# vote_tally_param

[src/rtl/vote_tally_param.sv]
// vote_tally_param: collects one-hot ballots, counts malformed ones, then scans the
// per-candidate tallies one per cycle to find the winner, its count and any tie.
module vote_tally_param #(
  parameter  int NUM_CAND  = 8,
  parameter  int NUM_VOTES = 8,
  localparam int CNT_W     = $clog2(NUM_VOTES + 1)
) (
  input  logic                clk,
  input  logic                rst,
  input  logic                start,
  input  logic                ballot_vld,
  input  logic [NUM_CAND-1:0] ballot,
  output logic                ballot_rdy,
  output logic                busy,
  output logic                done,
  output logic [NUM_CAND-1:0] winner,
  output logic [CNT_W-1:0]    win_count,
  output logic                tie,
  output logic [7:0]          invalid_cnt
);

  localparam int IDX_W = $clog2(NUM_CAND + 1);
  localparam int SEL_W = $clog2(NUM_CAND);
  // scan index one past the last candidate marks the result-load cycle
  localparam logic [IDX_W-1:0] LOAD_IDX  = IDX_W'(NUM_CAND);
  localparam logic [CNT_W-1:0] FINAL_ACC = CNT_W'(NUM_VOTES - 1);

  typedef enum logic [1:0] {
    ST_IDLE,
    ST_COLLECT,
    ST_RESOLVE,
    ST_DONE
  } state_t;

  state_t              state_reg;
  logic                ballot_rdy_reg;
  logic                busy_reg;
  logic                done_reg;
  logic [NUM_CAND-1:0] winner_reg;
  logic [CNT_W-1:0]    win_count_reg;
  logic                tie_reg;
  logic [7:0]          invalid_cnt_reg;
  logic [CNT_W-1:0]    accepted_reg;
  logic [IDX_W-1:0]    scan_idx_reg;
  logic [SEL_W-1:0]    lead_idx_reg;
  logic [CNT_W-1:0]    lead_cnt_reg;
  logic                lead_tie_reg;

  logic [NUM_CAND-1:0][CNT_W-1:0] tally;
  logic [CNT_W-1:0]               scan_cnt;
  logic [NUM_CAND-1:0]            ballot_less1;
  logic                           ballot_onehot;
  logic                           fire;
  logic                           accept;
  logic                           reject;
  logic                           clear;

  // one-hot test: nonzero and clearing the lowest set bit leaves nothing
  assign ballot_less1  = ballot - NUM_CAND'(1);
  assign ballot_onehot = (ballot != '0) && ((ballot & ballot_less1) == '0);
  assign fire          = ballot_vld && ballot_rdy_reg;
  assign accept        = fire && ballot_onehot;
  assign reject        = fire && !ballot_onehot;
  assign clear         = start && ((state_reg == ST_IDLE) || (state_reg == ST_DONE));

  genvar gi;
  generate
    for (gi = 0; gi < NUM_CAND; gi++) begin : g_tally
      logic [CNT_W-1:0] cnt_reg;

      always_ff @(posedge clk or negedge rst) begin
        if (!rst) begin
          cnt_reg <= '0;
        end else if (clear) begin
          cnt_reg <= '0;
        end else if (accept && ballot[gi]) begin
          cnt_reg <= cnt_reg + CNT_W'(1);
        end
      end

      assign tally[gi] = cnt_reg;
    end
  endgenerate

  always_comb begin
    scan_cnt = '0;
    for (int i = 0; i < NUM_CAND; i++) begin
      if (scan_idx_reg == IDX_W'(i)) begin
        scan_cnt = tally[i];
      end
    end
  end

  always_ff @(posedge clk or negedge rst) begin
    if (!rst) begin
      invalid_cnt_reg <= '0;
    end else if (clear) begin
      invalid_cnt_reg <= '0;
    end else if (reject && (invalid_cnt_reg != 8'hFF)) begin
      invalid_cnt_reg <= invalid_cnt_reg + 8'd1;
    end
  end

  always_ff @(posedge clk or negedge rst) begin
    if (!rst) begin
      state_reg      <= ST_IDLE;
      ballot_rdy_reg <= 1'b0;
      busy_reg       <= 1'b0;
      done_reg       <= 1'b0;
      winner_reg     <= '0;
      win_count_reg  <= '0;
      tie_reg        <= 1'b0;
      accepted_reg   <= '0;
      scan_idx_reg   <= '0;
      lead_idx_reg   <= '0;
      lead_cnt_reg   <= '0;
      lead_tie_reg   <= 1'b0;
    end else begin
      case (state_reg)
        ST_IDLE, ST_DONE: begin
          if (start) begin
            state_reg      <= ST_COLLECT;
            ballot_rdy_reg <= 1'b1;
            busy_reg       <= 1'b1;
            done_reg       <= 1'b0;
            winner_reg     <= '0;
            win_count_reg  <= '0;
            tie_reg        <= 1'b0;
            accepted_reg   <= '0;
          end
        end
        ST_COLLECT: begin
          if (accept) begin
            accepted_reg <= accepted_reg + CNT_W'(1);
            if (accepted_reg == FINAL_ACC) begin
              state_reg      <= ST_RESOLVE;
              ballot_rdy_reg <= 1'b0;
              scan_idx_reg   <= '0;
              lead_idx_reg   <= '0;
              lead_cnt_reg   <= '0;
              lead_tie_reg   <= 1'b0;
            end
          end
        end
        ST_RESOLVE: begin
          if (scan_idx_reg == LOAD_IDX) begin
            state_reg     <= ST_DONE;
            busy_reg      <= 1'b0;
            done_reg      <= 1'b1;
            winner_reg    <= NUM_CAND'(1) << lead_idx_reg;
            win_count_reg <= lead_cnt_reg;
            tie_reg       <= lead_tie_reg;
          end else begin
            // strict greater wins so the lowest index keeps a tied lead
            if (scan_cnt > lead_cnt_reg) begin
              lead_cnt_reg <= scan_cnt;
              lead_idx_reg <= scan_idx_reg[SEL_W-1:0];
              lead_tie_reg <= 1'b0;
            end else if ((scan_cnt == lead_cnt_reg) && (scan_cnt != '0)) begin
              lead_tie_reg <= 1'b1;
            end
            scan_idx_reg <= scan_idx_reg + IDX_W'(1);
          end
        end
        default: begin
          state_reg <= ST_IDLE;
        end
      endcase
    end
  end

  assign ballot_rdy  = ballot_rdy_reg;
  assign busy        = busy_reg;
  assign done        = done_reg;
  assign winner      = winner_reg;
  assign win_count   = win_count_reg;
  assign tie         = tie_reg;
  assign invalid_cnt = invalid_cnt_reg;

endmodule

[config.mk]
export PLATFORM = sky130hd
export DESIGN_NAME = vote_tally_param
export DESIGN_NICKNAME = d
export VERILOG_FILES = /design/src/rtl/vote_tally_param.sv
export SDC_FILE = /design/constraint.sdc
export NUM_CORES = 1
export LEC_CHECK = 0
export CORE_ASPECT_RATIO = 1.5
export CORE_MARGIN = 3
export CORE_UTILIZATION = 50
export DETAILED_ROUTE_END_ITERATION = 10
export PLACE_DENSITY_LB_ADDON = 0.12
export SYNTH_ARGS = -nofsm -noshare
export SYNTH_HDL_FRONTEND = slang
export SYNTH_SLANG_ARGS = --single-unit
[constraint.sdc]
create_clock -name clk -period 4 [get_ports clk]
set_input_delay 0.8 -clock clk [delete_from_list [all_inputs] [get_ports clk]]
set_output_delay 0.8 -clock clk [all_outputs]
set_load 0.02 [all_outputs]
# pwm_ctrl_flat

[src/rtl/pwm_pkg.sv]
// pwm_pkg: shared FSM encoding, PWM constants and ramp arithmetic for pwm_ctrl.
// Contents: pwm_state_e, PWM_MAX, PERIOD_LAST, default CLK_DIV/RAMP_STEP, ramp_next().
package pwm_pkg;

    typedef enum logic [1:0] {
        IDLE = 2'd0,
        RAMP = 2'd1,
        DONE = 2'd2
    } pwm_state_e;

    localparam logic [7:0] PWM_MAX     = 8'd255;
    localparam logic [7:0] PERIOD_LAST = 8'd254;
    localparam int DEF_CLK_DIV   = 196;
    localparam int DEF_RAMP_STEP = 8;

    // One ramp step toward target, limited to step. Working at 9 bits keeps the
    // result between duty and target, so it can neither overshoot nor wrap.
    function automatic logic [7:0] ramp_next(input logic [7:0] duty,
                                             input logic [7:0] target,
                                             input logic [7:0] step);
        logic signed [8:0] diff;
        logic [8:0] mag;
        logic [8:0] amt;
        diff = $signed({1'b0, target}) - $signed({1'b0, duty});
        mag  = diff[8] ? 9'(-diff) : 9'(diff);
        amt  = (mag > {1'b0, step}) ? {1'b0, step} : mag;
        ramp_next = diff[8] ? 8'({1'b0, duty} - amt) : 8'({1'b0, duty} + amt);
    endfunction

endpackage

[src/rtl/pwm_ctrl_if.sv]
// pwm_ctrl_if: decoder <-> PWM channel bundle.
// master (decoder): drives pwm_enable, pwm_update, pwm_target; reads pwm_done, pwm_duty, pwm_signal.
// slave (pwm_ctrl): the reverse.
interface pwm_ctrl_if;

    logic       pwm_enable;
    logic       pwm_update;
    logic [7:0] pwm_target;
    logic       pwm_done;
    logic [7:0] pwm_duty;
    logic       pwm_signal;

    modport master (
        output pwm_enable, pwm_update, pwm_target,
        input  pwm_done, pwm_duty, pwm_signal
    );

    modport slave (
        input  pwm_enable, pwm_update, pwm_target,
        output pwm_done, pwm_duty, pwm_signal
    );

endinterface

[src/rtl/pwm_tick_gen.sv]
// pwm_tick_gen: prescaler plus 0..254 period counter for one PWM channel.
// Ports: fpga_clock/reset_n (sync, active-low), clear_i (zero both counters),
//        tick_o (prescaler wrap), boundary_o (tick with counter at 254), count_o (period counter).
module pwm_tick_gen
    import pwm_pkg::*;
#(
    parameter int CLK_DIV = DEF_CLK_DIV
) (
    input  logic       fpga_clock,
    input  logic       reset_n,
    input  logic       clear_i,
    output logic       tick_o,
    output logic       boundary_o,
    output logic [7:0] count_o
);

    localparam int PW = (CLK_DIV > 1) ? $clog2(CLK_DIV) : 1;
    localparam logic [PW-1:0] PS_LAST = PW'(CLK_DIV - 1);

    logic [PW-1:0] presc_q, presc_d;
    logic [7:0]    count_q, count_d;

    always_comb begin
        tick_o     = presc_q == PS_LAST;
        boundary_o = tick_o && count_q == PERIOD_LAST;
        presc_d    = (clear_i || tick_o) ? '0 : presc_q + PW'(1);
        count_d    = (clear_i || boundary_o) ? 8'd0 : tick_o ? count_q + 8'd1 : count_q;
    end

    always_ff @(posedge fpga_clock) begin
        if (!reset_n) begin
            presc_q <= '0;
            count_q <= '0;
        end else begin
            presc_q <= presc_d;
            count_q <= count_d;
        end
    end

    assign count_o = count_q;

endmodule

[src/rtl/pwm_ctrl.sv]
// pwm_ctrl: one PWM channel that ramps its applied duty toward a latched target.
// Ports: fpga_clock, reset_n (sync, active-low); bus (pwm_ctrl_if.slave):
//        pwm_enable/pwm_update/pwm_target in, pwm_done/pwm_duty/pwm_signal out.
module pwm_ctrl
    import pwm_pkg::*;
#(
    parameter int CLK_DIV   = DEF_CLK_DIV,
    parameter int RAMP_STEP = DEF_RAMP_STEP
) (
    input  logic       fpga_clock,
    input  logic       reset_n,
    pwm_ctrl_if.slave  bus
);

    localparam logic [7:0] STEP = 8'(RAMP_STEP);

    logic       tick, boundary;
    logic [7:0] count;

    pwm_state_e state_q, state_d;
    logic [7:0] target_q, target_d;
    logic [7:0] duty_q, duty_d;
    logic       sig_q, sig_d;

    pwm_tick_gen #(.CLK_DIV(CLK_DIV)) u_tick (
        .fpga_clock (fpga_clock),
        .reset_n    (reset_n),
        .clear_i    (!bus.pwm_enable),
        .tick_o     (tick),
        .boundary_o (boundary),
        .count_o    (count)
    );

    always_comb begin
        state_d  = state_q;
        target_d = target_q;
        duty_d   = duty_q;
        // The counter tops out at 254, so full scale is held high explicitly.
        sig_d    = duty_q == PWM_MAX || count < duty_q;
        if (!bus.pwm_enable) begin
            state_d = IDLE;
            duty_d  = 8'd0;
            sig_d   = 1'b0;
        end else begin
            case (state_q)
                IDLE: if (bus.pwm_update) begin
                    target_d = bus.pwm_target;
                    state_d  = RAMP;
                end
                // Duty only moves on the period wrap, so no pulse is ever cut short.
                RAMP: if (tick && boundary) begin
                    if (duty_q == target_q) state_d = DONE;
                    else duty_d = ramp_next(duty_q, target_q, STEP);
                end
                DONE: state_d = IDLE;
                default: state_d = IDLE;
            endcase
        end
    end

    always_ff @(posedge fpga_clock) begin
        if (!reset_n) begin
            state_q  <= IDLE;
            target_q <= 8'd0;
            duty_q   <= 8'd0;
            sig_q    <= 1'b0;
        end else begin
            state_q  <= state_d;
            target_q <= target_d;
            duty_q   <= duty_d;
            sig_q    <= sig_d;
        end
    end

    assign bus.pwm_done   = state_q == DONE;
    assign bus.pwm_duty   = duty_q;
    assign bus.pwm_signal = sig_q;

endmodule

[src/flat_wrapper.sv]
// flat-port wrapper written by rule: the top's interface ports become plain ports
module pwm_ctrl_flat import pwm_pkg::*;
#(
    parameter int CLK_DIV   = DEF_CLK_DIV,
    parameter int RAMP_STEP = DEF_RAMP_STEP
)
  (fpga_clock, reset_n, bus_pwm_enable, bus_pwm_update, bus_pwm_target, bus_pwm_done, bus_pwm_duty, bus_pwm_signal);
  pwm_ctrl_if bus_i ();
  input  logic fpga_clock;
  input  logic reset_n;
  input wire logic [$bits(bus_i.pwm_enable)-1:0] bus_pwm_enable;
  input wire logic [$bits(bus_i.pwm_update)-1:0] bus_pwm_update;
  input wire logic [$bits(bus_i.pwm_target)-1:0] bus_pwm_target;
  output wire logic [$bits(bus_i.pwm_done)-1:0] bus_pwm_done;
  output wire logic [$bits(bus_i.pwm_duty)-1:0] bus_pwm_duty;
  output wire logic [$bits(bus_i.pwm_signal)-1:0] bus_pwm_signal;
  assign bus_i.pwm_enable = bus_pwm_enable;
  assign bus_i.pwm_update = bus_pwm_update;
  assign bus_i.pwm_target = bus_pwm_target;
  assign bus_pwm_done = bus_i.pwm_done;
  assign bus_pwm_duty = bus_i.pwm_duty;
  assign bus_pwm_signal = bus_i.pwm_signal;
  pwm_ctrl #(.CLK_DIV(CLK_DIV), .RAMP_STEP(RAMP_STEP)) u_core (.fpga_clock(fpga_clock), .reset_n(reset_n), .bus(bus_i));
endmodule
[config.mk]
export PLATFORM = sky130hd
export DESIGN_NAME = pwm_ctrl_flat
export DESIGN_NICKNAME = d
export VERILOG_FILES = /design/src/rtl/pwm_pkg.sv /design/src/rtl/pwm_ctrl_if.sv /design/src/rtl/pwm_tick_gen.sv /design/src/rtl/pwm_ctrl.sv /design/src/flat_wrapper.sv
export SDC_FILE = /design/constraint.sdc
export NUM_CORES = 1
export LEC_CHECK = 0
export CORE_MARGIN = 5
export CORE_UTILIZATION = 55
export DETAILED_ROUTE_END_ITERATION = 6
export PLACE_DENSITY = 0.76
export SLEW_MARGIN = 20
export SYNTH_ARGS = -nofsm -noshare
export SYNTH_HDL_FRONTEND = slang
export SYNTH_SLANG_ARGS = --single-unit
[constraint.sdc]
create_clock -name fpga_clock -period 8.1 [get_ports fpga_clock]
set_clock_uncertainty 0.2 [all_clocks]
set_input_delay 1.62 -clock fpga_clock [delete_from_list [all_inputs] [get_ports fpga_clock]]
set_output_delay 1.62 -clock fpga_clock [all_outputs]
set_load 0.02 [all_outputs]
vote_tally_param, close-up of the layout:
Region (26, 68) to (56, 98) um. Cells in grey, sequential cells in the stronger grey; small squares are vias.
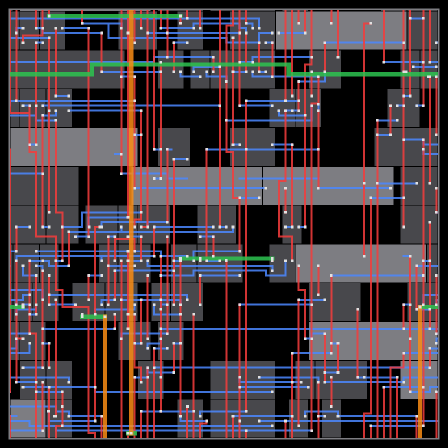
orange -> metal 4
blue -> metal 1
red -> metal 2
green -> metal 3
cells with their middle in the window = 65
sequential cells in the window = 6
netlist names of flops here include = g_tally.cnt_reg (4), scan_idx_reg (2)
most frequent = a21oi_1 (8), nand2_1 (7), dfrtp_1 (6)

==> notes.md, vote_tally_param <==
fresh numbers from the pnr run: post-route cell area=between 5000 and 6000 sq um, area of placed instances=4710 sq um, n_taps=105, most frequent cell after synthesis=dfrtp_1, Clock-cell share=under 10%, Worst Setup EP=lead_cnt_reg[1]$_DFFE_PN0P_, CTS tree=yes, worst hold slack=0.477 ns, routability cong.=a little over 0.8, cycle use final=88.5%, Hold Crit Class=reg2reg, number of placed instances, taps included=581, H-tree depth=3, status=finished clean, number of synthesis warnings=0, cell family with most CP delay=simple AND/OR/NAND/NOR gates, Initial DRC Count=171, CP startpoint kind=input pin, buffer count from post-CTS setup fixing=0, Logic pwr share=34.0%, worst reg2reg setup slack=0.51 ns, main flop type=dfrtp_1, # clk buffers=11, CTS sink cnt=74, Yosys chip area=around 4200 sq um, FP Core Util=52.1%, nonclk buf count=about 46, Slew headroom=24.2%, number of flip-flops in the largest register=32, fraction of layout cells with a size suffix above 1=under 10%, Final Util=about three fifths, num rows=around 40, Static Leak=2.17 nW, max-cap violations=0, gr usage total=22.1%, hold path cells=1, Clock transition at path regs=0.06 ns, vias per cell=6.02, Place WS=about 0.15 ns, reg-to-reg endpoint=lead_cnt_reg[1]$_DFFE_PN0P_, buffering overhead=8.58%, full die area=9660 sq um
[vote_tally_param: worst register-to-register path, cell delays in order (launching register included)]
cell      delay, ns
dfrtp_1        0.44
inv_1          0.14
ha_1           0.52
a21oi_1        0.08
o21ai_0        0.11
a31oi_1        0.11
o31ai_1        0.53
ha_1           0.38
a21oi_1        0.14
o22ai_1        0.10
o21a_1         0.20
nand2b_1       0.17
o211ai_1       0.27
a22o_1         0.24
[vote_tally_param: cells by family after synthesis]
group / Yosys count / share of synthesized area [%]
mux: 5 / 1.18
compound gates: 121 / 20.3
simple gates: 168 / 20.1
fa+ha+maj: 21 / 6.18
buf+inv: 44 / 4.15
flops: 74 / 43.6
xor+xnor: 22 / 4.53
[vote_tally_param: power groups by stage]
stage | clock network, mW | logic, mW | registers, mW
final | 0.814 | 0.865 | 0.863
after global routing | 0.867 | 0.968 | 0.870
after CTS | 0.829 | 0.872 | 0.862
after detailed placement | 0 | 0.868 | 0.875
after global placement | 0 | 0.848 | 0.872
after floorplan | 0 | 0.623 | 0.873
[vote_tally_param: per-layer routing]
metal	track usage, %	share of wire, %
met1	27.5	42
met2	37.1	53
met3	4.01	3.6
met4	8.56	2.1
met5	0	0
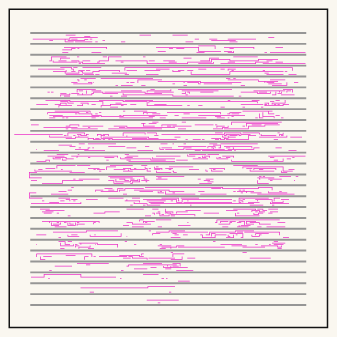
pwm_ctrl_flat: met1 routing
(4 px per um) Supply wires on this layer in grey.
share of all routed wire = 47%
longest straight run = 41.9 um
main direction = horizontal
nets with wire on the layer = 336
wire length on this layer = 2530 um

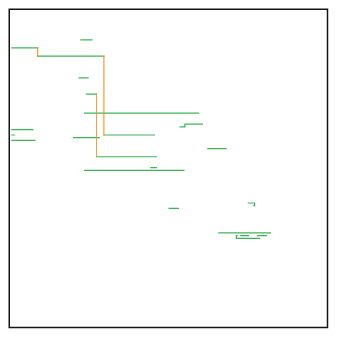
pwm_ctrl_flat: routed metal, one colour a layer
(4 px per um) Two of the layers only.
green -> metal 3  # wire length 170 um
orange -> metal 4  # wire length 37.4 um

==> notes.md, pwm_ctrl_flat <==
fresh numbers from the pnr run: status=finished clean, Final ANT Viol Nets=0, CTS resizes=0, Yosys chip area=2630 sq um, pin count of the biggest net entering global routing=16, first-pass GRT wire length=9180 um, cell type with the largest total area=dfxtp_1, cts bufs inserted=5, CP Capture Type=flop, Max stage delay cell, worst path=a211oi_2, post-route cell area=2950 sq um, unrepaired setup endpoints after global routing=no, FFs w/ async S/R, synth=0%, flop and latch count out of synthesis=35, flop share of the area=23.8%, n_diodes=0, top power group=sequential cells, Vias=2120, routability cong.=0.833, Worst Setup EP=u_core.bus.pwm_duty[7]$_SDFFE_PN0P_, initial antenna violation count=0, OpenROAD warning count=27, flop count=35, Slew headroom=42.3%, Synth Seq Share=26.6%, Static Leak=1.11 nW, main flop type=dfxtp_1, setup ws final=around 2.8 ns, Hold Crit Start=u_core.u_tick.presc_q[0]$_SDFF_PP0_, cycle use final=between 60 and 70%, XOR Share, Synth=between 8 and 9%, synthesized cell area=2630 sq um, Syn-to-layout area delta=12.0%
pwm_ctrl_flat: state kept, by name (all words and copies together) (netlist names):
| register | flops |
|---|---|
| u_core.bus.pwm_duty | 8 |
| u_core.bus.pwm_signal | 1 |
| u_core.state_q | 2 |
| u_core.target_q | 8 |
| u_core.u_tick.count_o | 8 |
| u_core.u_tick.presc_q | 8 |
pwm_ctrl_flat: how the worst min path moves through the flow:
stage | endpoint | slack (ns) | depth (start not counted)
detailed placement | u_core.u_tick.presc_q[0]$_SDFF_PP0_ | 0.25 | 1
CTS | u_core.u_tick.presc_q[0]$_SDFF_PP0_ | 0.27 | 1
global route | u_core.u_tick.presc_q[0]$_SDFF_PP0_ | 0.31 | 1
global placement | u_core.u_tick.presc_q[0]$_SDFF_PP0_ | 0.24 | 1
finish | u_core.u_tick.presc_q[0]$_SDFF_PP0_ | 0.26 | 1
floorplan | u_core.u_tick.presc_q[0]$_SDFF_PP0_ | 0.23 | 1
pwm_ctrl_flat: routing by layer:
layer	global-route usage (%)	share of wire, %	vias up
li1	-	-	1095
met1	24.6	47	984
met2	29.7	49	35
met3	3.97	3.2	6
met4	4.81	0.69	0
met5	0	0	-

# gf12_serial_reducer

gf12_serial_reducer, routed metal, one colour a layer:
(4 px per um) Two of the layers only.
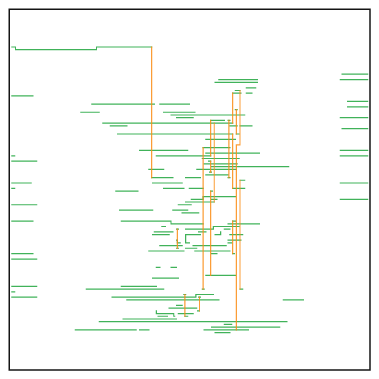

File: src/rtl/gf12_pkg.sv
`default_nettype none
// ============================================================================
// Module      : gf12_pkg
// Description : Shared GF(2^12) constants, types, FSM encoding and a
//               bit-serial reference reduction function.
// Revision    : 1.0 - initial release
// ============================================================================
package gf12_pkg;

    localparam int M      = 12;
    localparam int PROD_W = 2 * M - 1;
    localparam logic [M:0] POLY = 13'h1009;

    typedef logic [PROD_W-1:0] prod_t;
    typedef logic [M-1:0]      elem_t;

    typedef enum logic [1:0] {
        ST_IDLE   = 2'd0,
        ST_REDUCE = 2'd1,
        ST_DONE   = 2'd2
    } state_t;

    function automatic elem_t gf_reduce_ref(prod_t p);
        prod_t r;
        r = p;
        for (int i = PROD_W - 1; i >= M; i--) begin
            if (r[i]) begin
                r = r ^ (prod_t'(POLY) << (i - M));
            end
        end
        return r[M-1:0];
    endfunction

endpackage
`default_nettype wire

File: src/rtl/gf_fold_bit.sv
`default_nettype none
// ============================================================================
// Module      : gf_fold_bit
// Description : Folds one bit position of a GF(2)[x] operand by XORing in the
//               modulus shifted to that position when the bit is set.
// Revision    : 1.0 - initial release
// ============================================================================
module gf_fold_bit #(
    parameter int         W    = 23,
    parameter int         M    = 12,
    parameter logic [M:0] POLY = 13'h1009
) (
    input  logic [W-1:0]         i_r,
    input  logic [$clog2(W)-1:0] i_pos,
    input  logic                 i_en,
    output logic [W-1:0]         o_r
);

    localparam int c_pos_w = $clog2(W);

    logic [c_pos_w-1:0] w_shamt;
    logic [W-1:0]       w_mask;

    // The shift amount wraps when i_pos < M, but i_en masks that case.
    assign w_shamt = i_pos - c_pos_w'(M);
    assign w_mask  = W'(POLY) << w_shamt;
    assign o_r     = (i_en && i_r[i_pos]) ? (i_r ^ w_mask) : i_r;

endmodule
`default_nettype wire

File: src/rtl/gf12_serial_reducer.sv
`default_nettype none
// ============================================================================
// Module      : gf12_serial_reducer
// Description : Digit-serial reduction of a 23-bit GF(2)[x] product modulo
//               x^12+x^3+1, D bits per clock, valid/ready on both sides.
// Revision    : 1.0 - initial release
// ============================================================================
module gf12_serial_reducer #(
    parameter int         M    = gf12_pkg::M,
    parameter logic [M:0] POLY = gf12_pkg::POLY,
    parameter int         D    = 1
) (
    input  logic           clk,
    input  logic           rst,
    input  logic           in_valid,
    output logic           in_ready,
    input  logic [2*M-2:0] in_prod,
    output logic           out_valid,
    input  logic           out_ready,
    output logic [M-1:0]   out_res,
    output logic           busy
);

    import gf12_pkg::*;

    localparam int c_prod_w = 2 * M - 1;
    localparam int c_n      = (M - 1 + D - 1) / D;
    localparam int c_cnt_w  = (c_n > 1) ? $clog2(c_n) : 1;
    localparam int c_pos_w  = $clog2(c_prod_w);
    localparam logic [c_cnt_w-1:0] c_cnt_last = c_cnt_w'(c_n - 1);

    state_t              r_state;
    state_t              w_state_nxt;
    logic [c_prod_w-1:0] r_work;
    logic [c_cnt_w-1:0]  r_cnt;
    logic [M-1:0]        r_res;
    logic                w_load;
    logic                w_last;

    logic [c_prod_w-1:0] w_chain [D+1];
    logic [c_pos_w-1:0]  w_pos   [D];

    assign w_chain[0] = r_work;

    // Digit k of this cycle folds position (top - cnt*D - k), highest first.
    for (genvar k = 0; k < D; k++) begin : g_fold
        assign w_pos[k] = c_pos_w'(c_prod_w - 1 - k) - c_pos_w'(r_cnt) * c_pos_w'(D);

        gf_fold_bit #(
            .W    (c_prod_w),
            .M    (M),
            .POLY (POLY)
        ) u_fold (
            .i_r   (w_chain[k]),
            .i_pos (w_pos[k]),
            .i_en  (w_pos[k] >= c_pos_w'(M)),
            .o_r   (w_chain[k+1])
        );
    end

    assign w_last  = (r_state == ST_REDUCE) && (r_cnt == c_cnt_last);
    assign out_res = r_res;

    always_comb begin
        w_state_nxt = r_state;
        w_load      = 1'b0;
        in_ready    = 1'b0;
        out_valid   = 1'b0;
        busy        = 1'b0;
        case (r_state)
            ST_IDLE: begin
                in_ready = 1'b1;
                if (in_valid) begin
                    w_load      = 1'b1;
                    w_state_nxt = ST_REDUCE;
                end
            end
            ST_REDUCE: begin
                busy = 1'b1;
                if (r_cnt == c_cnt_last) begin
                    w_state_nxt = ST_DONE;
                end
            end
            ST_DONE: begin
                out_valid = 1'b1;
                in_ready  = out_ready;
                if (out_ready) begin
                    if (in_valid) begin
                        w_load      = 1'b1;
                        w_state_nxt = ST_REDUCE;
                    end else begin
                        w_state_nxt = ST_IDLE;
                    end
                end
            end
            default: w_state_nxt = ST_IDLE;
        endcase
    end

    always_ff @(posedge clk) begin
        if (rst) begin
            r_state <= ST_IDLE;
            r_work  <= '0;
            r_cnt   <= '0;
            r_res   <= '0;
        end else begin
            r_state <= w_state_nxt;
            if (w_load) begin
                r_work <= in_prod;
                r_cnt  <= '0;
            end else if (r_state == ST_REDUCE) begin
                r_work <= w_chain[D];
                r_cnt  <= r_cnt + 1'b1;
            end
            // Result is captured once so it holds while a new operand loads.
            if (w_last) begin
                r_res <= w_chain[D][M-1:0];
            end
        end
    end

    a_high_cleared : assert property (@(posedge clk) disable iff (rst)
        w_last |-> (w_chain[D][c_prod_w-1:M] == '0));

endmodule
`default_nettype wire
File: config.mk
export PLATFORM = sky130hd
export DESIGN_NAME = gf12_serial_reducer
export DESIGN_NICKNAME = d
export VERILOG_FILES = /design/src/rtl/gf12_pkg.sv /design/src/rtl/gf_fold_bit.sv /design/src/rtl/gf12_serial_reducer.sv
export SDC_FILE = /design/constraint.sdc
export NUM_CORES = 1
export LEC_CHECK = 0
export ABC_AREA = 1
export CORE_MARGIN = 5
export CORE_UTILIZATION = 55
export DETAILED_ROUTE_END_ITERATION = 10
export GPL_ROUTABILITY_DRIVEN = 0
export PLACE_DENSITY_LB_ADDON = 0.05
export SYNTH_ARGS = -nofsm -noshare
export SYNTH_HDL_FRONTEND = slang
export SYNTH_HIERARCHICAL = 1
export SYNTH_SLANG_ARGS = --single-unit
File: constraint.sdc
create_clock -name clk -period 2.78 [get_ports clk]
set_input_delay 0.556 -clock clk [delete_from_list [all_inputs] [get_ports clk]]
set_output_delay 0.556 -clock clk [all_outputs]
set_load 0.01 [all_outputs]
# mem_lsu_pipe

File: config.mk
export PLATFORM = sky130hd
export DESIGN_NAME = mem_lsu_pipe
export DESIGN_NICKNAME = d
export VERILOG_FILES = /design/src/rtl/mem_lsu_pipe.sv
export SDC_FILE = /design/constraint.sdc
export NUM_CORES = 1
export LEC_CHECK = 0
export ABC_AREA = 1
export ABC_CLOCK_PERIOD_IN_PS = 1530
export CAP_MARGIN = 20
export CORE_UTILIZATION = 35
export CTS_CLUSTER_SIZE = 12
export DETAILED_ROUTE_END_ITERATION = 10
export PLACE_DENSITY = 0.71
export SLEW_MARGIN = 0
export SYNTH_ARGS = -nofsm -noshare
export SYNTH_HDL_FRONTEND = slang
export SYNTH_SLANG_ARGS = --single-unit
File: constraint.sdc
create_clock -name clk -period 1.53 [get_ports clk]
set_clock_uncertainty 0.05 [all_clocks]
set_input_delay 0.459 -clock clk [delete_from_list [all_inputs] [get_ports clk]]
set_output_delay 0.459 -clock clk [all_outputs]
set_load 0.01 [all_outputs]
File: src/rtl/mem_lsu_pipe.sv
// Load/store unit between exe1 memory issue and the data cache: address generation,
// store alignment, cache handshake with timeout, load extension and a registered result.
module mem_lsu_pipe #(
  parameter int               ADDR_W  = 32,
  parameter int               RD_W    = 5,
  parameter int               EXP_W   = 7,
  parameter logic [EXP_W-1:0] EXP_ALE = 7'h09,
  parameter logic [EXP_W-1:0] EXP_TMO = 7'h3F,
  parameter int               TMO_CYC = 255
) (
  input  logic              clk,
  input  logic              rstn,
  input  logic              in_valid,
  output logic              in_ready,
  input  logic              in_write,
  input  logic [1:0]        in_width,
  input  logic              in_signed,
  input  logic [ADDR_W-1:0] in_base,
  input  logic [ADDR_W-1:0] in_imm,
  input  logic [31:0]       in_wdata,
  input  logic [RD_W-1:0]   in_rd,
  input  logic [EXP_W-1:0]  in_exp,
  input  logic              flush,
  output logic              cache_valid,
  output logic              cache_op,
  output logic [ADDR_W-1:0] cache_addr,
  output logic [3:0]        cache_wstrb,
  output logic [31:0]       cache_wdata,
  input  logic              cache_addr_ok,
  input  logic              cache_data_ok,
  input  logic [31:0]       cache_rdata,
  output logic              out_valid,
  input  logic              out_ready,
  output logic [RD_W-1:0]   out_rd,
  output logic [31:0]       out_data,
  output logic [EXP_W-1:0]  out_exp,
  output logic              stall,
  output logic [2:0]        o_dbg_state
);

  // Handshakes: a transfer happens on a rising edge where valid and ready are both high;
  // the offering side holds its payload unchanged until that edge.
  typedef enum logic [2:0] {S_IDLE, S_REQ, S_WAIT, S_RESP, S_DRAIN} state_t;

  localparam int CNT_W = $clog2(TMO_CYC + 1);
  localparam logic [CNT_W-1:0] TMO_LAST = CNT_W'(TMO_CYC - 1);

  state_t              r_state;
  state_t              w_state_nxt;
  logic [CNT_W-1:0]    r_cnt;
  logic                r_stale;
  logic [ADDR_W-1:0]   r_addr;
  logic                r_op;
  logic [3:0]          r_wstrb;
  logic [31:0]         r_wdata;
  logic [1:0]          r_width;
  logic                r_signed;
  logic [RD_W-1:0]     r_rd;
  logic [31:0]         r_data;
  logic [EXP_W-1:0]    r_exp;

  logic [ADDR_W-1:0]   w_ea;
  logic                w_accept;
  logic                w_misal;
  logic                w_data_ok;
  logic                w_tmo;
  logic                w_capture;
  logic                w_set_tmo;
  logic [3:0]          w_wstrb;
  logic [31:0]         w_wdata;
  logic [31:0]         w_ext;

  function automatic logic [31:0] load_ext(input logic [31:0] d, input logic [1:0] a,
                                           input logic [1:0] w, input logic s);
    logic [7:0]  b;
    logic [15:0] h;
    b = d[{a, 3'b000} +: 8];
    h = a[1] ? d[31:16] : d[15:0];
    case (w)
      2'b00:   load_ext = {{24{s & b[7]}}, b};
      2'b01:   load_ext = {{16{s & h[15]}}, h};
      default: load_ext = d;
    endcase
  endfunction

  assign w_ea      = in_base + in_imm;
  assign w_accept  = in_valid & (r_state == S_IDLE);
  assign w_misal   = ((in_width == 2'b01) & w_ea[0]) | (in_width[1] & (w_ea[1:0] != 2'b00));
  // A data_ok owed to a flushed request must not complete a newer one.
  assign w_data_ok = cache_data_ok & ~r_stale;
  assign w_tmo     = (r_cnt == TMO_LAST);
  assign w_ext     = load_ext(cache_rdata, r_addr[1:0], r_width, r_signed);

  always_comb begin
    w_wstrb = 4'b1111;
    w_wdata = in_wdata;
    case (in_width)
      2'b00: begin
        w_wstrb = 4'b0001 << w_ea[1:0];
        w_wdata = {4{in_wdata[7:0]}};
      end
      2'b01: begin
        w_wstrb = 4'b0011 << w_ea[1:0];
        w_wdata = {2{in_wdata[15:0]}};
      end
      default: ;
    endcase
  end

  always_comb begin
    w_state_nxt = r_state;
    w_capture   = 1'b0;
    w_set_tmo   = 1'b0;
    case (r_state)
      S_IDLE:
        if (w_accept) w_state_nxt = ((in_exp != '0) | w_misal) ? S_RESP : S_REQ;
      S_REQ:
        if (cache_addr_ok) begin
          if (w_data_ok) begin
            w_state_nxt = S_RESP;
            w_capture   = 1'b1;
          end else begin
            w_state_nxt = S_WAIT;
          end
        end
      S_WAIT:
        if (w_data_ok) begin
          w_state_nxt = S_RESP;
          w_capture   = 1'b1;
        end else if (w_tmo) begin
          w_state_nxt = S_RESP;
          w_set_tmo   = 1'b1;
        end
      S_RESP:
        if (out_ready) w_state_nxt = S_IDLE;
      S_DRAIN:
        if (w_data_ok | w_tmo) w_state_nxt = S_IDLE;
      default: w_state_nxt = S_IDLE;
    endcase
    // An address already taken by the cache still owes a data_ok, so drain it.
    if (flush)
      w_state_nxt = ((r_state == S_REQ) & cache_addr_ok & ~w_data_ok) ? S_DRAIN : S_IDLE;
  end

  always_ff @(posedge clk or negedge rstn) begin
    if (!rstn) begin
      r_state <= S_IDLE;
      r_cnt   <= '0;
      r_stale <= 1'b0;
    end else begin
      r_state <= w_state_nxt;
      if (w_state_nxt != r_state)
        r_cnt <= '0;
      else if ((r_state == S_WAIT) | (r_state == S_DRAIN))
        r_cnt <= r_cnt + 1'b1;
      if (flush & ((r_state == S_WAIT) | (r_state == S_DRAIN)) & ~w_data_ok)
        r_stale <= 1'b1;
      else if (cache_data_ok)
        r_stale <= 1'b0;
    end
  end

  always_ff @(posedge clk or negedge rstn) begin
    if (!rstn) begin
      r_addr   <= '0;
      r_op     <= 1'b0;
      r_wstrb  <= '0;
      r_wdata  <= '0;
      r_width  <= '0;
      r_signed <= 1'b0;
      r_rd     <= '0;
      r_data   <= '0;
      r_exp    <= '0;
    end else if (w_accept) begin
      r_addr   <= w_ea;
      r_op     <= in_write;
      r_wstrb  <= w_wstrb;
      r_wdata  <= w_wdata;
      r_width  <= in_width;
      r_signed <= in_signed;
      r_rd     <= in_write ? '0 : in_rd;
      r_data   <= '0;
      if (in_exp != '0)
        r_exp <= in_exp;
      else if (w_misal)
        r_exp <= EXP_ALE;
      else
        r_exp <= '0;
    end else if (w_capture) begin
      r_data <= r_op ? 32'h0 : w_ext;
    end else if (w_set_tmo) begin
      r_exp <= EXP_TMO;
    end
  end

  assign in_ready    = (r_state == S_IDLE);
  assign cache_valid = (r_state == S_REQ);
  assign out_valid   = (r_state == S_RESP);
  assign stall       = (r_state != S_IDLE) & ~((r_state == S_RESP) & out_ready);
  assign cache_op    = r_op;
  assign cache_addr  = r_addr;
  assign cache_wstrb = r_wstrb;
  assign cache_wdata = r_wdata;
  assign out_rd      = r_rd;
  assign out_data    = r_data;
  assign out_exp     = r_exp;
  assign o_dbg_state = r_state;

endmodule

# bit_serializer

## src/rtl/bit_serializer.sv

```systemverilog
// -----------------------------------------------------------------------------
// bit_serializer
//   Parallel-to-serial front end for the serial pattern-detector stage.
//   WIDTH-bit words are taken on a valid/ready handshake and sent out one bit
//   per clk. dout is held at 0 between words so the detector always sees a
//   defined stream.
//
// Configuration macro:
//   BIT_SERIALIZER_PARITY_EN  - when defined, an even-parity bit (^word) is
//                               appended after the last data bit (PAR state),
//                               so each word costs WIDTH+1 clks instead of
//                               WIDTH clks.
//
// Parameters:
//   WIDTH      data word width in bits (>= 2)
//   MSB_FIRST  1: bit WIDTH-1 goes first, 0: bit 0 goes first
//
// Ports:
//   clk         clock, rising edge
//   reset       asynchronous, active-high reset
//   din         parallel word, sampled when din_valid & din_ready
//   din_valid   upstream has a word on din
//   din_ready   word accepted this cycle (combinational from state/counter)
//   dout        serial bit, 0 whenever dout_valid is 0 (registered)
//   dout_valid  dout carries a data or parity bit (registered)
//   busy        a word is in flight, state != IDLE (registered)
// -----------------------------------------------------------------------------
module bit_serializer #(
  parameter int WIDTH     = 8,
  parameter bit MSB_FIRST = 1'b1
) (
  input  logic             clk,
  input  logic             reset,
  input  logic [WIDTH-1:0] din,
  input  logic             din_valid,
  output logic             din_ready,
  output logic             dout,
  output logic             dout_valid,
  output logic             busy
);

  localparam int            CW   = $clog2(WIDTH + 1);
  localparam logic [CW-1:0] ZERO = CW'(0);
  localparam logic [CW-1:0] ONE  = CW'(1);
  localparam logic [CW-1:0] LAST = CW'(WIDTH - 1);
`ifdef BIT_SERIALIZER_PARITY_EN
  localparam logic [CW-1:0] PCNT = CW'(WIDTH);
`endif

  typedef enum logic [1:0] {
    ST_IDLE  = 2'd0,
    ST_SHIFT = 2'd1,
    ST_PAR   = 2'd2
  } state_t;

  state_t           r_state;
  state_t           w_state_nxt;
  logic [WIDTH-1:0] r_word;
  logic [WIDTH-1:0] w_word_nxt;
  logic [CW-1:0]    r_cnt;
  logic [CW-1:0]    w_cnt_nxt;
  logic             r_dout;
  logic             w_dout_nxt;
  logic             r_dout_valid;
  logic             w_dout_valid_nxt;
  logic             r_busy;
  logic             w_busy_nxt;
  logic             w_ready;
  logic             w_accept;

  // Bit number `c` of the transmit order; the word register is never shifted,
  // the counter selects the bit instead, so the word stays intact for parity.
  function automatic logic word_bit(input logic [WIDTH-1:0] w,
                                    input logic [CW-1:0]    c);
    logic [CW-1:0] idx;
    logic          b;
    idx = MSB_FIRST ? (LAST - c) : c;
    b   = 1'b0;
    for (int i = 0; i < WIDTH; i++) begin
      if (CW'(i) == idx) begin
        b = w[i];
      end
    end
    return b;
  endfunction

`ifdef BIT_SERIALIZER_PARITY_EN
  // Even parity over the whole word.
  function automatic logic even_parity(input logic [WIDTH-1:0] w);
    return ^w;
  endfunction
`endif

  assign din_ready  = w_ready;
  assign w_accept   = din_valid & w_ready;
  assign dout       = r_dout;
  assign dout_valid = r_dout_valid;
  assign busy       = r_busy;

  // Ready decode: depends only on reset, state and counter, never on din_valid.
  always_comb begin
    w_ready = 1'b0;
    if (reset) begin
      w_ready = 1'b0;
    end else begin
      case (r_state)
        ST_IDLE:  w_ready = 1'b1;
`ifdef BIT_SERIALIZER_PARITY_EN
        ST_SHIFT: w_ready = 1'b0;
        ST_PAR:   w_ready = 1'b1;
`else
        ST_SHIFT: w_ready = (r_cnt == LAST);
        ST_PAR:   w_ready = 1'b0;
`endif
        default:  w_ready = 1'b0;
      endcase
    end
  end

  // State register.
  always_ff @(posedge clk or posedge reset) begin
    if (reset) begin
      r_state <= ST_IDLE;
    end else begin
      r_state <= w_state_nxt;
    end
  end

  // Next-state logic.
  always_comb begin
    w_state_nxt = r_state;
    case (r_state)
      ST_IDLE: begin
        if (w_accept) w_state_nxt = ST_SHIFT;
        else          w_state_nxt = ST_IDLE;
      end
      ST_SHIFT: begin
        if (r_cnt != LAST) begin
          w_state_nxt = ST_SHIFT;
        end else begin
`ifdef BIT_SERIALIZER_PARITY_EN
          w_state_nxt = ST_PAR;
`else
          if (w_accept) w_state_nxt = ST_SHIFT;
          else          w_state_nxt = ST_IDLE;
`endif
        end
      end
      ST_PAR: begin
`ifdef BIT_SERIALIZER_PARITY_EN
        if (w_accept) w_state_nxt = ST_SHIFT;
        else          w_state_nxt = ST_IDLE;
`else
        w_state_nxt = ST_IDLE;
`endif
      end
      default: w_state_nxt = ST_IDLE;
    endcase
  end

  // Output/datapath next values. The first bit of an accepted word is
  // computed from din directly so it appears one clk after the accept edge.
  always_comb begin
    w_word_nxt       = r_word;
    w_cnt_nxt        = r_cnt;
    w_dout_nxt       = 1'b0;
    w_dout_valid_nxt = 1'b0;
    if (w_accept) begin
      w_word_nxt       = din;
      w_cnt_nxt        = ZERO;
      w_dout_nxt       = word_bit(din, ZERO);
      w_dout_valid_nxt = 1'b1;
    end else begin
      case (r_state)
        ST_SHIFT: begin
          if (r_cnt != LAST) begin
            w_cnt_nxt        = r_cnt + ONE;
            w_dout_nxt       = word_bit(r_word, r_cnt + ONE);
            w_dout_valid_nxt = 1'b1;
          end else begin
`ifdef BIT_SERIALIZER_PARITY_EN
            w_cnt_nxt        = PCNT;
            w_dout_nxt       = even_parity(r_word);
            w_dout_valid_nxt = 1'b1;
`else
            w_cnt_nxt        = ZERO;
            w_dout_nxt       = 1'b0;
            w_dout_valid_nxt = 1'b0;
`endif
          end
        end
        ST_PAR: begin
          w_cnt_nxt        = ZERO;
          w_dout_nxt       = 1'b0;
          w_dout_valid_nxt = 1'b0;
        end
        ST_IDLE: begin
          w_cnt_nxt        = ZERO;
          w_dout_nxt       = 1'b0;
          w_dout_valid_nxt = 1'b0;
        end
        default: begin
          w_cnt_nxt        = ZERO;
          w_dout_nxt       = 1'b0;
          w_dout_valid_nxt = 1'b0;
        end
      endcase
    end
    w_busy_nxt = (w_state_nxt != ST_IDLE);
  end

  // Datapath and registered outputs.
  always_ff @(posedge clk or posedge reset) begin
    if (reset) begin
      r_word       <= {WIDTH{1'b0}};
      r_cnt        <= ZERO;
      r_dout       <= 1'b0;
      r_dout_valid <= 1'b0;
      r_busy       <= 1'b0;
    end else begin
      r_word       <= w_word_nxt;
      r_cnt        <= w_cnt_nxt;
      r_dout       <= w_dout_nxt;
      r_dout_valid <= w_dout_valid_nxt;
      r_busy       <= w_busy_nxt;
    end
  end

endmodule

```

## config.mk

```make
export PLATFORM = sky130hd
export DESIGN_NAME = bit_serializer
export DESIGN_NICKNAME = d
export VERILOG_FILES = /design/src/rtl/bit_serializer.sv
export SDC_FILE = /design/constraint.sdc
export NUM_CORES = 1
export LEC_CHECK = 0
export ABC_AREA = 1
export CAP_MARGIN = 10
export CORE_AREA = 3 3 43 45
export CTS_BUF_LIST = sky130_fd_sc_hd__clkbuf_16
export DETAILED_ROUTE_END_ITERATION = 10
export DIE_AREA = 0 0 46 48
export PLACE_DENSITY = 0.82
export SETUP_SLACK_MARGIN = 0.1
export SLEW_MARGIN = 15
export SYNTH_ARGS = -nofsm -noshare
export SYNTH_HDL_FRONTEND = slang
export SYNTH_SLANG_ARGS = --single-unit
export TNS_END_PERCENT = 10
```

## constraint.sdc

```tcl
create_clock -name clk -period 3.55 [get_ports clk]
set_input_delay 0.8875 -clock clk [delete_from_list [all_inputs] [get_ports clk]]
set_output_delay 0.8875 -clock clk [all_outputs]
set_load 0.01 [all_outputs]
```

# mc_ctrl

`src/rtl/mc_ctrl.sv`:
```
// Main control FSM for the multicycle RV32I core: sequences fetch/decode/execute/writeback
// and drives every datapath enable and select, including ImmSrc and ALUControl.
module mc_ctrl #(
   parameter logic [3:0] RESET_STATE = 4'd0
) (
   input  logic       clk,
   input  logic       reset_n,
   input  logic [6:0] op,
   input  logic [2:0] funct3,
   input  logic       funct7b5,
   input  logic       Zero,
   input  logic       Neg,
   input  logic       Ovf,
   input  logic       Carry,
   output logic       PCWrite,
   output logic       AdrSrc,
   output logic       MemWrite,
   output logic       IRWrite,
   output logic [1:0] ResultSrc,
   output logic [1:0] ALUSrcA,
   output logic [1:0] ALUSrcB,
   output logic [2:0] ALUControl,
   output logic [2:0] ImmSrc,
   output logic       RegWrite,
   output logic [3:0] state
);

   typedef enum logic [3:0] {
      FETCH    = 4'd0,
      DECODE   = 4'd1,
      MEMADR   = 4'd2,
      MEMREAD  = 4'd3,
      MEMWB    = 4'd4,
      MEMWRITE = 4'd5,
      EXECR    = 4'd6,
      EXECI    = 4'd7,
      ALUWB    = 4'd8,
      BRANCH   = 4'd9,
      JAL      = 4'd10,
      JALR     = 4'd11,
      LUI      = 4'd12,
      AUIPC    = 4'd13,
      BAD14    = 4'd14,
      BAD15    = 4'd15
   } state_t;

   typedef enum logic [2:0] {
      ALU_ADD = 3'b000,
      ALU_SUB = 3'b001,
      ALU_AND = 3'b010,
      ALU_OR  = 3'b011,
      ALU_XOR = 3'b100,
      ALU_SLT = 3'b101
   } aluctl_t;

   state_t     state_q, state_d;
   logic       pcupdate, branch, taken;
   logic       irw_raw, mw_raw, rw_raw;
   logic [2:0] alu_funct;

   always_ff @(posedge clk) begin
      if (!reset_n) state_q <= state_t'(RESET_STATE);
      else          state_q <= state_d;
   end

   assign state = state_q;

   always_comb begin
      alu_funct = ALU_ADD;
      case (funct3)
         3'b000:  alu_funct = (funct7b5 & op[5]) ? ALU_SUB : ALU_ADD;
         3'b010:  alu_funct = ALU_SLT;
         3'b100:  alu_funct = ALU_XOR;
         3'b110:  alu_funct = ALU_OR;
         3'b111:  alu_funct = ALU_AND;
         default: alu_funct = ALU_ADD;
      endcase
   end

   // Carry is the no-borrow flag, so unsigned less-than is !Carry.
   always_comb begin
      taken = 1'b0;
      case (funct3)
         3'b000:  taken = Zero;
         3'b001:  taken = ~Zero;
         3'b100:  taken = Neg ^ Ovf;
         3'b101:  taken = ~(Neg ^ Ovf);
         3'b110:  taken = ~Carry;
         3'b111:  taken = Carry;
         default: taken = 1'b0;
      endcase
   end

   always_comb begin
      ImmSrc = 3'b000;
      case (op)
         7'b0000011, 7'b0010011, 7'b1100111: ImmSrc = 3'b000;
         7'b0100011:                         ImmSrc = 3'b001;
         7'b1100011:                         ImmSrc = 3'b010;
         7'b1101111:                         ImmSrc = 3'b011;
         7'b0110111, 7'b0010111:             ImmSrc = 3'b100;
         7'b0110011:                         ImmSrc = 3'b101;
         default:                            ImmSrc = 3'b000;
      endcase
   end

   always_comb begin
      state_d    = FETCH;
      pcupdate   = 1'b0;
      branch     = 1'b0;
      irw_raw    = 1'b0;
      mw_raw     = 1'b0;
      rw_raw     = 1'b0;
      AdrSrc     = 1'b0;
      ResultSrc  = 2'b00;
      ALUSrcA    = 2'b00;
      ALUSrcB    = 2'b00;
      ALUControl = ALU_ADD;
      case (state_q)
         FETCH: begin
            state_d   = DECODE;
            irw_raw   = 1'b1;
            ALUSrcB   = 2'b10;
            ResultSrc = 2'b10;
            pcupdate  = 1'b1;
         end
         DECODE: begin
            ALUSrcA = 2'b01;
            ALUSrcB = 2'b01;
            case (op)
               7'b0000011, 7'b0100011: state_d = MEMADR;
               7'b0110011:             state_d = EXECR;
               7'b0010011:             state_d = EXECI;
               7'b1100011:             state_d = BRANCH;
               7'b1101111:             state_d = JAL;
               7'b1100111:             state_d = JALR;
               7'b0110111:             state_d = LUI;
               7'b0010111:             state_d = AUIPC;
               default:                state_d = FETCH;
            endcase
         end
         MEMADR: begin
            state_d = op[5] ? MEMWRITE : MEMREAD;
            ALUSrcA = 2'b10;
            ALUSrcB = 2'b01;
         end
         MEMREAD: begin
            state_d = MEMWB;
            AdrSrc  = 1'b1;
         end
         MEMWB: begin
            ResultSrc = 2'b01;
            rw_raw    = 1'b1;
         end
         MEMWRITE: begin
            AdrSrc = 1'b1;
            mw_raw = 1'b1;
         end
         EXECR: begin
            state_d    = ALUWB;
            ALUSrcA    = 2'b10;
            ALUControl = alu_funct;
         end
         EXECI: begin
            state_d    = ALUWB;
            ALUSrcA    = 2'b10;
            ALUSrcB    = 2'b01;
            ALUControl = alu_funct;
         end
         ALUWB: rw_raw = 1'b1;
         BRANCH: begin
            ALUSrcA    = 2'b10;
            ALUControl = ALU_SUB;
            branch     = 1'b1;
         end
         JAL: begin
            state_d  = ALUWB;
            ALUSrcA  = 2'b01;
            ALUSrcB  = 2'b10;
            pcupdate = 1'b1;
         end
         JALR: begin
            state_d = JAL;
            ALUSrcA = 2'b10;
            ALUSrcB = 2'b01;
         end
         LUI: begin
            state_d = ALUWB;
            ALUSrcA = 2'b11;
            ALUSrcB = 2'b01;
         end
         AUIPC: begin
            state_d = ALUWB;
            ALUSrcA = 2'b01;
            ALUSrcB = 2'b01;
         end
         default: state_d = FETCH;
      endcase
   end

   // Write enables are gated by reset so nothing commits while reset_n is low.
   assign PCWrite  = reset_n & (pcupdate | (branch & taken));
   assign IRWrite  = reset_n & irw_raw;
   assign MemWrite = reset_n & mw_raw;
   assign RegWrite = reset_n & rw_raw;

endmodule

```
`config.mk`:
```
export PLATFORM = sky130hd
export DESIGN_NAME = mc_ctrl
export DESIGN_NICKNAME = d
export VERILOG_FILES = /design/src/rtl/mc_ctrl.sv
export SDC_FILE = /design/constraint.sdc
export NUM_CORES = 1
export LEC_CHECK = 0
export CORE_MARGIN = 3
export CORE_UTILIZATION = 39
export DETAILED_ROUTE_END_ITERATION = 10
export HOLD_SLACK_MARGIN = 0.1
export PLACE_DENSITY = 0.85
export SYNTH_ARGS = -nofsm -noshare
export SYNTH_HDL_FRONTEND = slang
export SYNTH_SLANG_ARGS = --single-unit
export TNS_END_PERCENT = 10
```
`constraint.sdc`:
```
create_clock -name clk -period 1.9 [get_ports clk]
set_input_delay 0.38 -clock clk [delete_from_list [all_inputs] [get_ports clk]]
set_output_delay 0.38 -clock clk [all_outputs]
set_load 0.005 [all_outputs]
```

==> screenshots <==
Close-up of the layout.
(a)
Region (30, 48) to (60, 78) um. Cells in grey, sequential cells in the stronger grey; small squares are vias.
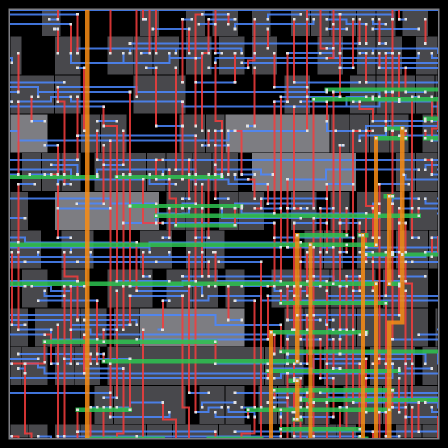
(b)
Region (8, 16) to (38, 46) um. Cells in grey, sequential cells in the stronger grey; small squares are vias.
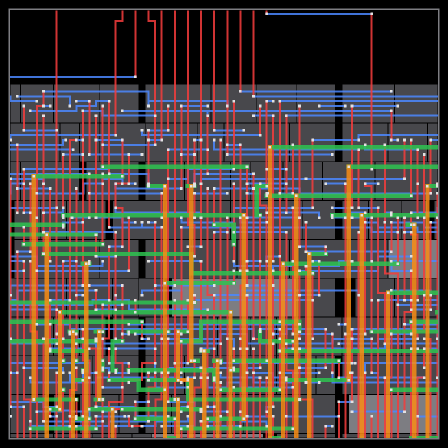
(c)
Region (8, 18) to (38, 48) um. Cells in grey, sequential cells in the stronger grey; small squares are vias.
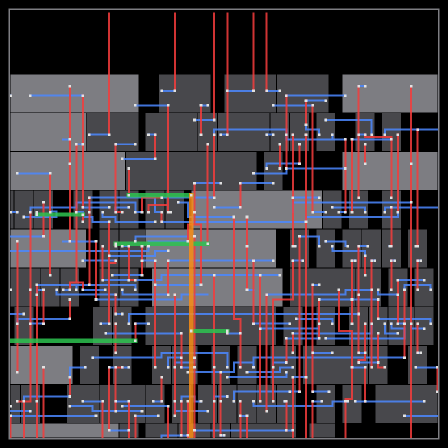
(d)
Region (63, 94) to (93, 124) um. Cells in grey, sequential cells in the stronger grey; small squares are vias.
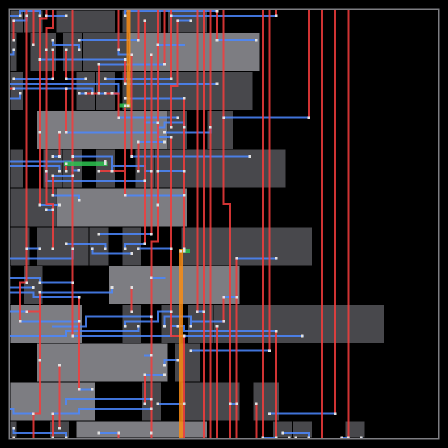
| picture | from |
|---|---|
| (d) | mem_lsu_pipe |
| (c) | bit_serializer |
| (a) | gf12_serial_reducer |
| (b) | mc_ctrl |

Key to (b):
blue -> metal 1
red -> metal 2
orange -> metal 4
green -> metal 3
most frequent = buf_4 (15), clkdlybuf4s50_1 (6), dlygate4sd2_1 (5)
sequential cells in the window = 2
cells with their middle in the window = 85
netlist names of flops here include = state (2)

bit_serializer, routed metal, one colour a layer:
(8 px per um) Two of the layers only.
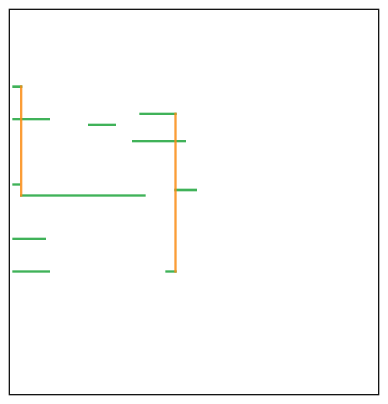
orange -> metal 4  # wire length 33.3 um
green -> metal 3  # wire length 47.4 um

==> notes.md, bit_serializer <==
fresh numbers from the pnr run: status=finished clean, XOR Share, Synth=1.11%, Initial DRC Count=16, Max stage delay cell, worst path=clkdlybuf4s50_1, hold path cells=2, Syn-to-layout area delta=28.6%, Total Routed Length=1510 um, clock tree root driver cell=clkbuf_16, max-cap violations=0, Final Critical Period=between 2 and 3 ns, Hold Crit Start=r_word[1]$_DFFE_PP0P_, CP startpoint kind=input pin, critical path data arrival time=2.02 ns, Overflow after GRT=0, fa+ha+maj area frac=roughly 6.3%, final slew viol count=0, syn nets=around 120, die extent in y=~48 um, Setup CP Type=in2out, gr usage total=17.1%, CTS max path bufs=2, number of enable flip-flop cells=0, final hold vios=0, pin count of the biggest net entering global routing=17, post-route setup TNS=0 ns
==> bit_serializer: state kept, by name (all words and copies together), names as in the netlist <==
register    count
dout            1
r_word          8
dout_valid      1
busy            1
r_cnt           4
==> bit_serializer: critical path: cells and delay by family <==
family	cells	cell delay, ns
AND/OR/NAND/NOR	1	0.15
buffers and inverters	2	0.98
==> bit_serializer: metrics by stage <==
stage	total power [mW]	setup WS (ns)	hold slack, ns	utilization (%)	area, sq um
finish	0.832	0.643	0.475	67.3	1010
global route	0.907	0.617	0.524	67.3	1010
CTS	0.840	0.644	0.480	67.3	1010
detailed placement	0.617	0.648	0.467	62.0	933
global placement	0.604	0.653	0.466	62.0	933
floorplan	0.520	1.61	0.449	-	788
==> bit_serializer: layout make-up <==
class,count,area [sq um],area share [%]
sequential,15,375,37.0
multi-input combinational,66,319,31.5
timing repair buffer,15,148,14.6
clock buffer,3,75.1,7.41
inverter,19,71.3,7.04
tap,16,20.0,1.98
clock inverter,1,5.00,0.494
==> bit_serializer: worst max-delay path by stage <==
stage	cells past startpoint	from	to
after CTS	3	reset	din_ready
after floorplan	1	reset	din_ready
after detailed placement	3	reset	din_ready
final	3	reset	din_ready
after global placement	3	reset	din_ready
after global routing	3	reset	din_ready
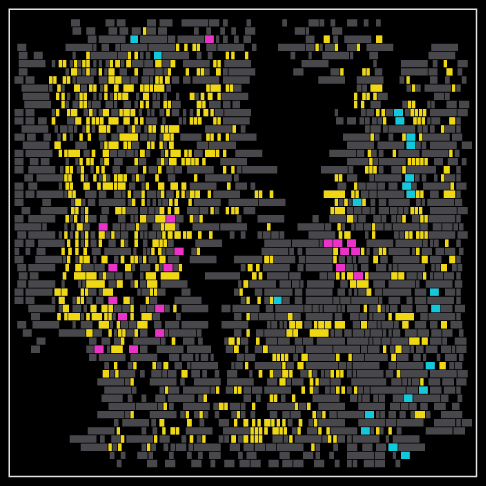
mem_lsu_pipe: selected gate families
(3 px per um)
cyan -> AND-OR and OR-AND gates  # cells 20, most used a22o_1
yellow -> NAND gates  # cells 573, most used nand2_1, where spread over the die
magenta -> XOR/XNOR gates  # cells 19, most used xnor2_1

==> notes.md, mem_lsu_pipe <==
fresh numbers from the pnr run: status=finished, violations left, failing checks=setup timing, most frequent logic cell in the layout=nand2_1, CTS tree=yes, FF-to-FF Start=o_dbg_state[1]$_DFF_PN0_, setup ws final=-0.400 ns, die width=155 um, flop and latch count out of synthesis=128, Pwr Density=1230 nW/um^2, Syn Inst Count=around 1200, fa+ha+maj area frac=under 10%, number of synthesis warnings=0, Total Routed Length=30900 um, final hold vios=0, Min-Delay Endpoint=out_data[7]$_DFFE_PN0P_, critical path required time=slightly above 1 ns, Syn-to-layout area delta=73.4%, Setup-failing EPs final=134, die extent in y=155 um, max frequency=518 MHz, n_diodes=0, Top non-seq family=simple AND/OR/NAND/NOR gates
-- mem_lsu_pipe: power by group through the flow --
stage / clock network [mW] / registers [mW] / logic [mW]
after floorplan: 0 / 5.51 / 3.00
after global placement: 0 / 5.16 / 7.71
after detailed placement: 0 / 5.19 / 7.81
after CTS: 4.11 / 5.08 / 8.18
after global routing: 4.28 / 5.23 / 9.12
final: 4.06 / 5.12 / 8.42
-- mem_lsu_pipe: area by class of cell --
class,count,area (sq um)
Fill cell,2024,8590
Clock inverter,14,143
Tap cell,313,392
Timing Repair Buffer,491,4190
Clock buffer,18,439
Multi-Input combinational cell,893,5320
Inverter,149,569
Sequential cell,128,3210
-- mem_lsu_pipe: per-layer routing --
metal | global-route usage [%] | wire length [um]
met4 | 6.91 | 639
met5 | 0 | 0
met3 | 3.84 | 1770
met1 | 31.8 | 12700
met2 | 46.9 | 15800
-- mem_lsu_pipe: logic make-up after synthesis --
family | Yosys count
adder cells (fa/ha/maj) | 34
AND-OR/OR-AND | 167
XOR/XNOR | 19
flip-flops | 128
buffers and inverters | 181
AND/OR/NAND/NOR | 671
multiplexers | 1
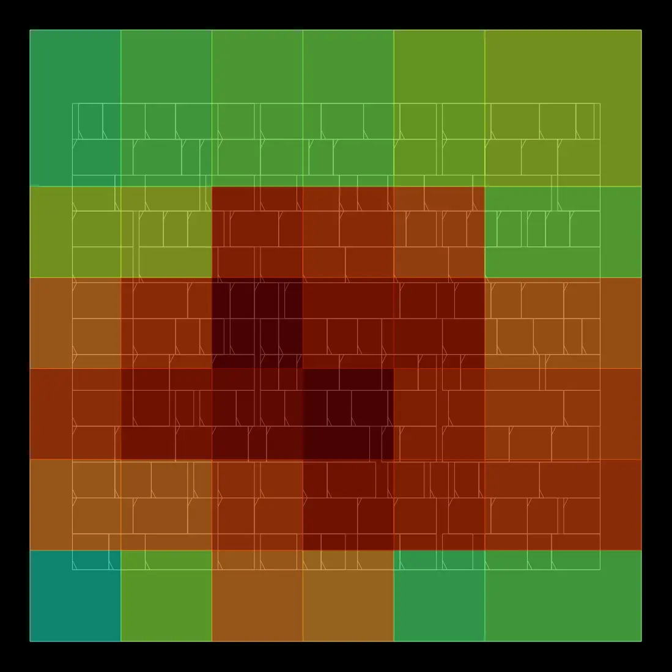
mc_ctrl: congestion heat map
Final Util: 96.9%
met1 Track Usage GR: 42.8%
GRT busiest layer: met2

==> notes.md, mc_ctrl <==
fresh numbers from the pnr run: Setup-failing EPs final=6, Vias=1225, wire length on met2=2050 um, final-layout fill cell count=28, cell type with the largest total area=dfxtp_1, status=finished, violations left, critical-path cell list=buf_4 -> inv_1 -> nand2_1 -> and3_1 -> clkdlybuf4s50_1, inverter count=5, Static Leak=between 0.7 and 0.8 nW, Buffers on Ports=37, fraction of layout cells with a size suffix above 1=approximately two fifths, XOR Share, Synth=8.27%, most frequent logic cell in the layout=buf_4, IO Pins=38, CP Launch Point=state[1]$_SDFF_PN0_, Syn Inst Count=98, FFs w/ async S/R, synth=0%, drt first pass iters=7, Avg WL per Cell=around 24 um, Final #Nets=180, failing checks=setup timing, worst-path fanout max=7, Min-Delay Endpoint=state[1]$_SDFF_PN0_, Avg Inst Size Synth=around 6.5 sq um, setup ws final=-0.236 ns, Initial DRC Count=124
mc_ctrl: cell families after synthesis:
group | Yosys count
buffers and inverters | 14
AOI/OAI and AO/OA | 27
and+or+nand+nor | 47
DFF | 4
xor gates and xnor gates | 6
mc_ctrl: through the flow:
step                setup slack [ns]  setup TNS [ns]  hold slack, ns  instances  instance area (sq um)
CTS                           -0.258           -1.10           0.664        176                   1300
floorplan                      0.279               0           0.560         98                    636
global route                  -0.394           -1.19           0.702        176                   1370
global placement              -0.683           -2.95           0.684        173                   1220
detailed placement            -0.747           -3.26           0.702        173                   1220
finish                        -0.236          -0.629           0.698        176                   1370
mc_ctrl: worst max-delay path by stage:
| stage | to | slack [ns] | cells after the start |
|---|---|---|---|
| after detailed placement | PCWrite | -0.75 | 5 |
| after global placement | PCWrite | -0.68 | 5 |
| after CTS | PCWrite | -0.26 | 6 |
| final | ALUSrcB[1] | -0.24 | 5 |
| after global routing | ALUSrcB[1] | -0.39 | 5 |
| after floorplan | PCWrite | 0.28 | 4 |
mc_ctrl: metal layers:
metal	track usage, %	vias up
li1	-	489
met3	16.8	54
met5	0	-
met1	42.8	533
met2	69.8	149
met4	21.0	0
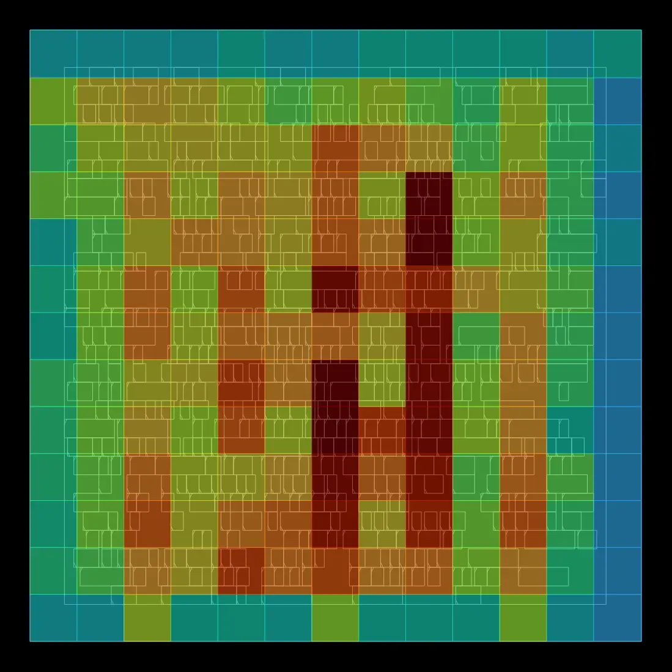
gf12_serial_reducer: congestion heat map
met3 global-route usage: 3.59%
Final Util: 66.1%
gr usage total: 23.7%
Avg WL per Cell: 14.9 um

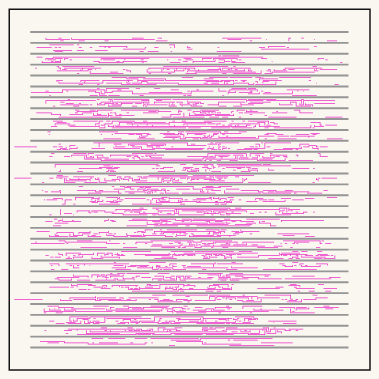
gf12_serial_reducer: met1 routing
(4 px per um) Supply wires on this layer in grey.
nets with wire on the layer = 586
main direction = horizontal
longest straight run = 52.4 um
share of all routed wire = 44%
wire length on this layer = 4530 um

Notes on 'routed metal, one colour a layer' of gf12_serial_reducer above:
orange -> metal 4  # wire length 272 um
green -> metal 3  # wire length 840 um

==> notes.md, gf12_serial_reducer <==
fresh numbers from the pnr run: status=finished clean, total power=about 1.9 mW, OpenROAD warning count=32, num rows=29, crit-path most repeated cell=nand2_1, most frequent cells in the layout=163 x nand2_1, 83 x nand3_1, 55 x inv_1, 41 x clkdlybuf4s50_1, 41 x dfxtp_1, GRT busiest layer=met2, Top class by area=combinational gates, Worst Skew=0.0103 ns, number of placed instances, taps included=about 670, n_diodes=0, syn nets=608, non-filler cells, final=between 600 and 700, Comb area share=54.6%, area of placed instances=3910 sq um, post-route cell area=4150 sq um, inverter count=~62, number of logic gates=432, flop share of the area=19.8%, Seq pwr share=between 30% and 40%, vias in the first global route=3441, Setup-failing EPs final=0, worst slew pin tran=0.561 ns, final-layout fill cell count=603, met3 WL=around 840 um, Static Leak=1.89 nW, number of enable flip-flop cells=0, post-route setup TNS=0 ns, wire length on met2=4540 um, H-tree depth=2, Top Metal Used=met4, full die area=roughly 8000 sq um, CTS tree=yes
[gf12_serial_reducer: cell families after synthesis]
group	count (synthesis)	share of synthesized area [%]
simple gates	329	44.1
buf+inv	101	13.6
flops	41	23.4
compound gates	78	12.1
fa+ha+maj	8	2.86
xor+xnor	16	4.00
[gf12_serial_reducer: repair_timing]
action | 4_1_cts | 5_1_grt
resized | 0 | 12
buffers inserted | 0 | 5
endpoints found under the setup margin | 0 | 29
[gf12_serial_reducer: flip-flops by register name (all words and copies together), names as in the netlist]
signal / flops
out_res: 12
r_cnt: 4
r_state: 2
r_work: 23
[gf12_serial_reducer: Yosys cell counts (4+ instances only)]
master	count	area, sq um
buf_6	6	67.6
xor2_1	11	96.3
clkbuf_1	8	30.0
xnor2_1	5	43.8
nor2_1	34	128
dfxtp_1	41	821
o21ai_0	24	120
nand3_1	83	415
nand4_1	25	156
inv_1	56	210
buf_4	4	30.0
nand3_2	10	100
o211ai_1	8	60.1
ha_1	8	100
inv_2	4	15.0
nand2_4	4	45.0
o21ai_1	6	30.0
nand2_1	163	612
a21oi_1	36	180
buf_2	18	90.1


==> layout pictures side by side <==
Routed metal, one colour a layer.
panel A
(3 px per um) Two of the layers only.
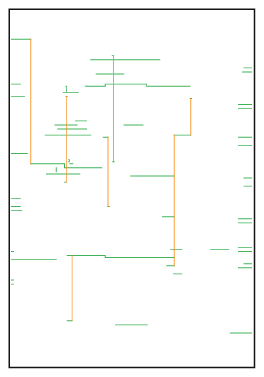
panel B
(8 px per um) Two of the layers only.
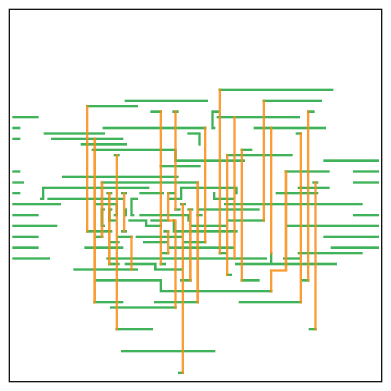
panel C
(2 px per um) Two of the layers only.
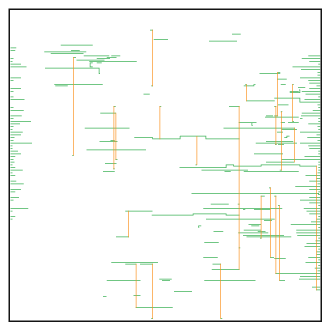
vote_tally_param is panel A.
mc_ctrl is panel B.
mem_lsu_pipe is panel C.
The one with the most wire is panel C.


==> notes/layouts.md <==
Pictures saved along the way, in no particular order.

Met1 routing.
image #1
(8 px per um) Supply wires on this layer in grey.
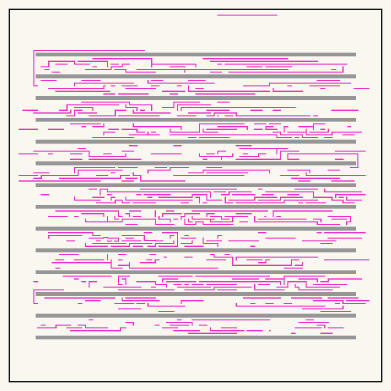
image #2
(8 px per um) Supply wires on this layer in grey.
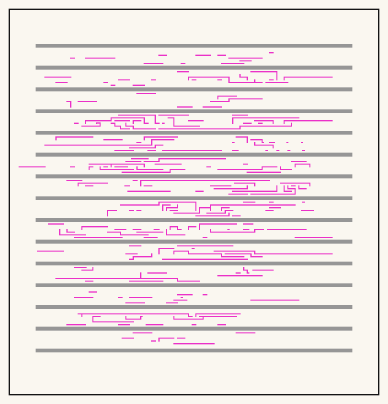
image #3
(3 px per um) Supply wires on this layer in grey.
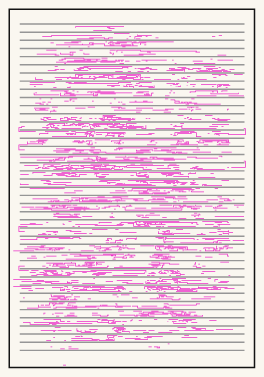
image #4
(2 px per um) Supply wires on this layer in grey.
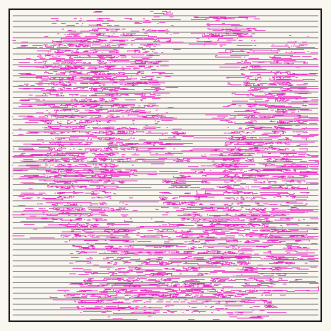
The one with the largest die is image #4.
mem_lsu_pipe is image #4.
mc_ctrl is image #1.
bit_serializer is image #2.
vote_tally_param is image #3.

Power and IR drop assume default switching activity.
